# txn_fsm

<file path="config.mk">
export PLATFORM = sky130hd
export DESIGN_NAME = txn_fsm
export DESIGN_NICKNAME = d
export VERILOG_FILES = /design/src/rtl/txn_fsm.sv
export SDC_FILE = /design/constraint.sdc
export NUM_CORES = 1
export LEC_CHECK = 0
export CAP_MARGIN = 20
export CORE_UTILIZATION = 26
export DETAILED_ROUTE_END_ITERATION = 10
export SLEW_MARGIN = 20
export SYNTH_ARGS = -nofsm -noshare
export SYNTH_HDL_FRONTEND = slang
export SYNTH_SLANG_ARGS = --single-unit
</file>
<file path="constraint.sdc">
create_clock -name clk -period 5.3 [get_ports clk]
set_clock_uncertainty 0.05 [all_clocks]
set_input_delay 1.06 -clock clk [delete_from_list [all_inputs] [get_ports clk]]
set_output_delay 1.06 -clock clk [all_outputs]
set_load 0.05 [all_outputs]
</file>
<file path="src/rtl/txn_fsm.sv">
// txn_fsm: sequences SPI-flash byte frames for one host command (READ, or
// WRITE = WREN, PAGE PROGRAM, RDSR poll) over a QSPI byte controller.
// Build option: TXN_FSM_FAST_READ_EN selects fast read (0Bh + one dummy
// byte); when undefined, plain read (03h) is used.
//
// state      | meaning
// -----------+------------------------------------------------------------
// IDLE       | cmd_ready high, waiting for a command
// CHECK      | one cycle: opcode / page-crossing validation
// RD_CMD     | frame: send read opcode
// RD_ADDR    | frame: send 3 address bytes, MSB first
// RD_DUMMY   | frame: fetch and discard one dummy byte (fast read only)
// RD_DATA    | frame: fetch bytes through the rd_data holding register
// WREN       | frame: send 06h
// PG_CMD     | frame: send 02h
// PG_ADDR    | frame: send 3 address bytes, MSB first
// PG_DATA    | frame: pass host write bytes through to tx
// POLL_CMD   | frame: send 05h
// POLL_RD    | frame: fetch status byte, test WIP (bit 0)
// GAP        | cs_n high for CS_GAP cycles, then go to ret_q
// DONE       | one cycle: txn_done (and txn_err) pulse
module txn_fsm #(
  parameter int OPCODE_WIDTH = 4,
  parameter int LEN_WIDTH    = 8,
  parameter int CS_GAP       = 4,
  parameter int POLL_MAX     = 1024
) (
  input  logic                    clk,
  input  logic                    rst_n,
  input  logic                    cmd_valid,
  output logic                    cmd_ready,
  input  logic [OPCODE_WIDTH-1:0] cmd_opcode,
  input  logic [LEN_WIDTH-1:0]    cmd_len,
  input  logic [23:0]             cmd_addr,
  input  logic                    wr_data_valid,
  input  logic [7:0]              wr_data,
  output logic                    wr_data_ready,
  output logic                    rd_data_valid,
  output logic [7:0]              rd_data,
  input  logic                    rd_data_ready,
  output logic                    qspi_cs_n,
  output logic                    qspi_tx_valid,
  output logic [7:0]              qspi_tx_data,
  input  logic                    qspi_tx_ready,
  output logic                    qspi_rx_req,
  input  logic                    qspi_rx_valid,
  input  logic [7:0]              qspi_rx_data,
  output logic                    busy,
  output logic                    txn_done,
  output logic                    txn_err
);

  localparam int GAP_W  = (CS_GAP > 1) ? $clog2(CS_GAP) : 1;
  localparam int POLL_W = (POLL_MAX > 1) ? $clog2(POLL_MAX) : 1;
  localparam int PW     = LEN_WIDTH + 9;
  localparam logic [GAP_W-1:0]        GAP_LOAD  = GAP_W'(CS_GAP - 1);
  localparam logic [POLL_W-1:0]       POLL_LOAD = POLL_W'(POLL_MAX - 1);
  localparam logic [OPCODE_WIDTH-1:0] OP_READ   = OPCODE_WIDTH'(1);
  localparam logic [OPCODE_WIDTH-1:0] OP_WRITE  = OPCODE_WIDTH'(2);
`ifdef TXN_FSM_FAST_READ_EN
  localparam logic [7:0] RD_OPC = 8'h0B;
  localparam bit         FAST   = 1'b1;
`else
  localparam logic [7:0] RD_OPC = 8'h03;
  localparam bit         FAST   = 1'b0;
`endif

  typedef enum logic [3:0] {
    S_IDLE, S_CHECK, S_RD_CMD, S_RD_ADDR, S_RD_DUMMY, S_RD_DATA, S_WREN,
    S_PG_CMD, S_PG_ADDR, S_PG_DATA, S_POLL_CMD, S_POLL_RD, S_GAP, S_DONE
  } state_t;

  state_t                    state_q, state_d, ret_q, ret_d;
  logic [OPCODE_WIDTH-1:0]   opc_q, opc_d;
  logic [LEN_WIDTH-1:0]      len_q, len_d;
  logic [23:0]               addr_q, addr_d;
  logic [LEN_WIDTH:0]        byte_cnt_q, byte_cnt_d;
  logic [GAP_W-1:0]          gap_cnt_q, gap_cnt_d;
  logic [POLL_W-1:0]         poll_cnt_q, poll_cnt_d;
  logic                      outst_q, outst_d;
  logic                      rd_valid_q, rd_valid_d;
  logic [7:0]                rd_data_q, rd_data_d;
  logic                      err_q, err_d;
  logic                      cs_n_q, cs_n_d;
  logic                      rx_hit, last_byte, page_cross;
  logic [7:0]                addr_byte;
  logic [PW-1:0]             page_end;

  function automatic logic in_frame(input state_t s);
    case (s)
      S_RD_CMD, S_RD_ADDR, S_RD_DUMMY, S_RD_DATA, S_WREN, S_PG_CMD,
      S_PG_ADDR, S_PG_DATA, S_POLL_CMD, S_POLL_RD: in_frame = 1'b1;
      default:                                     in_frame = 1'b0;
    endcase
  endfunction

  assign busy          = (state_q != S_IDLE) && (state_q != S_DONE);
  assign qspi_cs_n     = cs_n_q;
  assign rd_data_valid = rd_valid_q;
  assign rd_data       = rd_data_q;

  // Helper decode: address byte select, last-byte and page-crossing tests.
  always_comb begin
    case (byte_cnt_q[1:0])
      2'd0:    addr_byte = addr_q[23:16];
      2'd1:    addr_byte = addr_q[15:8];
      default: addr_byte = addr_q[7:0];
    endcase
    last_byte  = (byte_cnt_q == {1'b0, len_q});
    page_end   = PW'(addr_q[7:0]) + PW'(len_q);
    page_cross = (page_end > PW'(255));
    rx_hit     = outst_q && qspi_rx_valid;
  end

  // Next-state and output decode.
  always_comb begin
    state_d       = state_q;
    ret_d         = ret_q;
    opc_d         = opc_q;
    len_d         = len_q;
    addr_d        = addr_q;
    byte_cnt_d    = byte_cnt_q;
    gap_cnt_d     = gap_cnt_q;
    poll_cnt_d    = poll_cnt_q;
    outst_d       = outst_q;
    rd_valid_d    = rd_valid_q;
    rd_data_d     = rd_data_q;
    err_d         = err_q;
    cmd_ready     = 1'b0;
    qspi_tx_valid = 1'b0;
    qspi_tx_data  = 8'h00;
    qspi_rx_req   = 1'b0;
    wr_data_ready = 1'b0;
    txn_done      = 1'b0;
    txn_err       = 1'b0;
    case (state_q)
      S_IDLE: begin
        cmd_ready = 1'b1;
        if (cmd_valid) begin
          opc_d   = cmd_opcode;
          len_d   = cmd_len;
          addr_d  = cmd_addr;
          err_d   = 1'b0;
          state_d = S_CHECK;
        end
      end
      S_CHECK: begin
        byte_cnt_d = '0;
        poll_cnt_d = POLL_LOAD;
        if ((opc_q != OP_READ && opc_q != OP_WRITE) || (opc_q == OP_WRITE && page_cross)) begin
          err_d   = 1'b1;
          state_d = S_DONE;
        end else if (opc_q == OP_READ) begin
          state_d = S_RD_CMD;
        end else begin
          state_d = S_WREN;
        end
      end
      S_RD_CMD, S_PG_CMD, S_WREN, S_POLL_CMD: begin
        qspi_tx_valid = 1'b1;
        case (state_q)
          S_RD_CMD: qspi_tx_data = RD_OPC;
          S_PG_CMD: qspi_tx_data = 8'h02;
          S_WREN:   qspi_tx_data = 8'h06;
          default:  qspi_tx_data = 8'h05;
        endcase
        if (qspi_tx_ready) begin
          byte_cnt_d = '0;
          case (state_q)
            S_RD_CMD: state_d = S_RD_ADDR;
            S_PG_CMD: state_d = S_PG_ADDR;
            S_POLL_CMD: state_d = S_POLL_RD;
            default: begin
              state_d   = S_GAP;
              gap_cnt_d = GAP_LOAD;
              ret_d     = S_PG_CMD;
            end
          endcase
        end
      end
      S_RD_ADDR, S_PG_ADDR: begin
        qspi_tx_valid = 1'b1;
        qspi_tx_data  = addr_byte;
        if (qspi_tx_ready) begin
          byte_cnt_d = byte_cnt_q + 1'b1;
          if (byte_cnt_q[1:0] == 2'd2) begin
            byte_cnt_d = '0;
            if (state_q == S_PG_ADDR) state_d = S_PG_DATA;
            else                      state_d = FAST ? S_RD_DUMMY : S_RD_DATA;
          end
        end
      end
      S_RD_DUMMY: begin
        qspi_rx_req = !outst_q;
        if (rx_hit) state_d = S_RD_DATA;
      end
      S_RD_DATA: begin
        // Only request a byte once the holding register has drained.
        qspi_rx_req = !outst_q && !rd_valid_q;
        if (rx_hit) begin
          rd_valid_d = 1'b1;
          rd_data_d  = qspi_rx_data;
        end
        if (rd_valid_q && rd_data_ready) begin
          rd_valid_d = 1'b0;
          byte_cnt_d = byte_cnt_q + 1'b1;
          if (last_byte) begin
            state_d   = S_GAP;
            gap_cnt_d = GAP_LOAD;
            ret_d     = S_DONE;
          end
        end
      end
      S_PG_DATA: begin
        wr_data_ready = qspi_tx_ready;
        qspi_tx_valid = wr_data_valid;
        qspi_tx_data  = wr_data;
        if (wr_data_valid && qspi_tx_ready) begin
          byte_cnt_d = byte_cnt_q + 1'b1;
          if (last_byte) begin
            state_d   = S_GAP;
            gap_cnt_d = GAP_LOAD;
            ret_d     = S_POLL_CMD;
          end
        end
      end
      S_POLL_RD: begin
        qspi_rx_req = !outst_q;
        if (rx_hit) begin
          if (!qspi_rx_data[0]) begin
            state_d = S_DONE;
          end else if (poll_cnt_q == '0) begin
            err_d   = 1'b1;
            state_d = S_DONE;
          end else begin
            poll_cnt_d = poll_cnt_q - 1'b1;
            state_d    = S_GAP;
            gap_cnt_d  = GAP_LOAD;
            ret_d      = S_POLL_CMD;
          end
        end
      end
      S_GAP: begin
        if (gap_cnt_q == '0) state_d = ret_q;
        else                 gap_cnt_d = gap_cnt_q - 1'b1;
      end
      S_DONE: begin
        txn_done = 1'b1;
        txn_err  = err_q;
        state_d  = S_IDLE;
      end
      default: state_d = S_IDLE;
    endcase
    if (qspi_rx_req) outst_d = 1'b1;
    else if (rx_hit) outst_d = 1'b0;
    cs_n_d = !in_frame(state_d);
  end

  // State and datapath registers; reset drops cs_n immediately.
  always_ff @(posedge clk or negedge rst_n) begin
    if (!rst_n) begin
      state_q    <= S_IDLE;
      ret_q      <= S_IDLE;
      opc_q      <= '0;
      len_q      <= '0;
      addr_q     <= '0;
      byte_cnt_q <= '0;
      gap_cnt_q  <= '0;
      poll_cnt_q <= '0;
      outst_q    <= 1'b0;
      rd_valid_q <= 1'b0;
      rd_data_q  <= 8'h00;
      err_q      <= 1'b0;
      cs_n_q     <= 1'b1;
    end else begin
      state_q    <= state_d;
      ret_q      <= ret_d;
      opc_q      <= opc_d;
      len_q      <= len_d;
      addr_q     <= addr_d;
      byte_cnt_q <= byte_cnt_d;
      gap_cnt_q  <= gap_cnt_d;
      poll_cnt_q <= poll_cnt_d;
      outst_q    <= outst_d;
      rd_valid_q <= rd_valid_d;
      rd_data_q  <= rd_data_d;
      err_q      <= err_d;
      cs_n_q     <= cs_n_d;
    end
  end

endmodule

</file>
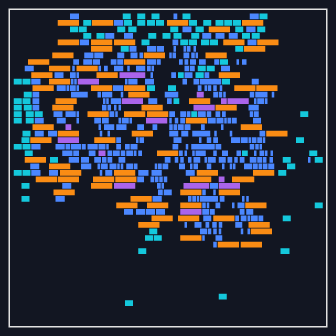
Figure 1: txn_fsm, placed cells, one color a class.
remaining logic cells: marked blue, cells 323, share of their area 43%. clock drivers and dummy loads: marked purple, cells 16, share of their area 6.0%. remaining buffers and delay cells: marked cyan, cells 87, share of their area 16%. sequential cells: marked orange, cells 76, share of their area 35%.

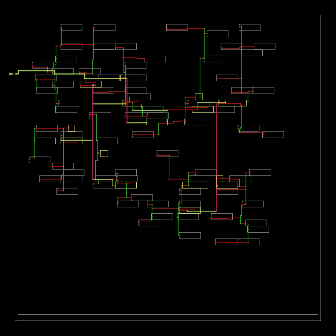
Figure 2: txn_fsm, clock nets.
seq_cells: 76
Worst-Skew Late Latency: 340 ps
CTS Buf Count: 9
clk sinks: 76
number of clock buffers in the layout: 9

==> metrics.cfg <==
[route]
vias=3489
drt-initial-drc-count=190
remaining_drc_errors=0

[cells_and_area]
diodes=0
nets=571
regArea_sq_mm=0.00190
sh_seq_area=0.332
buffers=87

[place]
placed_area_sq_mm=0.00540
hpwl_mm=8.45
dpl.cell_count=706
numPortBuffers=83

[yosys]
yosys-top-cells-area=dfrtp_1, mux2_2, xor2_1
ys_cells=421
ys_seq_share=0.434
mux_share=0.120
ys_sh_xor=0.0439
yosysTopAreaCell=dfrtp_1
synthArstFlopShare=1.00

[grt]
use_met2=0.220
grt_use_met1=0.182

[outcome]
status=completed

[clock_tree]
cts_tree=yes

[hold_path]
min_path_cells=1
hp-start=rd_data[1]
worstHoldPathType=register to register

[final_timing]
layout_setup_ws_ps=926
slew_headroom=0.456

[die]
core-area_sq_mm=0.0165
core.rowCount=47

[critical_path]
path_buffers=2
r2r_slack_ps=2630
critPathMaxStageDelay_ps=860
crit_end=qspi_tx_data[2]
cp_max_fo=10
crit_family=buffers and inverters

[pwr]
p_leak_nw=2.37

[run]
warnings=32

[flip-flops by register name (all words and copies together), names as in the netlist]
name,cells
rd_data,8
byte_cnt_q,9
addr_q,24
len_q,8
qspi_cs_n,1
opc_q,4
outst_q,1
gap_cnt_q,2
ret_q,3
state_q,4
rd_data_valid,1
poll_cnt_q,10
err_q,1
[power by group through the flow]
stage               registers, mW  logic, mW  clock network [mW]
floorplan                    1.07       1.34                   0
CTS                          1.08       1.86               0.681
finish                       1.08       1.86               0.669
detailed placement           1.09       1.85                   0
global route                 1.12       2.02               0.712
global placement             1.09       1.83                   0

# fp_add_arbiter_flat

Figure 3. Clock nets (fp_add_arbiter_flat).
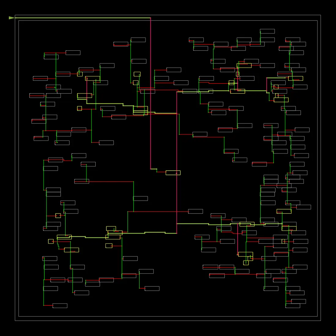
**src/rtl/fp_add_arbiter_if.sv**
```systemverilog
// Requester-side bus of the shared float add/subtract arbiter: packed per-requester
// operation requests in, one-hot result strobes and a shared result bus out.
interface fp_add_arbiter_if #(
    parameter int NUM_REQ = 4
);
    logic [NUM_REQ-1:0]    req_valid;
    logic [NUM_REQ-1:0]    req_sub;
    logic [32*NUM_REQ-1:0] req_a;
    logic [32*NUM_REQ-1:0] req_b;
    logic [NUM_REQ-1:0]    req_ready;
    logic [NUM_REQ-1:0]    rsp_valid;
    logic [31:0]           rsp_data;
    logic                  rsp_err;

    modport master (
        output req_valid, req_sub, req_a, req_b,
        input  req_ready, rsp_valid, rsp_data, rsp_err
    );

    modport slave (
        input  req_valid, req_sub, req_a, req_b,
        output req_ready, rsp_valid, rsp_data, rsp_err
    );
endinterface

```
**src/rtl/fp_add_arbiter.sv**
```systemverilog
// Round-robin sharing of one multi-cycle float add/sub core among NUM_REQ requesters,
// one operation in flight, with a watchdog that answers qNaN if the core never finishes.
module fp_add_arbiter #(
    parameter int NUM_REQ = 4,
    parameter int TIMEOUT = 64
) (
    input  logic            clock,
    input  logic            reset_n,
    fp_add_arbiter_if.slave req_bus,
    output logic            core_start,
    output logic [31:0]     core_a,
    output logic [31:0]     core_b,
    input  logic            core_done,
    input  logic [31:0]     core_result,
    output logic [31:0]     op_count,
    output logic            busy
);

    localparam int          IDW  = (NUM_REQ > 1) ? $clog2(NUM_REQ) : 1;
    localparam int          TW   = $clog2(TIMEOUT);
    localparam logic [31:0] QNAN = 32'h7FC0_0000;

    typedef enum logic [1:0] {
        IDLE,
        ISSUE,
        WAIT,
        RESP
    } state_t;

    state_t               state;
    logic [IDW-1:0]       last_grant;
    logic [IDW-1:0]       id_q;
    logic [31:0]          a_q;
    logic [31:0]          b_q;
    logic [31:0]          result_q;
    logic                 err_q;
    logic [TW-1:0]        timer;
    logic [NUM_REQ-1:0]   rsp_valid_q;

    logic [IDW-1:0]       win_id;
    logic                 win_found;
    logic [31:0]          sel_a;
    logic [31:0]          sel_b;
    logic                 sel_sub;
    int                   cand;

    function automatic logic [31:0] sat_inc(input logic [31:0] v);
        return (v == 32'hFFFF_FFFF) ? v : v + 32'd1;
    endfunction

    function automatic logic [NUM_REQ-1:0] onehot(input logic [IDW-1:0] i);
        logic [NUM_REQ-1:0] v;
        v    = '0;
        v[i] = 1'b1;
        return v;
    endfunction

    // Winner: first valid requester after last_grant, wrapping modulo NUM_REQ.
    always_comb begin
        win_found = 1'b0;
        win_id    = '0;
        cand      = 0;
        for (int k = 1; k <= NUM_REQ; k++) begin
            cand = int'(last_grant) + k;
            if (cand >= NUM_REQ) cand = cand - NUM_REQ;
            if (!win_found && req_bus.req_valid[IDW'(cand)]) begin
                win_found = 1'b1;
                win_id    = IDW'(cand);
            end
        end
    end

    always_comb begin
        sel_a   = '0;
        sel_b   = '0;
        sel_sub = 1'b0;
        for (int i = 0; i < NUM_REQ; i++) begin
            if (IDW'(i) == win_id) begin
                sel_a   = req_bus.req_a[32*i +: 32];
                sel_b   = req_bus.req_b[32*i +: 32];
                sel_sub = req_bus.req_sub[i];
            end
        end
    end

    always_comb begin
        req_bus.req_ready = '0;
        if (state == IDLE && win_found) req_bus.req_ready = onehot(win_id);
    end

    assign req_bus.rsp_valid = rsp_valid_q;
    assign req_bus.rsp_data  = result_q;
    assign req_bus.rsp_err   = err_q;
    assign core_a            = a_q;
    assign core_b            = b_q;
    assign busy              = (state != IDLE);

    always_ff @(posedge clock or negedge reset_n) begin
        if (!reset_n) begin
            state       <= IDLE;
            last_grant  <= IDW'(NUM_REQ - 1);
            id_q        <= '0;
            a_q         <= '0;
            b_q         <= '0;
            result_q    <= '0;
            err_q       <= 1'b0;
            timer       <= '0;
            rsp_valid_q <= '0;
            core_start  <= 1'b0;
            op_count    <= '0;
        end else begin
            core_start  <= 1'b0;
            rsp_valid_q <= '0;
            case (state)
                IDLE: begin
                    if (win_found) begin
                        id_q       <= win_id;
                        a_q        <= sel_a;
                        // Subtraction is an add with b's sign flipped.
                        b_q        <= {sel_b[31] ^ sel_sub, sel_b[30:0]};
                        core_start <= 1'b1;
                        state      <= ISSUE;
                    end
                end
                ISSUE: begin
                    timer <= '0;
                    state <= WAIT;
                end
                WAIT: begin
                    // A done arriving on the timeout cycle still wins.
                    if (core_done) begin
                        result_q    <= core_result;
                        err_q       <= 1'b0;
                        rsp_valid_q <= onehot(id_q);
                        state       <= RESP;
                    end else if (timer == TW'(TIMEOUT - 1)) begin
                        result_q    <= QNAN;
                        err_q       <= 1'b1;
                        rsp_valid_q <= onehot(id_q);
                        state       <= RESP;
                    end else begin
                        timer <= timer + TW'(1);
                    end
                end
                RESP: begin
                    last_grant <= id_q;
                    if (!err_q) op_count <= sat_inc(op_count);
                    state <= IDLE;
                end
                default: state <= IDLE;
            endcase
        end
    end

endmodule

```
**src/flat_wrapper.sv**
```systemverilog
// flat-port wrapper written by rule: the top's interface ports become plain ports
module fp_add_arbiter_flat 
#(
    parameter int NUM_REQ = 4,
    parameter int TIMEOUT = 64
)
  (clock, reset_n, core_start, core_a, core_b, core_done, core_result, op_count, busy, req_bus_req_valid, req_bus_req_sub, req_bus_req_a, req_bus_req_b, req_bus_req_ready, req_bus_rsp_valid, req_bus_rsp_data, req_bus_rsp_err);
  fp_add_arbiter_if #(.NUM_REQ(NUM_REQ)) req_bus_i ();
  input  logic clock;
  input  logic reset_n;
  output logic core_start;
  output logic [31:0] core_a;
  output logic [31:0] core_b;
  input  logic core_done;
  input  logic [31:0] core_result;
  output logic [31:0] op_count;
  output logic busy;
  input wire logic [$bits(req_bus_i.req_valid)-1:0] req_bus_req_valid;
  input wire logic [$bits(req_bus_i.req_sub)-1:0] req_bus_req_sub;
  input wire logic [$bits(req_bus_i.req_a)-1:0] req_bus_req_a;
  input wire logic [$bits(req_bus_i.req_b)-1:0] req_bus_req_b;
  output wire logic [$bits(req_bus_i.req_ready)-1:0] req_bus_req_ready;
  output wire logic [$bits(req_bus_i.rsp_valid)-1:0] req_bus_rsp_valid;
  output wire logic [$bits(req_bus_i.rsp_data)-1:0] req_bus_rsp_data;
  output wire logic [$bits(req_bus_i.rsp_err)-1:0] req_bus_rsp_err;
  assign req_bus_i.req_valid = req_bus_req_valid;
  assign req_bus_i.req_sub = req_bus_req_sub;
  assign req_bus_i.req_a = req_bus_req_a;
  assign req_bus_i.req_b = req_bus_req_b;
  assign req_bus_req_ready = req_bus_i.req_ready;
  assign req_bus_rsp_valid = req_bus_i.rsp_valid;
  assign req_bus_rsp_data = req_bus_i.rsp_data;
  assign req_bus_rsp_err = req_bus_i.rsp_err;
  fp_add_arbiter #(.NUM_REQ(NUM_REQ), .TIMEOUT(TIMEOUT)) u_core (.clock(clock), .reset_n(reset_n), .req_bus(req_bus_i), .core_start(core_start), .core_a(core_a), .core_b(core_b), .core_done(core_done), .core_result(core_result), .op_count(op_count), .busy(busy));
endmodule
```
**config.mk**
```make
export PLATFORM = sky130hd
export DESIGN_NAME = fp_add_arbiter_flat
export DESIGN_NICKNAME = d
export VERILOG_FILES = /design/src/rtl/fp_add_arbiter_if.sv /design/src/rtl/fp_add_arbiter.sv /design/src/flat_wrapper.sv
export SDC_FILE = /design/constraint.sdc
export NUM_CORES = 1
export LEC_CHECK = 0
export ABC_AREA = 1
export CELL_PAD_IN_SITES_DETAIL_PLACEMENT = 1
export CELL_PAD_IN_SITES_GLOBAL_PLACEMENT = 2
export CORE_MARGIN = 2
export CORE_UTILIZATION = 22
export DETAILED_ROUTE_END_ITERATION = 10
export MAX_ROUTING_LAYER = met4
export PLACE_DENSITY = 0.83
export SLEW_MARGIN = 0
export SYNTH_ARGS = -nofsm -noshare
export SYNTH_HDL_FRONTEND = slang
export SYNTH_SLANG_ARGS = --single-unit
```
**constraint.sdc**
```tcl
create_clock -name clock -period 5.6 [get_ports clock]
set_input_delay 0.84 -clock clock [delete_from_list [all_inputs] [get_ports clock]]
set_output_delay 0.84 -clock clock [all_outputs]
set_load 0.05 [all_outputs]
```
==> metrics.cfg <==
[outcome]
status=completed

[pwr]
internal_power_mw=3.89
p_leak_nw=5.63
p_switching_mw=4.70
p_clk_frac=0.129

[critical_path]
critPathKind=primary input to output port
cp.depth=10
cp_max_fo=61
ff2ff_path_depth=16
crit_path_start_kind=primary input
cp_slowest_cell=clkdlybuf4s50_1

[die]
dieHeight_um=194
num_tap_cells=461

[final_timing]
fmax_mhz=223
tightestPinTransition_ps=1040
finalSetupTns_ps=0

[route]
wl_met3_mm=3.11
wl_met2_mm=18.4

[cells_and_area]
sh_comb_area=0.285
regArea_sq_mm=0.00366
layout.nonclk_buf_frac=0.336
comb.multi_input.count=753

[grt]
grt_start_max_net_pins=73
track_usage=0.201
use_met2=0.343

[yosys]
yosysTopAreaCell=dfrtp_1
yosys_most_used_dff=dfrtp_1
yosysWarnings=0
ys.flops=146

[place]
placed_area_sq_mm=0.0127

About Figure 3:
clk sinks: 146
number of clock buffers in the layout: 17
seq_cells: 146

==> cell usage after synthesis, drive strengths merged, types with 5 or more instances <==
| master | number |
|---|---|
| nand2 | 356 |
| a22o | 23 |
| inv | 55 |
| a31oi | 12 |
| o22a | 9 |
| nand4 | 12 |
| xnor2 | 10 |
| a21oi | 56 |
| ha | 7 |
| buf | 35 |
| dfrtp | 144 |
| clkbuf | 16 |
| nor3 | 19 |
| o21ai | 91 |
| xor2 | 19 |
| nor4 | 5 |
| nor2 | 54 |
| nand3 | 74 |

# divider_iterative

### config.mk
export PLATFORM = sky130hd
export DESIGN_NAME = divider_iterative
export DESIGN_NICKNAME = d
export VERILOG_FILES = /design/src/rtl/divider_iterative.sv
export SDC_FILE = /design/constraint.sdc
export NUM_CORES = 1
export LEC_CHECK = 0
export CORE_MARGIN = 2
export CORE_UTILIZATION = 40
export CTS_BUF_LIST = sky130_fd_sc_hd__clkbuf_4 sky130_fd_sc_hd__clkbuf_8
export CTS_CLUSTER_DIAMETER = 120
export CTS_CLUSTER_SIZE = 30
export DETAILED_ROUTE_END_ITERATION = 12
export GPL_ROUTABILITY_DRIVEN = 1
export PLACE_DENSITY_LB_ADDON = 0.2
export SKIP_LAST_GASP = 1
export SYNTH_ARGS = -nofsm -noshare
export SYNTH_HDL_FRONTEND = slang
export SYNTH_SLANG_ARGS = --single-unit
### constraint.sdc
create_clock -name clk -period 2.7 [get_ports clk]
set_input_delay 0.54 -clock clk [delete_from_list [all_inputs] [get_ports clk]]
set_output_delay 0.54 -clock clk [all_outputs]
set_load 0.02 [all_outputs]
### src/rtl/divider_iterative.sv
// Iterative radix-2 restoring divider for the RV32M divide group
// (DIV, DIVU, REM, REMU). One quotient bit is retired per cycle; divide-by-zero
// and signed overflow skip the loop and complete one edge after acceptance.
// The handshake (startD / done / div_use) matches the iterative multiplier.
module divider_iterative #(
    parameter int XLEN = 32
) (
    input  logic            clk,
    input  logic            rst,
    input  logic            startD,
    input  logic [1:0]      div_opcode,
    input  logic [XLEN-1:0] operand1,
    input  logic [XLEN-1:0] operand2,
    output logic [XLEN-1:0] result_divide,
    output logic            done,
    output logic            div_use
);

    localparam int CNT_W = $clog2(XLEN);
    localparam logic [CNT_W-1:0] CNT_LAST = CNT_W'(XLEN - 1);
    localparam logic [XLEN-1:0]  INT_MIN  = {1'b1, {(XLEN-1){1'b0}}};

    typedef enum logic [1:0] {
        S_IDLE = 2'd0,
        S_ITER = 2'd1,
        S_FIN  = 2'd2
    } state_t;

    // Two's-complement negation, wraps modulo 2^XLEN.
    function automatic logic [XLEN-1:0] negate(input logic [XLEN-1:0] v);
        return (~v) + {{(XLEN-1){1'b0}}, 1'b1};
    endfunction

    // Magnitude of a signed operand; INT_MIN maps to itself, which is the
    // correct unsigned magnitude.
    function automatic logic [XLEN-1:0] magnitude(input logic [XLEN-1:0] v);
        return v[XLEN-1] ? negate(v) : v;
    endfunction

    state_t            state_q, state_d;
    logic              op_rem_q, op_rem_d;      // 1: REM/REMU, 0: DIV/DIVU
    logic              sign_q_q, sign_q_d;      // negate quotient at the end
    logic              sign_r_q, sign_r_d;      // negate remainder at the end
    logic [XLEN-1:0]   dvd_q, dvd_d;            // dividend shifting out, quotient shifting in
    logic [XLEN-1:0]   rem_q, rem_d;            // partial remainder (always < divisor)
    logic [XLEN-1:0]   divisor_q, divisor_d;
    logic [CNT_W-1:0]  cnt_q, cnt_d;
    logic [XLEN-1:0]   result_q, result_d;
    logic              done_q, done_d;

    // Working values for one restoring step; the shifted remainder needs one
    // extra bit so the compare against the divisor is exact.
    logic [XLEN:0]     rem_shift;
    logic [XLEN-1:0]   rem_diff;
    logic              op_signed;

    // FSM state register.
    always_ff @(posedge clk or negedge rst) begin
        if (!rst) begin
            state_q <= S_IDLE;
        end else begin
            state_q <= state_d;
        end
    end

    // Datapath and output registers; all cleared so a reset aborts cleanly.
    always_ff @(posedge clk or negedge rst) begin
        if (!rst) begin
            op_rem_q  <= 1'b0;
            sign_q_q  <= 1'b0;
            sign_r_q  <= 1'b0;
            dvd_q     <= '0;
            rem_q     <= '0;
            divisor_q <= '0;
            cnt_q     <= '0;
            result_q  <= '0;
            done_q    <= 1'b0;
        end else begin
            op_rem_q  <= op_rem_d;
            sign_q_q  <= sign_q_d;
            sign_r_q  <= sign_r_d;
            dvd_q     <= dvd_d;
            rem_q     <= rem_d;
            divisor_q <= divisor_d;
            cnt_q     <= cnt_d;
            result_q  <= result_d;
            done_q    <= done_d;
        end
    end

    // Next-state logic: operand capture / fast path, restoring step, result.
    always_comb begin
        state_d   = state_q;
        op_rem_d  = op_rem_q;
        sign_q_d  = sign_q_q;
        sign_r_d  = sign_r_q;
        dvd_d     = dvd_q;
        rem_d     = rem_q;
        divisor_d = divisor_q;
        cnt_d     = cnt_q;
        result_d  = result_q;
        done_d    = 1'b0;
        op_signed = ~div_opcode[0];
        rem_shift = {rem_q, dvd_q[XLEN-1]};
        rem_diff  = rem_shift[XLEN-1:0] - divisor_q;

        case (state_q)
            S_IDLE: begin
                if (startD) begin
                    op_rem_d = div_opcode[1];
                    cnt_d    = '0;
                    rem_d    = '0;
                    state_d  = S_ITER;
                    if (op_signed) begin
                        sign_q_d  = operand1[XLEN-1] ^ operand2[XLEN-1];
                        sign_r_d  = operand1[XLEN-1];
                        dvd_d     = magnitude(operand1);
                        divisor_d = magnitude(operand2);
                    end else begin
                        sign_q_d  = 1'b0;
                        sign_r_d  = 1'b0;
                        dvd_d     = operand1;
                        divisor_d = operand2;
                    end
                    // Fast paths: load the final quotient/remainder directly
                    // and let FIN select between them, without sign fix-up.
                    if (operand2 == '0) begin
                        sign_q_d = 1'b0;
                        sign_r_d = 1'b0;
                        dvd_d    = '1;
                        rem_d    = operand1;
                        state_d  = S_FIN;
                    end else if (op_signed && operand1 == INT_MIN && operand2 == '1) begin
                        sign_q_d = 1'b0;
                        sign_r_d = 1'b0;
                        dvd_d    = INT_MIN;
                        rem_d    = '0;
                        state_d  = S_FIN;
                    end
                end
            end

            S_ITER: begin
                if (rem_shift >= {1'b0, divisor_q}) begin
                    rem_d = rem_diff;
                    dvd_d = {dvd_q[XLEN-2:0], 1'b1};
                end else begin
                    rem_d = rem_shift[XLEN-1:0];
                    dvd_d = {dvd_q[XLEN-2:0], 1'b0};
                end
                cnt_d = cnt_q + 1'b1;
                if (cnt_q == CNT_LAST) begin
                    state_d = S_FIN;
                end
            end

            S_FIN: begin
                if (op_rem_q) begin
                    result_d = sign_r_q ? negate(rem_q) : rem_q;
                end else begin
                    result_d = sign_q_q ? negate(dvd_q) : dvd_q;
                end
                done_d  = 1'b1;
                state_d = S_IDLE;
            end

            default: begin
                state_d = S_IDLE;
            end
        endcase
    end

    assign result_divide = result_q;
    assign done          = done_q;
    // Stall the pipeline from the request cycle until the block is idle again.
    assign div_use       = (state_q != S_IDLE) | startD;

endmodule

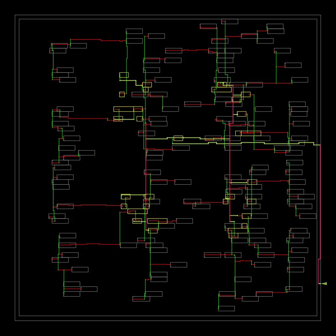
Figure 4: divider_iterative, clock nets.
clk sinks: 139
seq_cells: 139
Clk. pwr: 2.15 mW
Setup Skew: 23.8 ps
Worst-Skew Late Latency: 470 ps

==> metrics.cfg <==
[cells_and_area]
finalNonFillerCells=2142
area_growth_pct=45.6
sh_seq_area=0.215
comb.multi_input.count=1124
layout_top_cells=buf_4, nand2_1, dfrtp_1, a21oi_1, o21ai_0

[route]
highest_layer=met4
drtAntennaViolNets=0
m1WireLength_mm=17.4
detail_route.vias_per_cell=5.43

[die]
die_w_um=171
core.rowCount=61

[pwr]
p_switching_mw=10.0
power.group.top=combinational cells
power_mw=22.3

[yosys]
netlist_top_cells_count=nand2_1, a21oi_1, dfrtp_1, o21ai_0, nor2_1
synthArstFlopShare=1.00
ys_seq_share=0.312

[final_timing]
period_used_share=1.04
setup_viol=5
layout_setup_ws_ps=-121
tightestPinTransition_ps=794

[grt]
grt_pass1_wl_mm=58.6
track_usage=0.257
use_met2=0.433

[critical_path]
worstPathCellList=or4_4 > or3_4 > or4_4 > or3_4 > o31ai_4 > xor2_1 > o221ai_1
r2r_slack_ps=-120
cp-end-kind=register
reg2reg_to=result_divide[31]
reg2reg_from=rem_q[21]
cp_slowest_cell=or4_4

[place]
numPortBuffers=102
place_congestion=0.969

[clock_tree]
cts_hold_buf=0
post_cts_buffers=23
cts_tree=yes

[outcome]
violations=setup timing
status=finished, violations left

[run]
warnings=30

==> registers in the layout (all words and copies together) (netlist names) <==
signal	cells
divisor_q	32
dvd_q	32
rem_q	32
result_divide	32
cnt_q	5
state_q	2
done	1
op_rem_q	1
sign_q_q	1
sign_r_q	1
==> kinds of logic after synthesis <==
family          Yosys count  synth area share
compound gates          465             0.260
xor+xnor                139             0.109
fa+ha+maj                40            0.0456
buf+inv                 134            0.0474
flops                   139             0.312
mux                      27            0.0250
simple gates            453             0.201

# fsm_div_param_disp

Figure 5. Wire density map (fsm_div_param_disp).
The die is cut into 16 by 16 equal tiles; dark blue is low, red is high, scaled to the fullest tile. Values are wire area over tile area, all layers added.
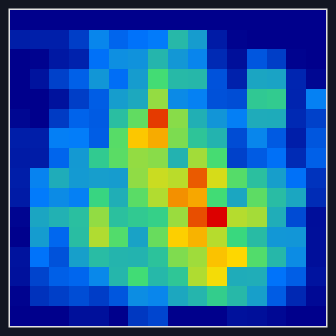
Figure 6. M4 wires (fsm_div_param_disp).
Cells faint in the background.
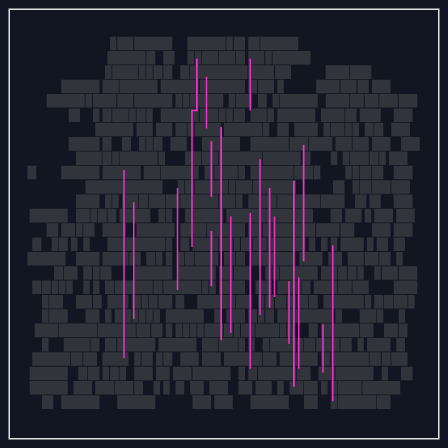
==> src/rtl/div_disp_pkg.sv <==
// Shared definitions for the parametrised divider/display top: FSM state
// encoding, active-low seven-segment hex glyphs and a constant clog2 helper.
package div_disp_pkg;

  typedef enum logic [1:0] {
    IDLE   = 2'd0,
    WAIT_B = 2'd1,
    CALC   = 2'd2,
    DONE   = 2'd3
  } state_t;

  // Segment order {g,f,e,d,c,b,a}, a lit segment is 0.
  localparam logic [6:0] SEG_HEX [0:15] = '{
    7'b1000000, 7'b1111001, 7'b0100100, 7'b0110000,
    7'b0011001, 7'b0010010, 7'b0000010, 7'b1111000,
    7'b0000000, 7'b0010000, 7'b0001000, 7'b0000011,
    7'b1000110, 7'b0100001, 7'b0000110, 7'b0001110
  };

  function automatic int clog2(input int v);
    int r;
    r = 0;
    for (int i = 0; i < 31; i++)
      if ((1 << i) < v) r = i + 1;
    return r;
  endfunction

endpackage

==> src/rtl/seg7_hex_dec.sv <==
// Combinational nibble to active-low seven-segment decoder.
module seg7_hex_dec
  import div_disp_pkg::*;
(
  input  logic [3:0] i_nib,
  output logic [6:0] o_cath
);

  assign o_cath = SEG_HEX[i_nib];

endmodule

==> src/rtl/fsm_div_param_disp.sv <==
// Two-press operand capture, WIDTH-cycle restoring divider and a multiplexed
// hex display showing operands (A|B) or the result (Q|R).
module fsm_div_param_disp
  import div_disp_pkg::*;
#(
  parameter int WIDTH        = 8,
  parameter int DIGITS       = 8,
  parameter int REFRESH_BITS = 17
) (
  input  logic              clk,
  input  logic              rst,
  input  logic              btn_c_in,
  input  logic [WIDTH-1:0]  SW,
  output logic [DIGITS-1:0] AN,
  output logic [6:0]        CATH,
  output logic              valid_out_LED,
  output logic              dbz_LED
);

  localparam int IDX_W  = clog2(DIGITS);
  localparam int HALF_W = DIGITS * 2;
  localparam int CNT_W  = clog2(WIDTH + 1);
  localparam logic [CNT_W-1:0] LAST = CNT_W'(WIDTH - 1);

  state_t                  r_state;
  logic [WIDTH-1:0]        r_a, r_b, r_q, r_r;
  logic [CNT_W-1:0]        r_cnt;
  logic                    r_btn_q, r_valid, r_dbz;
  logic [REFRESH_BITS-1:0] r_scan;

  logic                    w_press;
  logic [WIDTH:0]          w_shr;
  logic                    w_ge;
  logic [HALF_W-1:0]       w_hi, w_lo;
  logic [2*HALF_W-1:0]     w_disp;
  logic [IDX_W-1:0]        w_idx;
  logic [3:0]              w_nib;

  assign w_press = btn_c_in & ~r_btn_q;

  // Partial remainder is one bit wider than B so the compare never overflows.
  assign w_shr = {r_r, r_q[WIDTH-1]};
  assign w_ge  = (w_shr >= {1'b0, r_b});

  always_ff @(posedge clk) begin
    if (rst) begin
      r_state <= IDLE;
      r_a     <= '0;
      r_b     <= '0;
      r_q     <= '0;
      r_r     <= '0;
      r_cnt   <= '0;
      r_btn_q <= 1'b0;
      r_valid <= 1'b0;
      r_dbz   <= 1'b0;
      r_scan  <= '0;
    end else begin
      r_btn_q <= btn_c_in;
      r_scan  <= r_scan + 1'b1;
      case (r_state)
        IDLE, DONE: begin
          if (w_press) begin
            r_a     <= SW;
            r_b     <= '0;
            r_valid <= 1'b0;
            r_dbz   <= 1'b0;
            r_state <= WAIT_B;
          end
        end
        WAIT_B: begin
          if (w_press) begin
            if (SW != '0) begin
              r_b     <= SW;
              r_r     <= '0;
              r_q     <= r_a;
              r_cnt   <= '0;
              r_state <= CALC;
            end else begin
              r_b     <= '0;
              r_q     <= '1;
              r_r     <= r_a;
              r_dbz   <= 1'b1;
              r_valid <= 1'b1;
              r_state <= DONE;
            end
          end
        end
        CALC: begin
          r_r   <= w_ge ? WIDTH'(w_shr - {1'b0, r_b}) : WIDTH'(w_shr);
          r_q   <= (r_q << 1) | WIDTH'(w_ge);
          r_cnt <= r_cnt + 1'b1;
          if (r_cnt == LAST) begin
            r_valid <= 1'b1;
            r_state <= DONE;
          end
        end
        default: r_state <= IDLE;
      endcase
    end
  end

  always_comb begin
    w_hi = '0;
    w_lo = '0;
    if (r_state == DONE) begin
      w_hi[WIDTH-1:0] = r_q;
      w_lo[WIDTH-1:0] = r_r;
    end else begin
      w_hi[WIDTH-1:0] = r_a;
      w_lo[WIDTH-1:0] = r_b;
    end
  end

  assign w_disp = {w_hi, w_lo};
  assign w_idx  = r_scan[REFRESH_BITS-1 -: IDX_W];
  assign w_nib  = w_disp[{w_idx, 2'b00} +: 4];
  assign AN     = ~(DIGITS'(1) << w_idx);

  seg7_hex_dec u_dec (
    .i_nib  (w_nib),
    .o_cath (CATH)
  );

  assign valid_out_LED = r_valid;
  assign dbz_LED       = r_dbz;

endmodule

==> config.mk <==
export PLATFORM = sky130hd
export DESIGN_NAME = fsm_div_param_disp
export DESIGN_NICKNAME = d
export VERILOG_FILES = /design/src/rtl/div_disp_pkg.sv /design/src/rtl/seg7_hex_dec.sv /design/src/rtl/fsm_div_param_disp.sv
export SDC_FILE = /design/constraint.sdc
export NUM_CORES = 1
export LEC_CHECK = 0
export ABC_CLOCK_PERIOD_IN_PS = 6000
export CAP_MARGIN = 15
export CORE_MARGIN = 3
export CORE_UTILIZATION = 63
export CTS_CLUSTER_DIAMETER = 80
export DETAILED_ROUTE_END_ITERATION = 6
export HOLD_SLACK_MARGIN = 0.15
export PLACE_DENSITY = 0.94
export SYNTH_ARGS = -nofsm -noshare
export SYNTH_HDL_FRONTEND = slang
export SYNTH_SLANG_ARGS = --single-unit
export TNS_END_PERCENT = 30
==> constraint.sdc <==
create_clock -name clk -period 6 [get_ports clk]
set_input_delay 1.2 -clock clk [delete_from_list [all_inputs] [get_ports clk]]
set_output_delay 1.2 -clock clk [all_outputs]
set_load 0.03 [all_outputs]
==> metrics.cfg <==
[die]
dieHeight_um=81.1
core.rowCount=26
die_area_sq_mm=0.00658
ios=28
num_tap_cells=70

[cells_and_area]
design_area_sq_mm=0.00402
buffers=27
sh_comb_area=0.552
top_register=r_scan
layout.cells.most_common=dfxtp_1
diodes=0
area_growth_pct=13.1
layout-drive-gt1-share=0.0831
seq_cells=58
layout_top_cells=dfxtp_1, nand2_1, nor2_1, a21oi_1, clkdlybuf4s50_1
largest_register_ffs=17

[critical_path]
worstPathRequired_ps=4800
worstPathCellList=ha_1 > mux4_2 > mux2i_1 > nor2_1 > inv_1 > ha_1 > inv_1 > o22a_1 > o31ai_1 > clkdlybuf4s50_1
crit_arrival_ps=3380
ff2ff_path_depth=7
crit_path_start_kind=register
path_buffers=3
critPathKind=register to output port
cp_max_fo=8

[place]
hpwl_mm=6.67

[clock_tree]
cts_tree=yes
numCtsBuffers=9
clkLatencyLatePin_ps=350
h-tree-depth=3

[grt]
grt_start_max_net_pins=58

[yosys]
edf_count=0
fa_ha_area_frac=0.0689
ys_cells=424
ys_types=62
synthArstFlopShare=0
ys.flops=58

[route]
detail_route.vias_per_cell=6.73
drtPass1Iterations=5
drtAntennaViolNets=0

[final_timing]
finalSetupTns_ps=0
setup_viol=0
hold_ws_ps=463
layout_setup_ws_ps=1420

[outcome]
status=completed

Notes on Figure 5 above:
18% of the tiles are over half the peak. The emptiest ninth of the die: upper left. The densest ninth of the die: center. The mean over all tiles is 0.25. The fullest tile reaches 0.90. 18% of the tiles are nearly empty.
Total GRT Usage: 0.312
vias post-DR: 3467

Notes on Figure 6 above:
The layer holds 4.6% of the routed length. The layer carries 437 um of wire. The longest straight run is 40.1 um. 17 nets have wire on it.
Routed WL: 9.59 mm

power by group:
| group | internal [mW] | switching (mW) |
|---|---|---|
| logic | 0.332 | 0.592 |
| registers | 0.446 | 0.0752 |
| clock network | 0.244 | 0.158 |
per-layer routing:
layer / GRT usage / up-vias / wire length [um]
li1: - / 1570 / -
met1: 0.390 / 1633 / 3740
met2: 0.492 / 215 / 4410
met3: 0.0743 / 49 / 1010
met4: 0.179 / 0 / 436
met5: 0 / - / 0
per-stage QoR:
stage / util / std cells
finish: 0.764 / 515
global route: 0.764 / 515
CTS: 0.764 / 515
detailed placement: 0.722 / 499
global placement: 0.722 / 499
floorplan: - / 424

# sram_port_arbiter_flat

===== config.mk =====
export PLATFORM = sky130hd
export DESIGN_NAME = sram_port_arbiter_flat
export DESIGN_NICKNAME = d
export VERILOG_FILES = /design/src/rtl/sram_arb_pkg.sv /design/src/rtl/sram_port_arbiter_if.sv /design/src/rtl/rr_arbiter2.sv /design/src/rtl/sram_port_arbiter.sv /design/src/flat_wrapper.sv
export SDC_FILE = /design/constraint.sdc
export NUM_CORES = 1
export LEC_CHECK = 0
export CORE_MARGIN = 3
export CORE_UTILIZATION = 30
export CTS_CLUSTER_SIZE = 40
export DETAILED_ROUTE_END_ITERATION = 6
export PLACE_DENSITY_LB_ADDON = 0.3
export SLEW_MARGIN = 40
export SYNTH_ARGS = -nofsm -noshare
export SYNTH_HDL_FRONTEND = slang
export SYNTH_HIERARCHICAL = 1
export SYNTH_SLANG_ARGS = --single-unit

===== constraint.sdc =====
create_clock -name clk -period 2.4 [get_ports clk]
set_clock_uncertainty 0.2 [all_clocks]
set_input_delay 0.24 -clock clk [delete_from_list [all_inputs] [get_ports clk]]
set_output_delay 0.24 -clock clk [all_outputs]
set_load 0.005 [all_outputs]

===== src/rtl/sram_arb_pkg.sv =====
// Shared types and default sizes for the two-client SRAM port arbiter.
package sram_arb_pkg;

    localparam int unsigned DEF_DATA_W = 8;
    localparam int unsigned DEF_ADDR_W = 8;
    localparam int unsigned DEF_DEPTH  = 128;

    typedef enum logic [1:0] {
        IDLE,
        SETUP,
        STROBE,
        DONE
    } arbStateT;

    typedef enum logic {
        CLI_A,
        CLI_B
    } clientT;

endpackage


===== src/rtl/sram_port_arbiter_if.sv =====
// Client A/B request buses plus the SRAM register-array drive bundle.
interface sram_port_arbiter_if
    import sram_arb_pkg::*;
#(
    parameter int unsigned DATA_W = DEF_DATA_W,
    parameter int unsigned ADDR_W = DEF_ADDR_W
);
    logic              a_req;
    logic              a_we;
    logic [ADDR_W-1:0] a_addr;
    logic [DATA_W-1:0] a_wdata;
    logic              a_ack;
    logic [DATA_W-1:0] a_rdata;
    logic              a_err;

    logic              b_req;
    logic              b_we;
    logic [ADDR_W-1:0] b_addr;
    logic [DATA_W-1:0] b_wdata;
    logic              b_ack;
    logic [DATA_W-1:0] b_rdata;
    logic              b_err;

    logic [ADDR_W-1:0] sram_read_reg;
    logic [ADDR_W-1:0] sram_write_reg;
    logic [DATA_W-1:0] sram_write_data;
    logic              sram_reg_write;
    logic [DATA_W-1:0] sram_read_data;

    modport slave (
        input  a_req, a_we, a_addr, a_wdata,
        input  b_req, b_we, b_addr, b_wdata,
        input  sram_read_data,
        output a_ack, a_rdata, a_err,
        output b_ack, b_rdata, b_err,
        output sram_read_reg, sram_write_reg, sram_write_data, sram_reg_write
    );

    modport master (
        output a_req, a_we, a_addr, a_wdata,
        output b_req, b_we, b_addr, b_wdata,
        output sram_read_data,
        input  a_ack, a_rdata, a_err,
        input  b_ack, b_rdata, b_err,
        input  sram_read_reg, sram_write_reg, sram_write_data, sram_reg_write
    );

endinterface


===== src/rtl/rr_arbiter2.sv =====
// Combinational two-way round-robin pick; grant[0] = client A, grant[1] = client B.
module rr_arbiter2
    import sram_arb_pkg::*;
(
    input  logic [1:0] req,
    input  clientT     ptr,
    output logic [1:0] grant
);

    always_comb begin
        grant = req;
        if (req == 2'b11) begin
            grant = (ptr == CLI_A) ? 2'b01 : 2'b10;
        end
    end

endmodule


===== src/rtl/sram_port_arbiter.sv =====
// Serialises two clients onto the SRAM register array: setup, one-cycle write strobe,
// then a one-cycle ack with registered read data / refusal flag.
module sram_port_arbiter
    import sram_arb_pkg::*;
#(
    parameter int unsigned DATA_W       = DEF_DATA_W,
    parameter int unsigned ADDR_W       = DEF_ADDR_W,
    parameter int unsigned DEPTH        = DEF_DEPTH,
    parameter bit          PROTECT_ZERO = 1'b1
) (
    input logic                clk,
    input logic                reset,
    sram_port_arbiter_if.slave bus
);

    arbStateT          stateQ, stateD;
    clientT            ptrQ, ptrD;
    clientT            grantQ, grantD;
    logic              weQ, weD;
    logic [ADDR_W-1:0] addrQ, addrD;
    logic [DATA_W-1:0] wdataQ, wdataD;
    logic              regWriteQ, regWriteD;
    logic [1:0]        ackQ, ackD;
    logic [1:0]        errQ, errD;
    logic [DATA_W-1:0] aRdataQ, aRdataD;
    logic [DATA_W-1:0] bRdataQ, bRdataD;
    logic [1:0]        pick;
    logic              gIdx;
    logic              illegal;

    rr_arbiter2 uArb (
        .req   ({bus.b_req, bus.a_req}),
        .ptr   (ptrQ),
        .grant (pick)
    );

    assign gIdx    = (grantQ == CLI_B);
    assign illegal = (32'(addrQ) >= DEPTH) || (PROTECT_ZERO && weQ && (addrQ == '0));

    always_comb begin
        stateD  = stateQ;
        ptrD    = ptrQ;
        grantD  = grantQ;
        weD     = weQ;
        addrD   = addrQ;
        wdataD  = wdataQ;
        errD    = errQ;
        aRdataD = aRdataQ;
        bRdataD = bRdataQ;
        unique case (stateQ)
            IDLE: begin
                if (pick[1]) begin
                    grantD = CLI_B;
                    weD    = bus.b_we;
                    addrD  = bus.b_addr;
                    wdataD = bus.b_wdata;
                    stateD = SETUP;
                end else if (pick[0]) begin
                    grantD = CLI_A;
                    weD    = bus.a_we;
                    addrD  = bus.a_addr;
                    wdataD = bus.a_wdata;
                    stateD = SETUP;
                end
            end
            SETUP: begin
                if (illegal) begin
                    errD[gIdx] = 1'b1;
                    stateD     = DONE;
                end else if (weQ) begin
                    stateD = STROBE;
                end else begin
                    errD[gIdx] = 1'b0;
                    if (gIdx) bRdataD = bus.sram_read_data;
                    else      aRdataD = bus.sram_read_data;
                    stateD = DONE;
                end
            end
            STROBE: begin
                errD[gIdx] = 1'b0;
                stateD     = DONE;
            end
            DONE: begin
                ptrD   = (grantQ == CLI_A) ? CLI_B : CLI_A;
                stateD = IDLE;
            end
            default: stateD = IDLE;
        endcase
        // Registered outputs track the state being entered, so they line up with it.
        ackD       = '0;
        ackD[gIdx] = (stateD == DONE);
        regWriteD  = (stateD == STROBE);
    end

    always_ff @(posedge clk or posedge reset) begin
        if (reset) begin
            stateQ    <= IDLE;
            ptrQ      <= CLI_A;
            grantQ    <= CLI_A;
            weQ       <= 1'b0;
            addrQ     <= '0;
            wdataQ    <= '0;
            regWriteQ <= 1'b0;
            ackQ      <= '0;
            errQ      <= '0;
            aRdataQ   <= '0;
            bRdataQ   <= '0;
        end else begin
            stateQ    <= stateD;
            ptrQ      <= ptrD;
            grantQ    <= grantD;
            weQ       <= weD;
            addrQ     <= addrD;
            wdataQ    <= wdataD;
            regWriteQ <= regWriteD;
            ackQ      <= ackD;
            errQ      <= errD;
            aRdataQ   <= aRdataD;
            bRdataQ   <= bRdataD;
        end
    end

    assign bus.sram_read_reg   = addrQ;
    assign bus.sram_write_reg  = addrQ;
    assign bus.sram_write_data = wdataQ;
    assign bus.sram_reg_write  = regWriteQ;
    assign bus.a_ack           = ackQ[0];
    assign bus.b_ack           = ackQ[1];
    assign bus.a_err           = errQ[0];
    assign bus.b_err           = errQ[1];
    assign bus.a_rdata         = aRdataQ;
    assign bus.b_rdata         = bRdataQ;

endmodule


===== src/flat_wrapper.sv =====
// flat-port wrapper written by rule: the top's interface ports become plain ports
module sram_port_arbiter_flat import sram_arb_pkg::*;
#(
    parameter int unsigned DATA_W       = DEF_DATA_W,
    parameter int unsigned ADDR_W       = DEF_ADDR_W,
    parameter int unsigned DEPTH        = DEF_DEPTH,
    parameter bit          PROTECT_ZERO = 1'b1
)
  (clk, reset, bus_a_req, bus_a_we, bus_a_addr, bus_a_wdata, bus_b_req, bus_b_we, bus_b_addr, bus_b_wdata, bus_sram_read_data, bus_a_ack, bus_a_rdata, bus_a_err, bus_b_ack, bus_b_rdata, bus_b_err, bus_sram_read_reg, bus_sram_write_reg, bus_sram_write_data, bus_sram_reg_write);
  sram_port_arbiter_if #(.DATA_W(DATA_W), .ADDR_W(ADDR_W)) bus_i ();
  input logic clk;
  input logic reset;
  input wire logic [$bits(bus_i.a_req)-1:0] bus_a_req;
  input wire logic [$bits(bus_i.a_we)-1:0] bus_a_we;
  input wire logic [$bits(bus_i.a_addr)-1:0] bus_a_addr;
  input wire logic [$bits(bus_i.a_wdata)-1:0] bus_a_wdata;
  input wire logic [$bits(bus_i.b_req)-1:0] bus_b_req;
  input wire logic [$bits(bus_i.b_we)-1:0] bus_b_we;
  input wire logic [$bits(bus_i.b_addr)-1:0] bus_b_addr;
  input wire logic [$bits(bus_i.b_wdata)-1:0] bus_b_wdata;
  input wire logic [$bits(bus_i.sram_read_data)-1:0] bus_sram_read_data;
  output wire logic [$bits(bus_i.a_ack)-1:0] bus_a_ack;
  output wire logic [$bits(bus_i.a_rdata)-1:0] bus_a_rdata;
  output wire logic [$bits(bus_i.a_err)-1:0] bus_a_err;
  output wire logic [$bits(bus_i.b_ack)-1:0] bus_b_ack;
  output wire logic [$bits(bus_i.b_rdata)-1:0] bus_b_rdata;
  output wire logic [$bits(bus_i.b_err)-1:0] bus_b_err;
  output wire logic [$bits(bus_i.sram_read_reg)-1:0] bus_sram_read_reg;
  output wire logic [$bits(bus_i.sram_write_reg)-1:0] bus_sram_write_reg;
  output wire logic [$bits(bus_i.sram_write_data)-1:0] bus_sram_write_data;
  output wire logic [$bits(bus_i.sram_reg_write)-1:0] bus_sram_reg_write;
  assign bus_i.a_req = bus_a_req;
  assign bus_i.a_we = bus_a_we;
  assign bus_i.a_addr = bus_a_addr;
  assign bus_i.a_wdata = bus_a_wdata;
  assign bus_i.b_req = bus_b_req;
  assign bus_i.b_we = bus_b_we;
  assign bus_i.b_addr = bus_b_addr;
  assign bus_i.b_wdata = bus_b_wdata;
  assign bus_i.sram_read_data = bus_sram_read_data;
  assign bus_a_ack = bus_i.a_ack;
  assign bus_a_rdata = bus_i.a_rdata;
  assign bus_a_err = bus_i.a_err;
  assign bus_b_ack = bus_i.b_ack;
  assign bus_b_rdata = bus_i.b_rdata;
  assign bus_b_err = bus_i.b_err;
  assign bus_sram_read_reg = bus_i.sram_read_reg;
  assign bus_sram_write_reg = bus_i.sram_write_reg;
  assign bus_sram_write_data = bus_i.sram_write_data;
  assign bus_sram_reg_write = bus_i.sram_reg_write;
  sram_port_arbiter #(.DATA_W(DATA_W), .ADDR_W(ADDR_W), .DEPTH(DEPTH), .PROTECT_ZERO(PROTECT_ZERO)) u_core (.clk(clk), .reset(reset), .bus(bus_i));
endmodule

==> metrics.cfg <==
[cells_and_area]
buffers=93
sh_comb_area=0.276
comb.multi_input.count=107
clk_share=0.0358
area_growth_pct=51.9
diodes=0
design_area_sq_mm=0.00304
nClkBuffers=5

[pwr]
internal_power_mw=2.44
comb-power_mw=1.73
p_seq_frac=0.369

[critical_path]
crit_start=u_core/stateQ[1]
cp_slowest_cell=nor3b_4

[yosys]
ys.flops=42
ys_sh_xor=0
logic_family=multiplexers

[final_timing]
finalSetupTns_ps=0

[die]
dieHeight_um=87.7
die_w_um=87.7
num_tap_cells=77

[route]
remaining_drc_errors=0
m1WireLength_mm=2.12
wl_met2_mm=1.87
drtPass1Iterations=4

[clock_tree]
cts_resized=0
numCtsBuffers=5
h-tree-depth=2

[outcome]
status=completed

[place]
place_congestion=0.865

## cell usage in the layout (no fill, tap or decap), types with 4 or more instances in the layout
master	Yosys	final
clkbuf_8	0	5
clkdlybuf4s50_1	0	90
dfrtp_1	42	42
ha_1	5	5
inv_1	5	4
mux2_2	17	17
mux2i_1	17	17
nand2_1	19	19
nor2_1	4	4
o21ai_0	19	19
## worst max-delay path: cells and delay by family, from the launching register on
kind	cells	cell delay, ps
AND/OR/NAND/NOR	2	640
flip-flops	1	410
multiplexers	1	400
adder cells (fa/ha/maj)	1	220
buffers and inverters	1	100
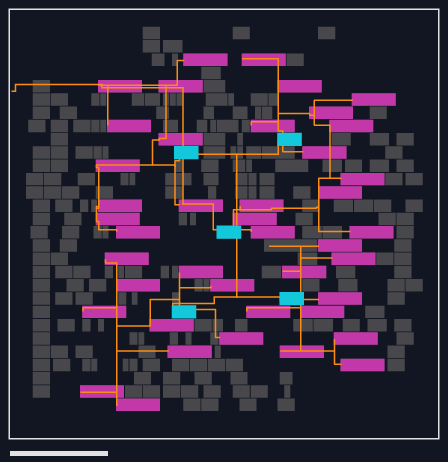
Figure 7: sram_port_arbiter_flat, clock distribution.
Scale bar: 20 um.
clock-net drivers: marked cyan, count 5. clock wires: marked orange, length 557 um. flip-flops: marked magenta, count 42.
There are 6 routed clock nets.

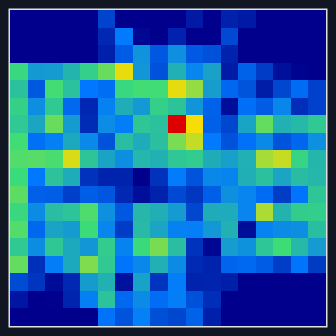
Figure 8: sram_port_arbiter_flat, wire density map.
The die is cut into 18 by 18 equal tiles; dark blue is low, red is high, scaled to the fullest tile. Values are wire area over tile area, all layers added.
The fullest tile reaches 0.40. 20% of the tiles are nearly empty. The emptiest ninth of the die: upper right.
Avg WL per Cell: 13.6 um
vias post-DR: 1508
Total GRT Usage: 0.126


# rom_serial_loader_rx

Figure 9. Clock nets (rom_serial_loader_rx).
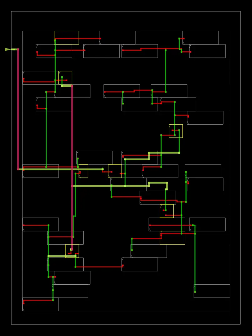
Figure 10. Clock distribution (rom_serial_loader_rx).
Scale bar: 10 um.
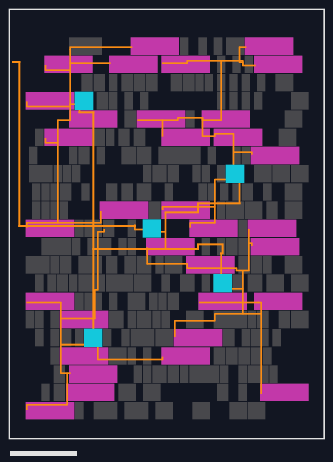
===== config.mk =====
export PLATFORM = sky130hd
export DESIGN_NAME = rom_serial_loader_rx
export DESIGN_NICKNAME = d
export VERILOG_FILES = /design/src/rtl/rom_serial_loader_rx.sv
export SDC_FILE = /design/constraint.sdc
export NUM_CORES = 1
export LEC_CHECK = 0
export ABC_AREA = 1
export CAP_MARGIN = 20
export CORE_ASPECT_RATIO = 1.4
export CORE_MARGIN = 2
export CORE_UTILIZATION = 58
export CTS_BUF_LIST = sky130_fd_sc_hd__clkbuf_4 sky130_fd_sc_hd__clkbuf_8
export DETAILED_ROUTE_END_ITERATION = 12
export PLACE_DENSITY = 0.86
export SYNTH_ARGS = -nofsm -noshare
export SYNTH_HDL_FRONTEND = slang
export SYNTH_SLANG_ARGS = --single-unit

===== constraint.sdc =====
create_clock -name clk -period 2.6 [get_ports clk]
set_input_delay 0.39 -clock clk [delete_from_list [all_inputs] [get_ports clk]]
set_output_delay 0.39 -clock clk [all_outputs]
set_load 0.1 [all_outputs]

===== src/rtl/rom_serial_loader_rx.sv =====
// Serial-to-parallel byte receiver for the i4001 ROM image load path, with a
// valid/ready byte output. Optional even-parity 9th bit: `ROM_LOADER_PARITY_EN.
module rom_serial_loader_rx #(
    parameter int unsigned BITS_PER_WORD = 8,
    parameter int unsigned ADDR_W        = 8,
    parameter bit          LSB_FIRST     = 1'b1
) (
    input  logic                     clk,
    input  logic                     rst,
    input  logic                     sdi,
    input  logic                     sdv,
    input  logic                     sof,
    output logic [BITS_PER_WORD-1:0] data,
    output logic [ADDR_W-1:0]        addr,
    output logic                     valid,
    input  logic                     ready,
    output logic                     wrap,
    output logic                     ovr
`ifdef ROM_LOADER_PARITY_EN
    ,
    output logic                     perr
`endif
);

`ifdef ROM_LOADER_PARITY_EN
    localparam int unsigned FRAME = BITS_PER_WORD + 1;
`else
    localparam int unsigned FRAME = BITS_PER_WORD;
`endif
    localparam int unsigned CW      = $clog2(FRAME + 1);
    localparam logic [CW-1:0] FRAME_C = CW'(FRAME);

    typedef enum logic [1:0] {
        IDLE,
        SHIFT,
        HOLD_SHIFT
    } state_e;

    state_e                   st_q, st_d;
    logic [CW-1:0]            cnt_q, cnt_d, cnt_n;
    logic [BITS_PER_WORD-1:0] sr_q, sr_d, sr_base, sr_n, byte_c;
    logic [BITS_PER_WORD-1:0] data_q, data_d;
    logic [ADDR_W-1:0]        addr_q, addr_d;
    logic                     valid_q, valid_d;
    logic                     wrap_q, wrap_d;
    logic                     ovr_q, ovr_d;
    logic                     sofp_q, sofp_d;
    logic                     first, done, accept;
`ifdef ROM_LOADER_PARITY_EN
    logic                     perr_q, perr_d;
    logic                     par_bad;
`endif

    always_comb begin
        st_d    = st_q;
        cnt_d   = cnt_q;
        sr_d    = sr_q;
        data_d  = data_q;
        addr_d  = addr_q;
        valid_d = valid_q;
        wrap_d  = wrap_q;
        ovr_d   = ovr_q;
        sofp_d  = sofp_q;
`ifdef ROM_LOADER_PARITY_EN
        perr_d  = perr_q;
        par_bad = 1'b0;
`endif
        done    = 1'b0;
        accept  = valid_q & ready;

        // A new frame starts either on sof or on the first strobe after idle.
        first   = sof || (st_q == IDLE);
        cnt_n   = first ? CW'(1) : cnt_q + CW'(1);
        sr_base = first ? '0 : sr_q;
        sr_n    = LSB_FIRST ? {sdi, sr_base[BITS_PER_WORD-1:1]}
                            : {sr_base[BITS_PER_WORD-2:0], sdi};
`ifdef ROM_LOADER_PARITY_EN
        byte_c  = sr_q;
`else
        byte_c  = sr_n;
`endif

        if (sdv) begin
            sr_d = sr_n;
            if (cnt_n == FRAME_C) begin
                done  = 1'b1;
                cnt_d = '0;
`ifdef ROM_LOADER_PARITY_EN
                par_bad = ((^sr_q) != sdi);
`endif
            end else begin
                cnt_d = cnt_n;
            end
        end

        if (accept) begin
            valid_d = 1'b0;
            if (sofp_q) begin
                addr_d = '0;
                sofp_d = 1'b0;
            end else begin
                if (addr_q == '1) wrap_d = 1'b1;
                addr_d = addr_q + ADDR_W'(1);
            end
        end

        // sof restarts addressing, but a byte still on offer keeps its address.
        if (sdv && sof) begin
            if (valid_q && !accept) begin
                sofp_d = 1'b1;
            end else begin
                addr_d = '0;
                sofp_d = 1'b0;
            end
        end

        if (done) begin
`ifdef ROM_LOADER_PARITY_EN
            if (par_bad) perr_d = 1'b1;
            else
`endif
            if (!valid_q || accept) begin
                data_d  = byte_c;
                valid_d = 1'b1;
            end else begin
                ovr_d = 1'b1;
            end
        end

        if (cnt_d == '0)  st_d = IDLE;
        else if (valid_d) st_d = HOLD_SHIFT;
        else              st_d = SHIFT;
    end

    always_ff @(posedge clk) begin
        if (rst) begin
            st_q    <= IDLE;
            cnt_q   <= '0;
            sr_q    <= '0;
            data_q  <= '0;
            addr_q  <= '0;
            valid_q <= 1'b0;
            wrap_q  <= 1'b0;
            ovr_q   <= 1'b0;
            sofp_q  <= 1'b0;
`ifdef ROM_LOADER_PARITY_EN
            perr_q  <= 1'b0;
`endif
        end else begin
            st_q    <= st_d;
            cnt_q   <= cnt_d;
            sr_q    <= sr_d;
            data_q  <= data_d;
            addr_q  <= addr_d;
            valid_q <= valid_d;
            wrap_q  <= wrap_d;
            ovr_q   <= ovr_d;
            sofp_q  <= sofp_d;
`ifdef ROM_LOADER_PARITY_EN
            perr_q  <= perr_d;
`endif
        end
    end

    assign data  = data_q;
    assign addr  = addr_q;
    assign valid = valid_q;
    assign wrap  = wrap_q;
    assign ovr   = ovr_q;
`ifdef ROM_LOADER_PARITY_EN
    assign perr  = perr_q;
`endif

endmodule

==> metrics.cfg <==
[final_timing]
setup_viol=0
finalHoldViolCount=0

[grt]
antenna_found_initial=0
top_usage_layer=met2
use_met3=0.0508

[route]
remaining_drc_errors=0
drtAntennaViolNets=0

[die]
ios=25
die_area_sq_mm=0.00299

[cells_and_area]
regArea_sq_um=661
layout.nonclk_buf_frac=0.120
diodes=0
nNonClkInverters=27

[critical_path]
worstPathRequired_ps=2840
crit_start=cnt_q[0]

[hold_path]
worstHoldPathType=register to register
whs_endpoint=wrap

[outcome]
status=completed

[place]
placed_area_sq_mm=0.00172

[run]
max_cap_viol_count=0
warnings=26

[yosys]
netlist_top_cells_count=nand2_1, dfxtp_1, nor2_1, inv_1, a21oi_1

## Picture notes: Figure 9
CTS Buf Count: 5
seq_cells: 33

## Picture notes: Figure 10
clock-net drivers: marked cyan, count 5. flip-flops: marked magenta, count 33. clock wires: marked orange, length 432 um.
Position of the flops: all over the die. There are 6 routed clock nets.
Clk. pwr: 0.336 mW
Setup Skew: 4.95 ps
Worst-Skew Late Latency: 340 ps

## power breakdown
| part | total (mW) | switching (mW) | internal (mW) |
|---|---|---|---|
| logic | 0.0633 | 0.0400 | 0.0233 |
| registers | 0.523 | 0.00746 | 0.516 |
| clock network | 0.336 | 0.180 | 0.157 |
| total | 0.923 | 0.227 | 0.696 |
## cell families (layout without fill, tap and decap cells)
family,after synthesis,after routing,share of synthesized area
fa+ha+maj,2,2,0.0168
flops,33,33,0.445
compound gates,38,38,0.144
simple gates,102,102,0.311
buf+inv,32,62,0.0834

# ham_encoder_tx

[config.mk]
export PLATFORM = sky130hd
export DESIGN_NAME = ham_encoder_tx
export DESIGN_NICKNAME = d
export VERILOG_FILES = /design/src/rtl/ham_encoder_tx.sv
export SDC_FILE = /design/constraint.sdc
export NUM_CORES = 1
export LEC_CHECK = 0
export ABC_AREA = 1
export CAP_MARGIN = 0
export CORE_ASPECT_RATIO = 1.5
export CORE_MARGIN = 3
export CORE_UTILIZATION = 55
export DETAILED_ROUTE_END_ITERATION = 16
export PLACE_DENSITY_LB_ADDON = 0.05
export RECOVER_POWER = 50
export SYNTH_ARGS = -nofsm -noshare
export SYNTH_HDL_FRONTEND = slang
export SYNTH_SLANG_ARGS = --single-unit
[constraint.sdc]
create_clock -name clk -period 3.31 [get_ports clk]
set_input_delay 0.662 -clock clk [delete_from_list [all_inputs] [get_ports clk]]
set_output_delay 0.662 -clock clk [all_outputs]
set_load 0.1 [all_outputs]
[src/rtl/ham_encoder_tx.sv]
// Hamming(7,4) encoder with a framed serial transmitter.
// A nibble accepted on the valid/ready handshake is encoded, optionally
// corrupted in one bit position, and then sent LSB-first as
// start + 7 code bits + stop. Each bit lasts CLKS_PER_BIT clocks.
module ham_encoder_tx #(
  parameter int CLKS_PER_BIT = 4
) (
  input  logic       clk,
  input  logic       rst,
  input  logic [3:0] data_in,
  input  logic       data_valid,
  output logic       data_ready,
  input  logic       err_inject,
  input  logic [2:0] err_pos,
  output logic [6:0] enc_ham_data,
  output logic       tx,
  output logic       tx_busy,
  output logic       frame_done,
  output logic [1:0] state_dbg
);

  // Handshake: a nibble transfers on a rising clk edge where data_valid and
  // data_ready are both high. data_ready is high only in IDLE and nothing is
  // queued, so data_valid in any other state is simply ignored.

  localparam int CW = $clog2(CLKS_PER_BIT + 1);
  localparam logic [CW-1:0] LAST_CNT = CW'(CLKS_PER_BIT - 1);

  localparam logic [1:0] S_IDLE  = 2'd0;
  localparam logic [1:0] S_START = 2'd1;
  localparam logic [1:0] S_DATA  = 2'd2;
  localparam logic [1:0] S_STOP  = 2'd3;

  logic [1:0]    r_state;
  logic [CW-1:0] r_cnt;
  logic [2:0]    r_bit;
  logic [6:0]    r_shift;
  logic [6:0]    r_enc;
  logic          r_tx;
  logic          r_busy;
  logic          r_frame_done;

  logic [1:0]    w_state_nxt;
  logic [CW-1:0] w_cnt_nxt;
  logic [2:0]    w_bit_nxt;
  logic [6:0]    w_shift_nxt;
  logic          w_accept;
  logic          w_cnt_last;
  logic [6:0]    w_code;
  logic [6:0]    w_err_mask;
  logic [6:0]    w_code_err;
  logic          w_p1;
  logic          w_p2;
  logic          w_p3;

  assign w_accept   = data_valid && data_ready;
  assign w_cnt_last = (r_cnt == LAST_CNT);

  // Parity and codeword layout: bit[i-1] carries Hamming position i.
  always_comb begin
    w_p1   = data_in[0] ^ data_in[1] ^ data_in[3];
    w_p2   = data_in[0] ^ data_in[2] ^ data_in[3];
    w_p3   = data_in[1] ^ data_in[2] ^ data_in[3];
    w_code = {data_in[3], data_in[2], data_in[1], w_p3, data_in[0], w_p2, w_p1};
  end

  // Single-bit error mask; position 0 means no corruption.
  always_comb begin
    w_err_mask = 7'd0;
    if (err_inject && (err_pos != 3'd0)) begin
      w_err_mask = 7'(7'd1 << (err_pos - 3'd1));
    end
    w_code_err = w_code ^ w_err_mask;
  end

  // Next-state logic for the frame sequencer, counters and shift register.
  always_comb begin
    w_state_nxt = r_state;
    w_cnt_nxt   = r_cnt;
    w_bit_nxt   = r_bit;
    w_shift_nxt = r_shift;
    case (r_state)
      S_IDLE: begin
        if (w_accept) begin
          w_state_nxt = S_START;
          w_cnt_nxt   = '0;
          w_bit_nxt   = 3'd0;
          w_shift_nxt = w_code_err;
        end
      end
      S_START: begin
        if (w_cnt_last) begin
          w_state_nxt = S_DATA;
          w_cnt_nxt   = '0;
          w_bit_nxt   = 3'd0;
        end else begin
          w_cnt_nxt = r_cnt + 1'b1;
        end
      end
      S_DATA: begin
        if (w_cnt_last) begin
          w_cnt_nxt   = '0;
          w_shift_nxt = {1'b0, r_shift[6:1]};
          if (r_bit == 3'd6) begin
            w_state_nxt = S_STOP;
            w_bit_nxt   = 3'd0;
          end else begin
            w_bit_nxt = r_bit + 3'd1;
          end
        end else begin
          w_cnt_nxt = r_cnt + 1'b1;
        end
      end
      default: begin
        if (w_cnt_last) begin
          w_state_nxt = S_IDLE;
          w_cnt_nxt   = '0;
        end else begin
          w_cnt_nxt = r_cnt + 1'b1;
        end
      end
    endcase
  end

  // State, counters and registered outputs; outputs are derived from the
  // next state so they line up with the state they belong to.
  always_ff @(posedge clk or posedge rst) begin
    if (rst) begin
      r_state      <= S_IDLE;
      r_cnt        <= '0;
      r_bit        <= 3'd0;
      r_shift      <= 7'd0;
      r_enc        <= 7'd0;
      r_tx         <= 1'b1;
      r_busy       <= 1'b0;
      r_frame_done <= 1'b0;
    end else begin
      r_state      <= w_state_nxt;
      r_cnt        <= w_cnt_nxt;
      r_bit        <= w_bit_nxt;
      r_shift      <= w_shift_nxt;
      if (w_accept) begin
        r_enc <= w_code_err;
      end
      case (w_state_nxt)
        S_START: r_tx <= 1'b0;
        S_DATA:  r_tx <= w_shift_nxt[0];
        default: r_tx <= 1'b1;
      endcase
      r_busy       <= (w_state_nxt != S_IDLE);
      r_frame_done <= (w_state_nxt == S_STOP) && (w_cnt_nxt == LAST_CNT);
    end
  end

  assign data_ready   = (r_state == S_IDLE);
  assign enc_ham_data = r_enc;
  assign tx           = r_tx;
  assign tx_busy      = r_busy;
  assign frame_done   = r_frame_done;
  assign state_dbg    = r_state;

endmodule
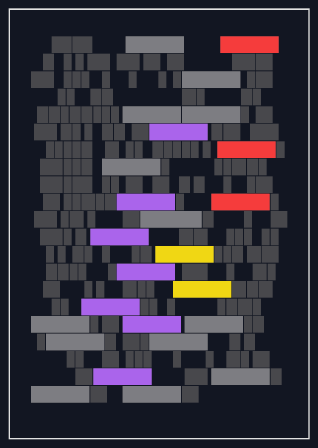
Figure 11: ham_encoder_tx, register map, names as in the netlist.
Other sequential cells in the stronger gray, the rest of the logic in the fainter gray.
r_shift: marked purple, flops 7. r_cnt: marked red, flops 3. state_dbg: marked yellow, flops 2.
Util after Layout: 0.688

==> metrics.cfg <==
[yosys]
ys.flops=25
yosys.cell_count.top_type=nand2_1
synth_top_area_share=0.446
synthArstFlopShare=1.00

[die]
num_tap_cells=23
core-area_sq_mm=0.00229

[cells_and_area]
comb.multi_input.count=119
comb_area_sq_um=576
layout_top_cells=nand2_1, inv_1, dfrtp_1, nand3_1
finalNonFillerCells=225
area_growth_pct=16.8

[outcome]
status=completed

[critical_path]
crit_arrival_ps=1480
crit_start=state_dbg[0]
cp_max_fo=6
reg2reg_from=state_dbg[0]

[clock_tree]
clkLatencyLatePin_ps=320
numCtsBuffers=3
cts_buffer_depth=2

[grt]
grt_overflow=0
grt_pass1_vias=1164
track_usage=0.216
grt_start_max_net_pins=26

[hold_path]
worstHoldPathType=register to register
whs_endpoint=enc_ham_data[2]

[place]
numPortBuffers=23

[route]
drt-initial-drc-count=36
remaining_drc_errors=0

[final_timing]
layout_setup_ws_ps=1170
finalSetupTns_ps=0
min_period_ps=2140

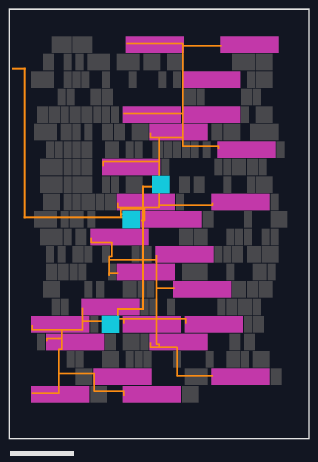
Figure 12: ham_encoder_tx, clock distribution.
Scale bar: 10 um.
clock-net drivers: marked cyan, count 3. flip-flops: marked magenta, count 25. clock wires: marked orange, length 281 um.
There are 4 routed clock nets.

-- sequential cells by signal, indices dropped and copies added, names as in the netlist --
signal / count
enc_ham_data: 7
r_shift: 7
r_bit: 3
r_cnt: 3
state_dbg: 2
frame_done: 1
tx: 1
tx_busy: 1
-- logic make-up (layout without fill, tap and decap cells) --
kind of cell / after synthesis / in the layout / synth area share
buffers and inverters: 33 / 58 / 0.0939
adders and majority gates: 1 / 1 / 0.00929
and+or+nand+nor: 91 / 91 / 0.308
AOI/OAI and AO/OA: 24 / 24 / 0.104
xor gates and xnor gates: 3 / 3 / 0.0195
DFF: 25 / 25 / 0.466

# ps2_scancode_rx

<file path="config.mk">
export PLATFORM = sky130hd
export DESIGN_NAME = ps2_scancode_rx
export DESIGN_NICKNAME = d
export VERILOG_FILES = /design/src/rtl/ps2_pkg.sv /design/src/rtl/ps2_in_sync.sv /design/src/rtl/ps2_scancode_rx.sv
export SDC_FILE = /design/constraint.sdc
export NUM_CORES = 1
export LEC_CHECK = 0
export CORE_MARGIN = 5
export CORE_UTILIZATION = 52
export CTS_BUF_LIST = sky130_fd_sc_hd__clkbuf_16
export DETAILED_ROUTE_END_ITERATION = 6
export PLACE_DENSITY = 0.73
export RECOVER_POWER = 50
export SLEW_MARGIN = 40
export SYNTH_ARGS = -nofsm -noshare
export SYNTH_HDL_FRONTEND = slang
export SYNTH_SLANG_ARGS = --single-unit
export TNS_END_PERCENT = 100
</file>
<file path="constraint.sdc">
create_clock -name FPGAClk -period 1.9 [get_ports FPGAClk]
set_input_delay 0.19 -clock FPGAClk [delete_from_list [all_inputs] [get_ports FPGAClk]]
set_output_delay 0.19 -clock FPGAClk [all_outputs]
set_load 0.01 [all_outputs]
</file>
<file path="src/rtl/ps2_pkg.sv">
// Shared types and constants for the PS/2 scan-code receiver.
package ps2_pkg;

  typedef enum logic [1:0] {
    IDLE,
    DATA,
    PARITY,
    STOP
  } ps2_state_t;

  localparam logic [7:0] PREFIX_EXT = 8'hE0;
  localparam logic [7:0] PREFIX_BRK = 8'hF0;
  localparam int         FRAME_BITS = 11;

endpackage

</file>
<file path="src/rtl/ps2_in_sync.sv">
// Two-flop synchronizer for a raw PS/2 pin with optional falling-edge detect.
// All flops reset to 1, the idle level of the open-collector bus.
module ps2_in_sync #(
  parameter bit EDGE_DET = 1'b1
) (
  input  logic FPGAClk,
  input  logic rst,
  input  logic din,
  output logic dout,
  output logic fall
);

  logic s1;
  logic s2;

  // Two-stage metastability filter.
  always_ff @(posedge FPGAClk) begin
    if (rst) begin
      s1 <= 1'b1;
      s2 <= 1'b1;
    end else begin
      s1 <= din;
      s2 <= s1;
    end
  end

  assign dout = s2;

  if (EDGE_DET) begin : g_edge
    logic prev;

    // Delayed copy of the synchronized level for edge detection.
    always_ff @(posedge FPGAClk) begin
      if (rst) prev <= 1'b1;
      else     prev <= s2;
    end

    assign fall = prev & ~s2;
  end else begin : g_noedge
    assign fall = 1'b0;
  end

endmodule

</file>
<file path="src/rtl/ps2_scancode_rx.sv">
// PS/2 keyboard receiver: frames 11-bit PS/2 words, checks odd parity and stop
// bit, folds 0xE0/0xF0 prefixes into flags and emits one pulse per scan code.
module ps2_scancode_rx
  import ps2_pkg::*;
#(
  parameter int unsigned TIMEOUT_CYCLES = 100000
) (
  input  logic       FPGAClk,
  input  logic       rst,
  input  logic       PS2Clk,
  input  logic       PS2Data,
  output logic [7:0] scan_code,
  output logic       code_valid,
  output logic       is_break,
  output logic       is_extended,
  output logic       frame_err
);

  localparam int unsigned     TW      = $clog2(TIMEOUT_CYCLES + 1);
  localparam logic [TW-1:0]   TMO_MAX = TW'(TIMEOUT_CYCLES);

  logic ps2c_fall;
  logic ps2c_sync_unused;
  logic ps2d;
  logic ps2d_fall_unused;

  ps2_in_sync #(.EDGE_DET(1'b1)) u_clk_sync (
    .FPGAClk (FPGAClk),
    .rst     (rst),
    .din     (PS2Clk),
    .dout    (ps2c_sync_unused),
    .fall    (ps2c_fall)
  );

  ps2_in_sync #(.EDGE_DET(1'b0)) u_data_sync (
    .FPGAClk (FPGAClk),
    .rst     (rst),
    .din     (PS2Data),
    .dout    (ps2d),
    .fall    (ps2d_fall_unused)
  );

  ps2_state_t    state_q, state_d;
  logic [2:0]    bit_cnt_q, bit_cnt_d;
  logic [7:0]    shreg_q, shreg_d;
  logic          par_q, par_d;
  logic [TW-1:0] tmo_q, tmo_d;
  logic          ext_q, ext_d;
  logic          brk_q, brk_d;
  logic [7:0]    scan_code_d;
  logic          is_break_d, is_extended_d, code_valid_d, frame_err_d;

  // State, datapath and registered outputs.
  always_ff @(posedge FPGAClk) begin
    if (rst) begin
      state_q     <= IDLE;
      bit_cnt_q   <= '0;
      shreg_q     <= '0;
      par_q       <= 1'b0;
      tmo_q       <= '0;
      ext_q       <= 1'b0;
      brk_q       <= 1'b0;
      scan_code   <= '0;
      is_break    <= 1'b0;
      is_extended <= 1'b0;
      code_valid  <= 1'b0;
      frame_err   <= 1'b0;
    end else begin
      state_q     <= state_d;
      bit_cnt_q   <= bit_cnt_d;
      shreg_q     <= shreg_d;
      par_q       <= par_d;
      tmo_q       <= tmo_d;
      ext_q       <= ext_d;
      brk_q       <= brk_d;
      scan_code   <= scan_code_d;
      is_break    <= is_break_d;
      is_extended <= is_extended_d;
      code_valid  <= code_valid_d;
      frame_err   <= frame_err_d;
    end
  end

  // Next-state, frame decode and timeout; a PS/2 edge takes priority over expiry.
  always_comb begin
    state_d       = state_q;
    bit_cnt_d     = bit_cnt_q;
    shreg_d       = shreg_q;
    par_d         = par_q;
    tmo_d         = '0;
    ext_d         = ext_q;
    brk_d         = brk_q;
    scan_code_d   = scan_code;
    is_break_d    = is_break;
    is_extended_d = is_extended;
    code_valid_d  = 1'b0;
    frame_err_d   = 1'b0;

    if (state_q == IDLE) begin
      if (ps2c_fall && !ps2d) begin
        state_d   = DATA;
        bit_cnt_d = '0;
      end
    end else if (ps2c_fall) begin
      case (state_q)
        DATA: begin
          shreg_d   = {ps2d, shreg_q[7:1]};
          bit_cnt_d = bit_cnt_q + 3'd1;
          if (bit_cnt_q == 3'd7) state_d = PARITY;
        end
        PARITY: begin
          par_d   = ps2d;
          state_d = STOP;
        end
        STOP: begin
          state_d = IDLE;
          if (ps2d && (^{shreg_q, par_q})) begin
            if (shreg_q == PREFIX_EXT) begin
              ext_d = 1'b1;
            end else if (shreg_q == PREFIX_BRK) begin
              brk_d = 1'b1;
            end else begin
              scan_code_d   = shreg_q;
              is_break_d    = brk_q;
              is_extended_d = ext_q;
              code_valid_d  = 1'b1;
              ext_d         = 1'b0;
              brk_d         = 1'b0;
            end
          end else begin
            frame_err_d = 1'b1;
            ext_d       = 1'b0;
            brk_d       = 1'b0;
          end
        end
        default: ;
      endcase
    end else if (tmo_q == TMO_MAX) begin
      state_d     = IDLE;
      frame_err_d = 1'b1;
      ext_d       = 1'b0;
      brk_d       = 1'b0;
    end else begin
      tmo_d = tmo_q + 1'b1;
    end
  end

endmodule
</file>
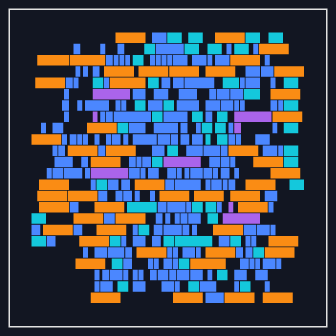
Figure 13: ps2_scancode_rx, placed cells, one color a class.
remaining buffers and delay cells: marked cyan, cells 50, share of their area 15%. clock drivers and dummy loads: marked purple, cells 8, share of their area 4.7%. remaining logic cells: marked blue, cells 203, share of their area 45%. sequential cells: marked orange, cells 50, share of their area 35%.
Std-Cell Rows: 24
Util after Layout: 0.691
CORE AREA: 0.00429 sq mm
post-route cell area: 0.00297 sq mm

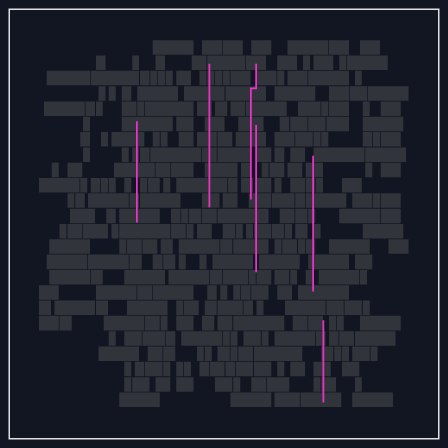
Figure 14: ps2_scancode_rx, M4 wires.
Cells faint in the background.
5 nets have wire on it. The longest straight run is 25.8 um. The layer holds 2.7% of the routed length. The wires run mostly vertical.

==> metrics.cfg <==
[outcome]
status=finished, violations left
violations=setup timing

[yosys]
yosys_most_used_dff=dfxtp_1
ys.flops=50
ys_types=42

[cells_and_area]
area_growth_pct=31.0
sh_comb_area=0.431
largestRegisters=tmo_q (17), scan_code (8), shreg_q (8)

[grt]
grt_start_max_net_pins=23

[clock_tree]
numCtsBuffers=5
cts_hold_buf=0
cts_buffer_depth=2
cts_tree=yes

[pwr]
vdd_drop_max_uv=471

[critical_path]
reg2reg_from=shreg_q[3]

[hold_path]
min_path_cells=1

[final_timing]
slew_headroom=0.643
layout_setup_ws_ps=-87.0
setup_viol=8

[place]
hpwl_mm=3.22

-- metrics by stage --
stage	util	worst slack [ps]	instances	hold slack [ps]
2_1_floorplan	-	10.5	262	294
3_3_place_gp	0.622	17.2	349	393
5_1_grt	0.691	-154	363	423
3_5_place_dp	0.622	-16.4	349	393
4_1_cts	0.656	-28.0	357	408
6_report	0.691	-87.0	363	407
-- where the power goes --
group / internal [mW] / switching, mW
combinational: 0.0164 / 0.0237
clock: 0.476 / 0.359
sequential: 1.05 / 0.00238
total: 1.54 / 0.385


==> screenshots <==
Clock distribution.
image #1
Scale bar: 50 um.
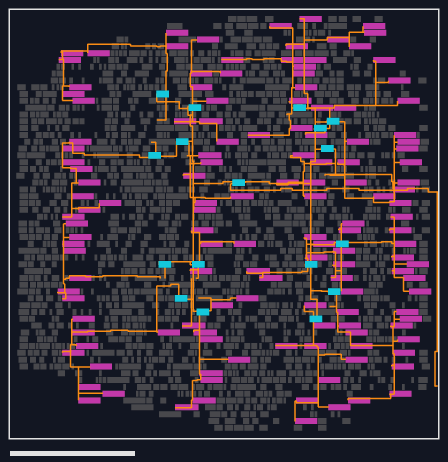
image #2
Scale bar: 50 um.
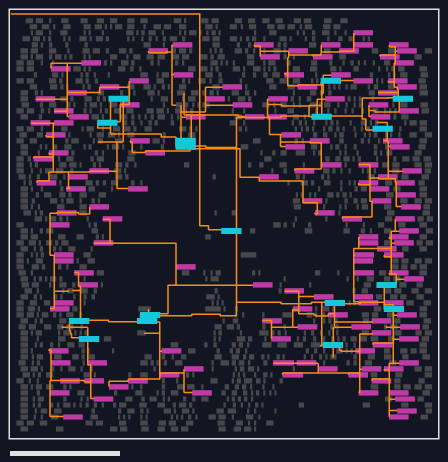
image #3
Scale bar: 50 um.
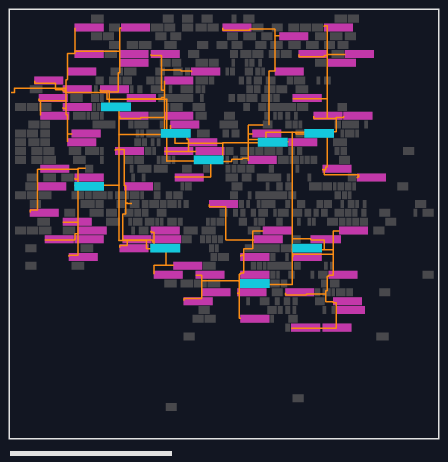
image #4
Scale bar: 20 um.
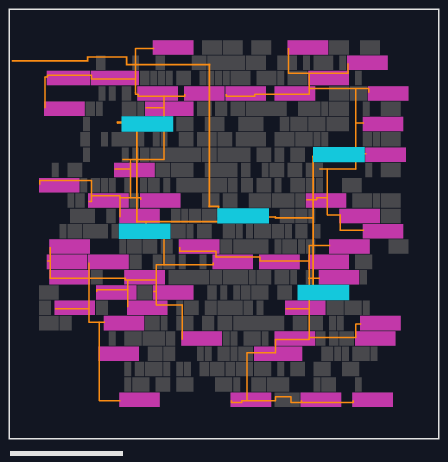
image #5
Scale bar: 20 um.
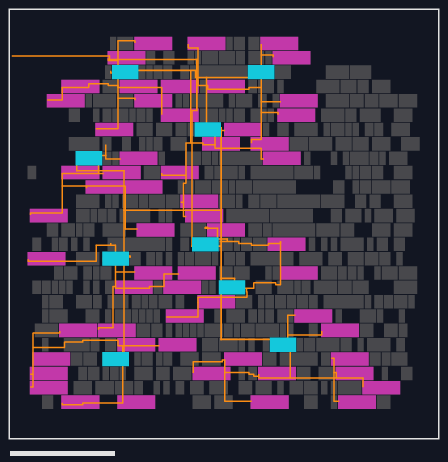
The one with the largest die is image #2.
ps2_scancode_rx is image #4.
fsm_div_param_disp is image #5.
txn_fsm is image #3.
divider_iterative is image #1.
fp_add_arbiter_flat is image #2.


==> layout pictures side by side <==
M4 wires.
Cells faint in the background.
shot_01.png
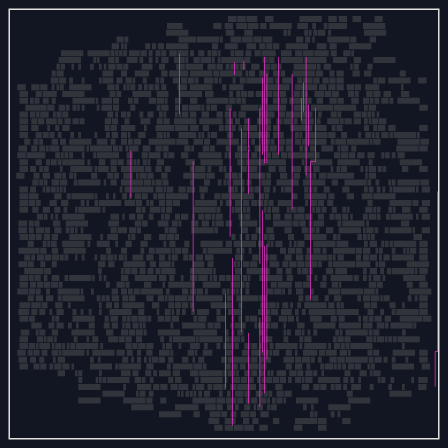
shot_02.png
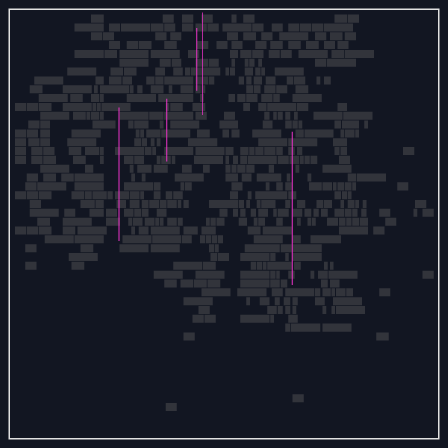
shot_03.png
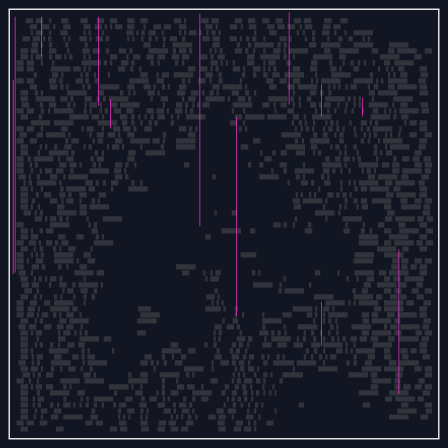
| picture | from |
|---|---|
| shot_02.png | txn_fsm |
| shot_03.png | fp_add_arbiter_flat |
| shot_01.png | divider_iterative |

Key to shot_02.png:
The layer carries 157 um of wire. The layer holds 1.4% of the routed length. 4 nets have wire on it. The longest straight run is 46.9 um.

No activity file was given, so power comes from the tool's default toggle rates.
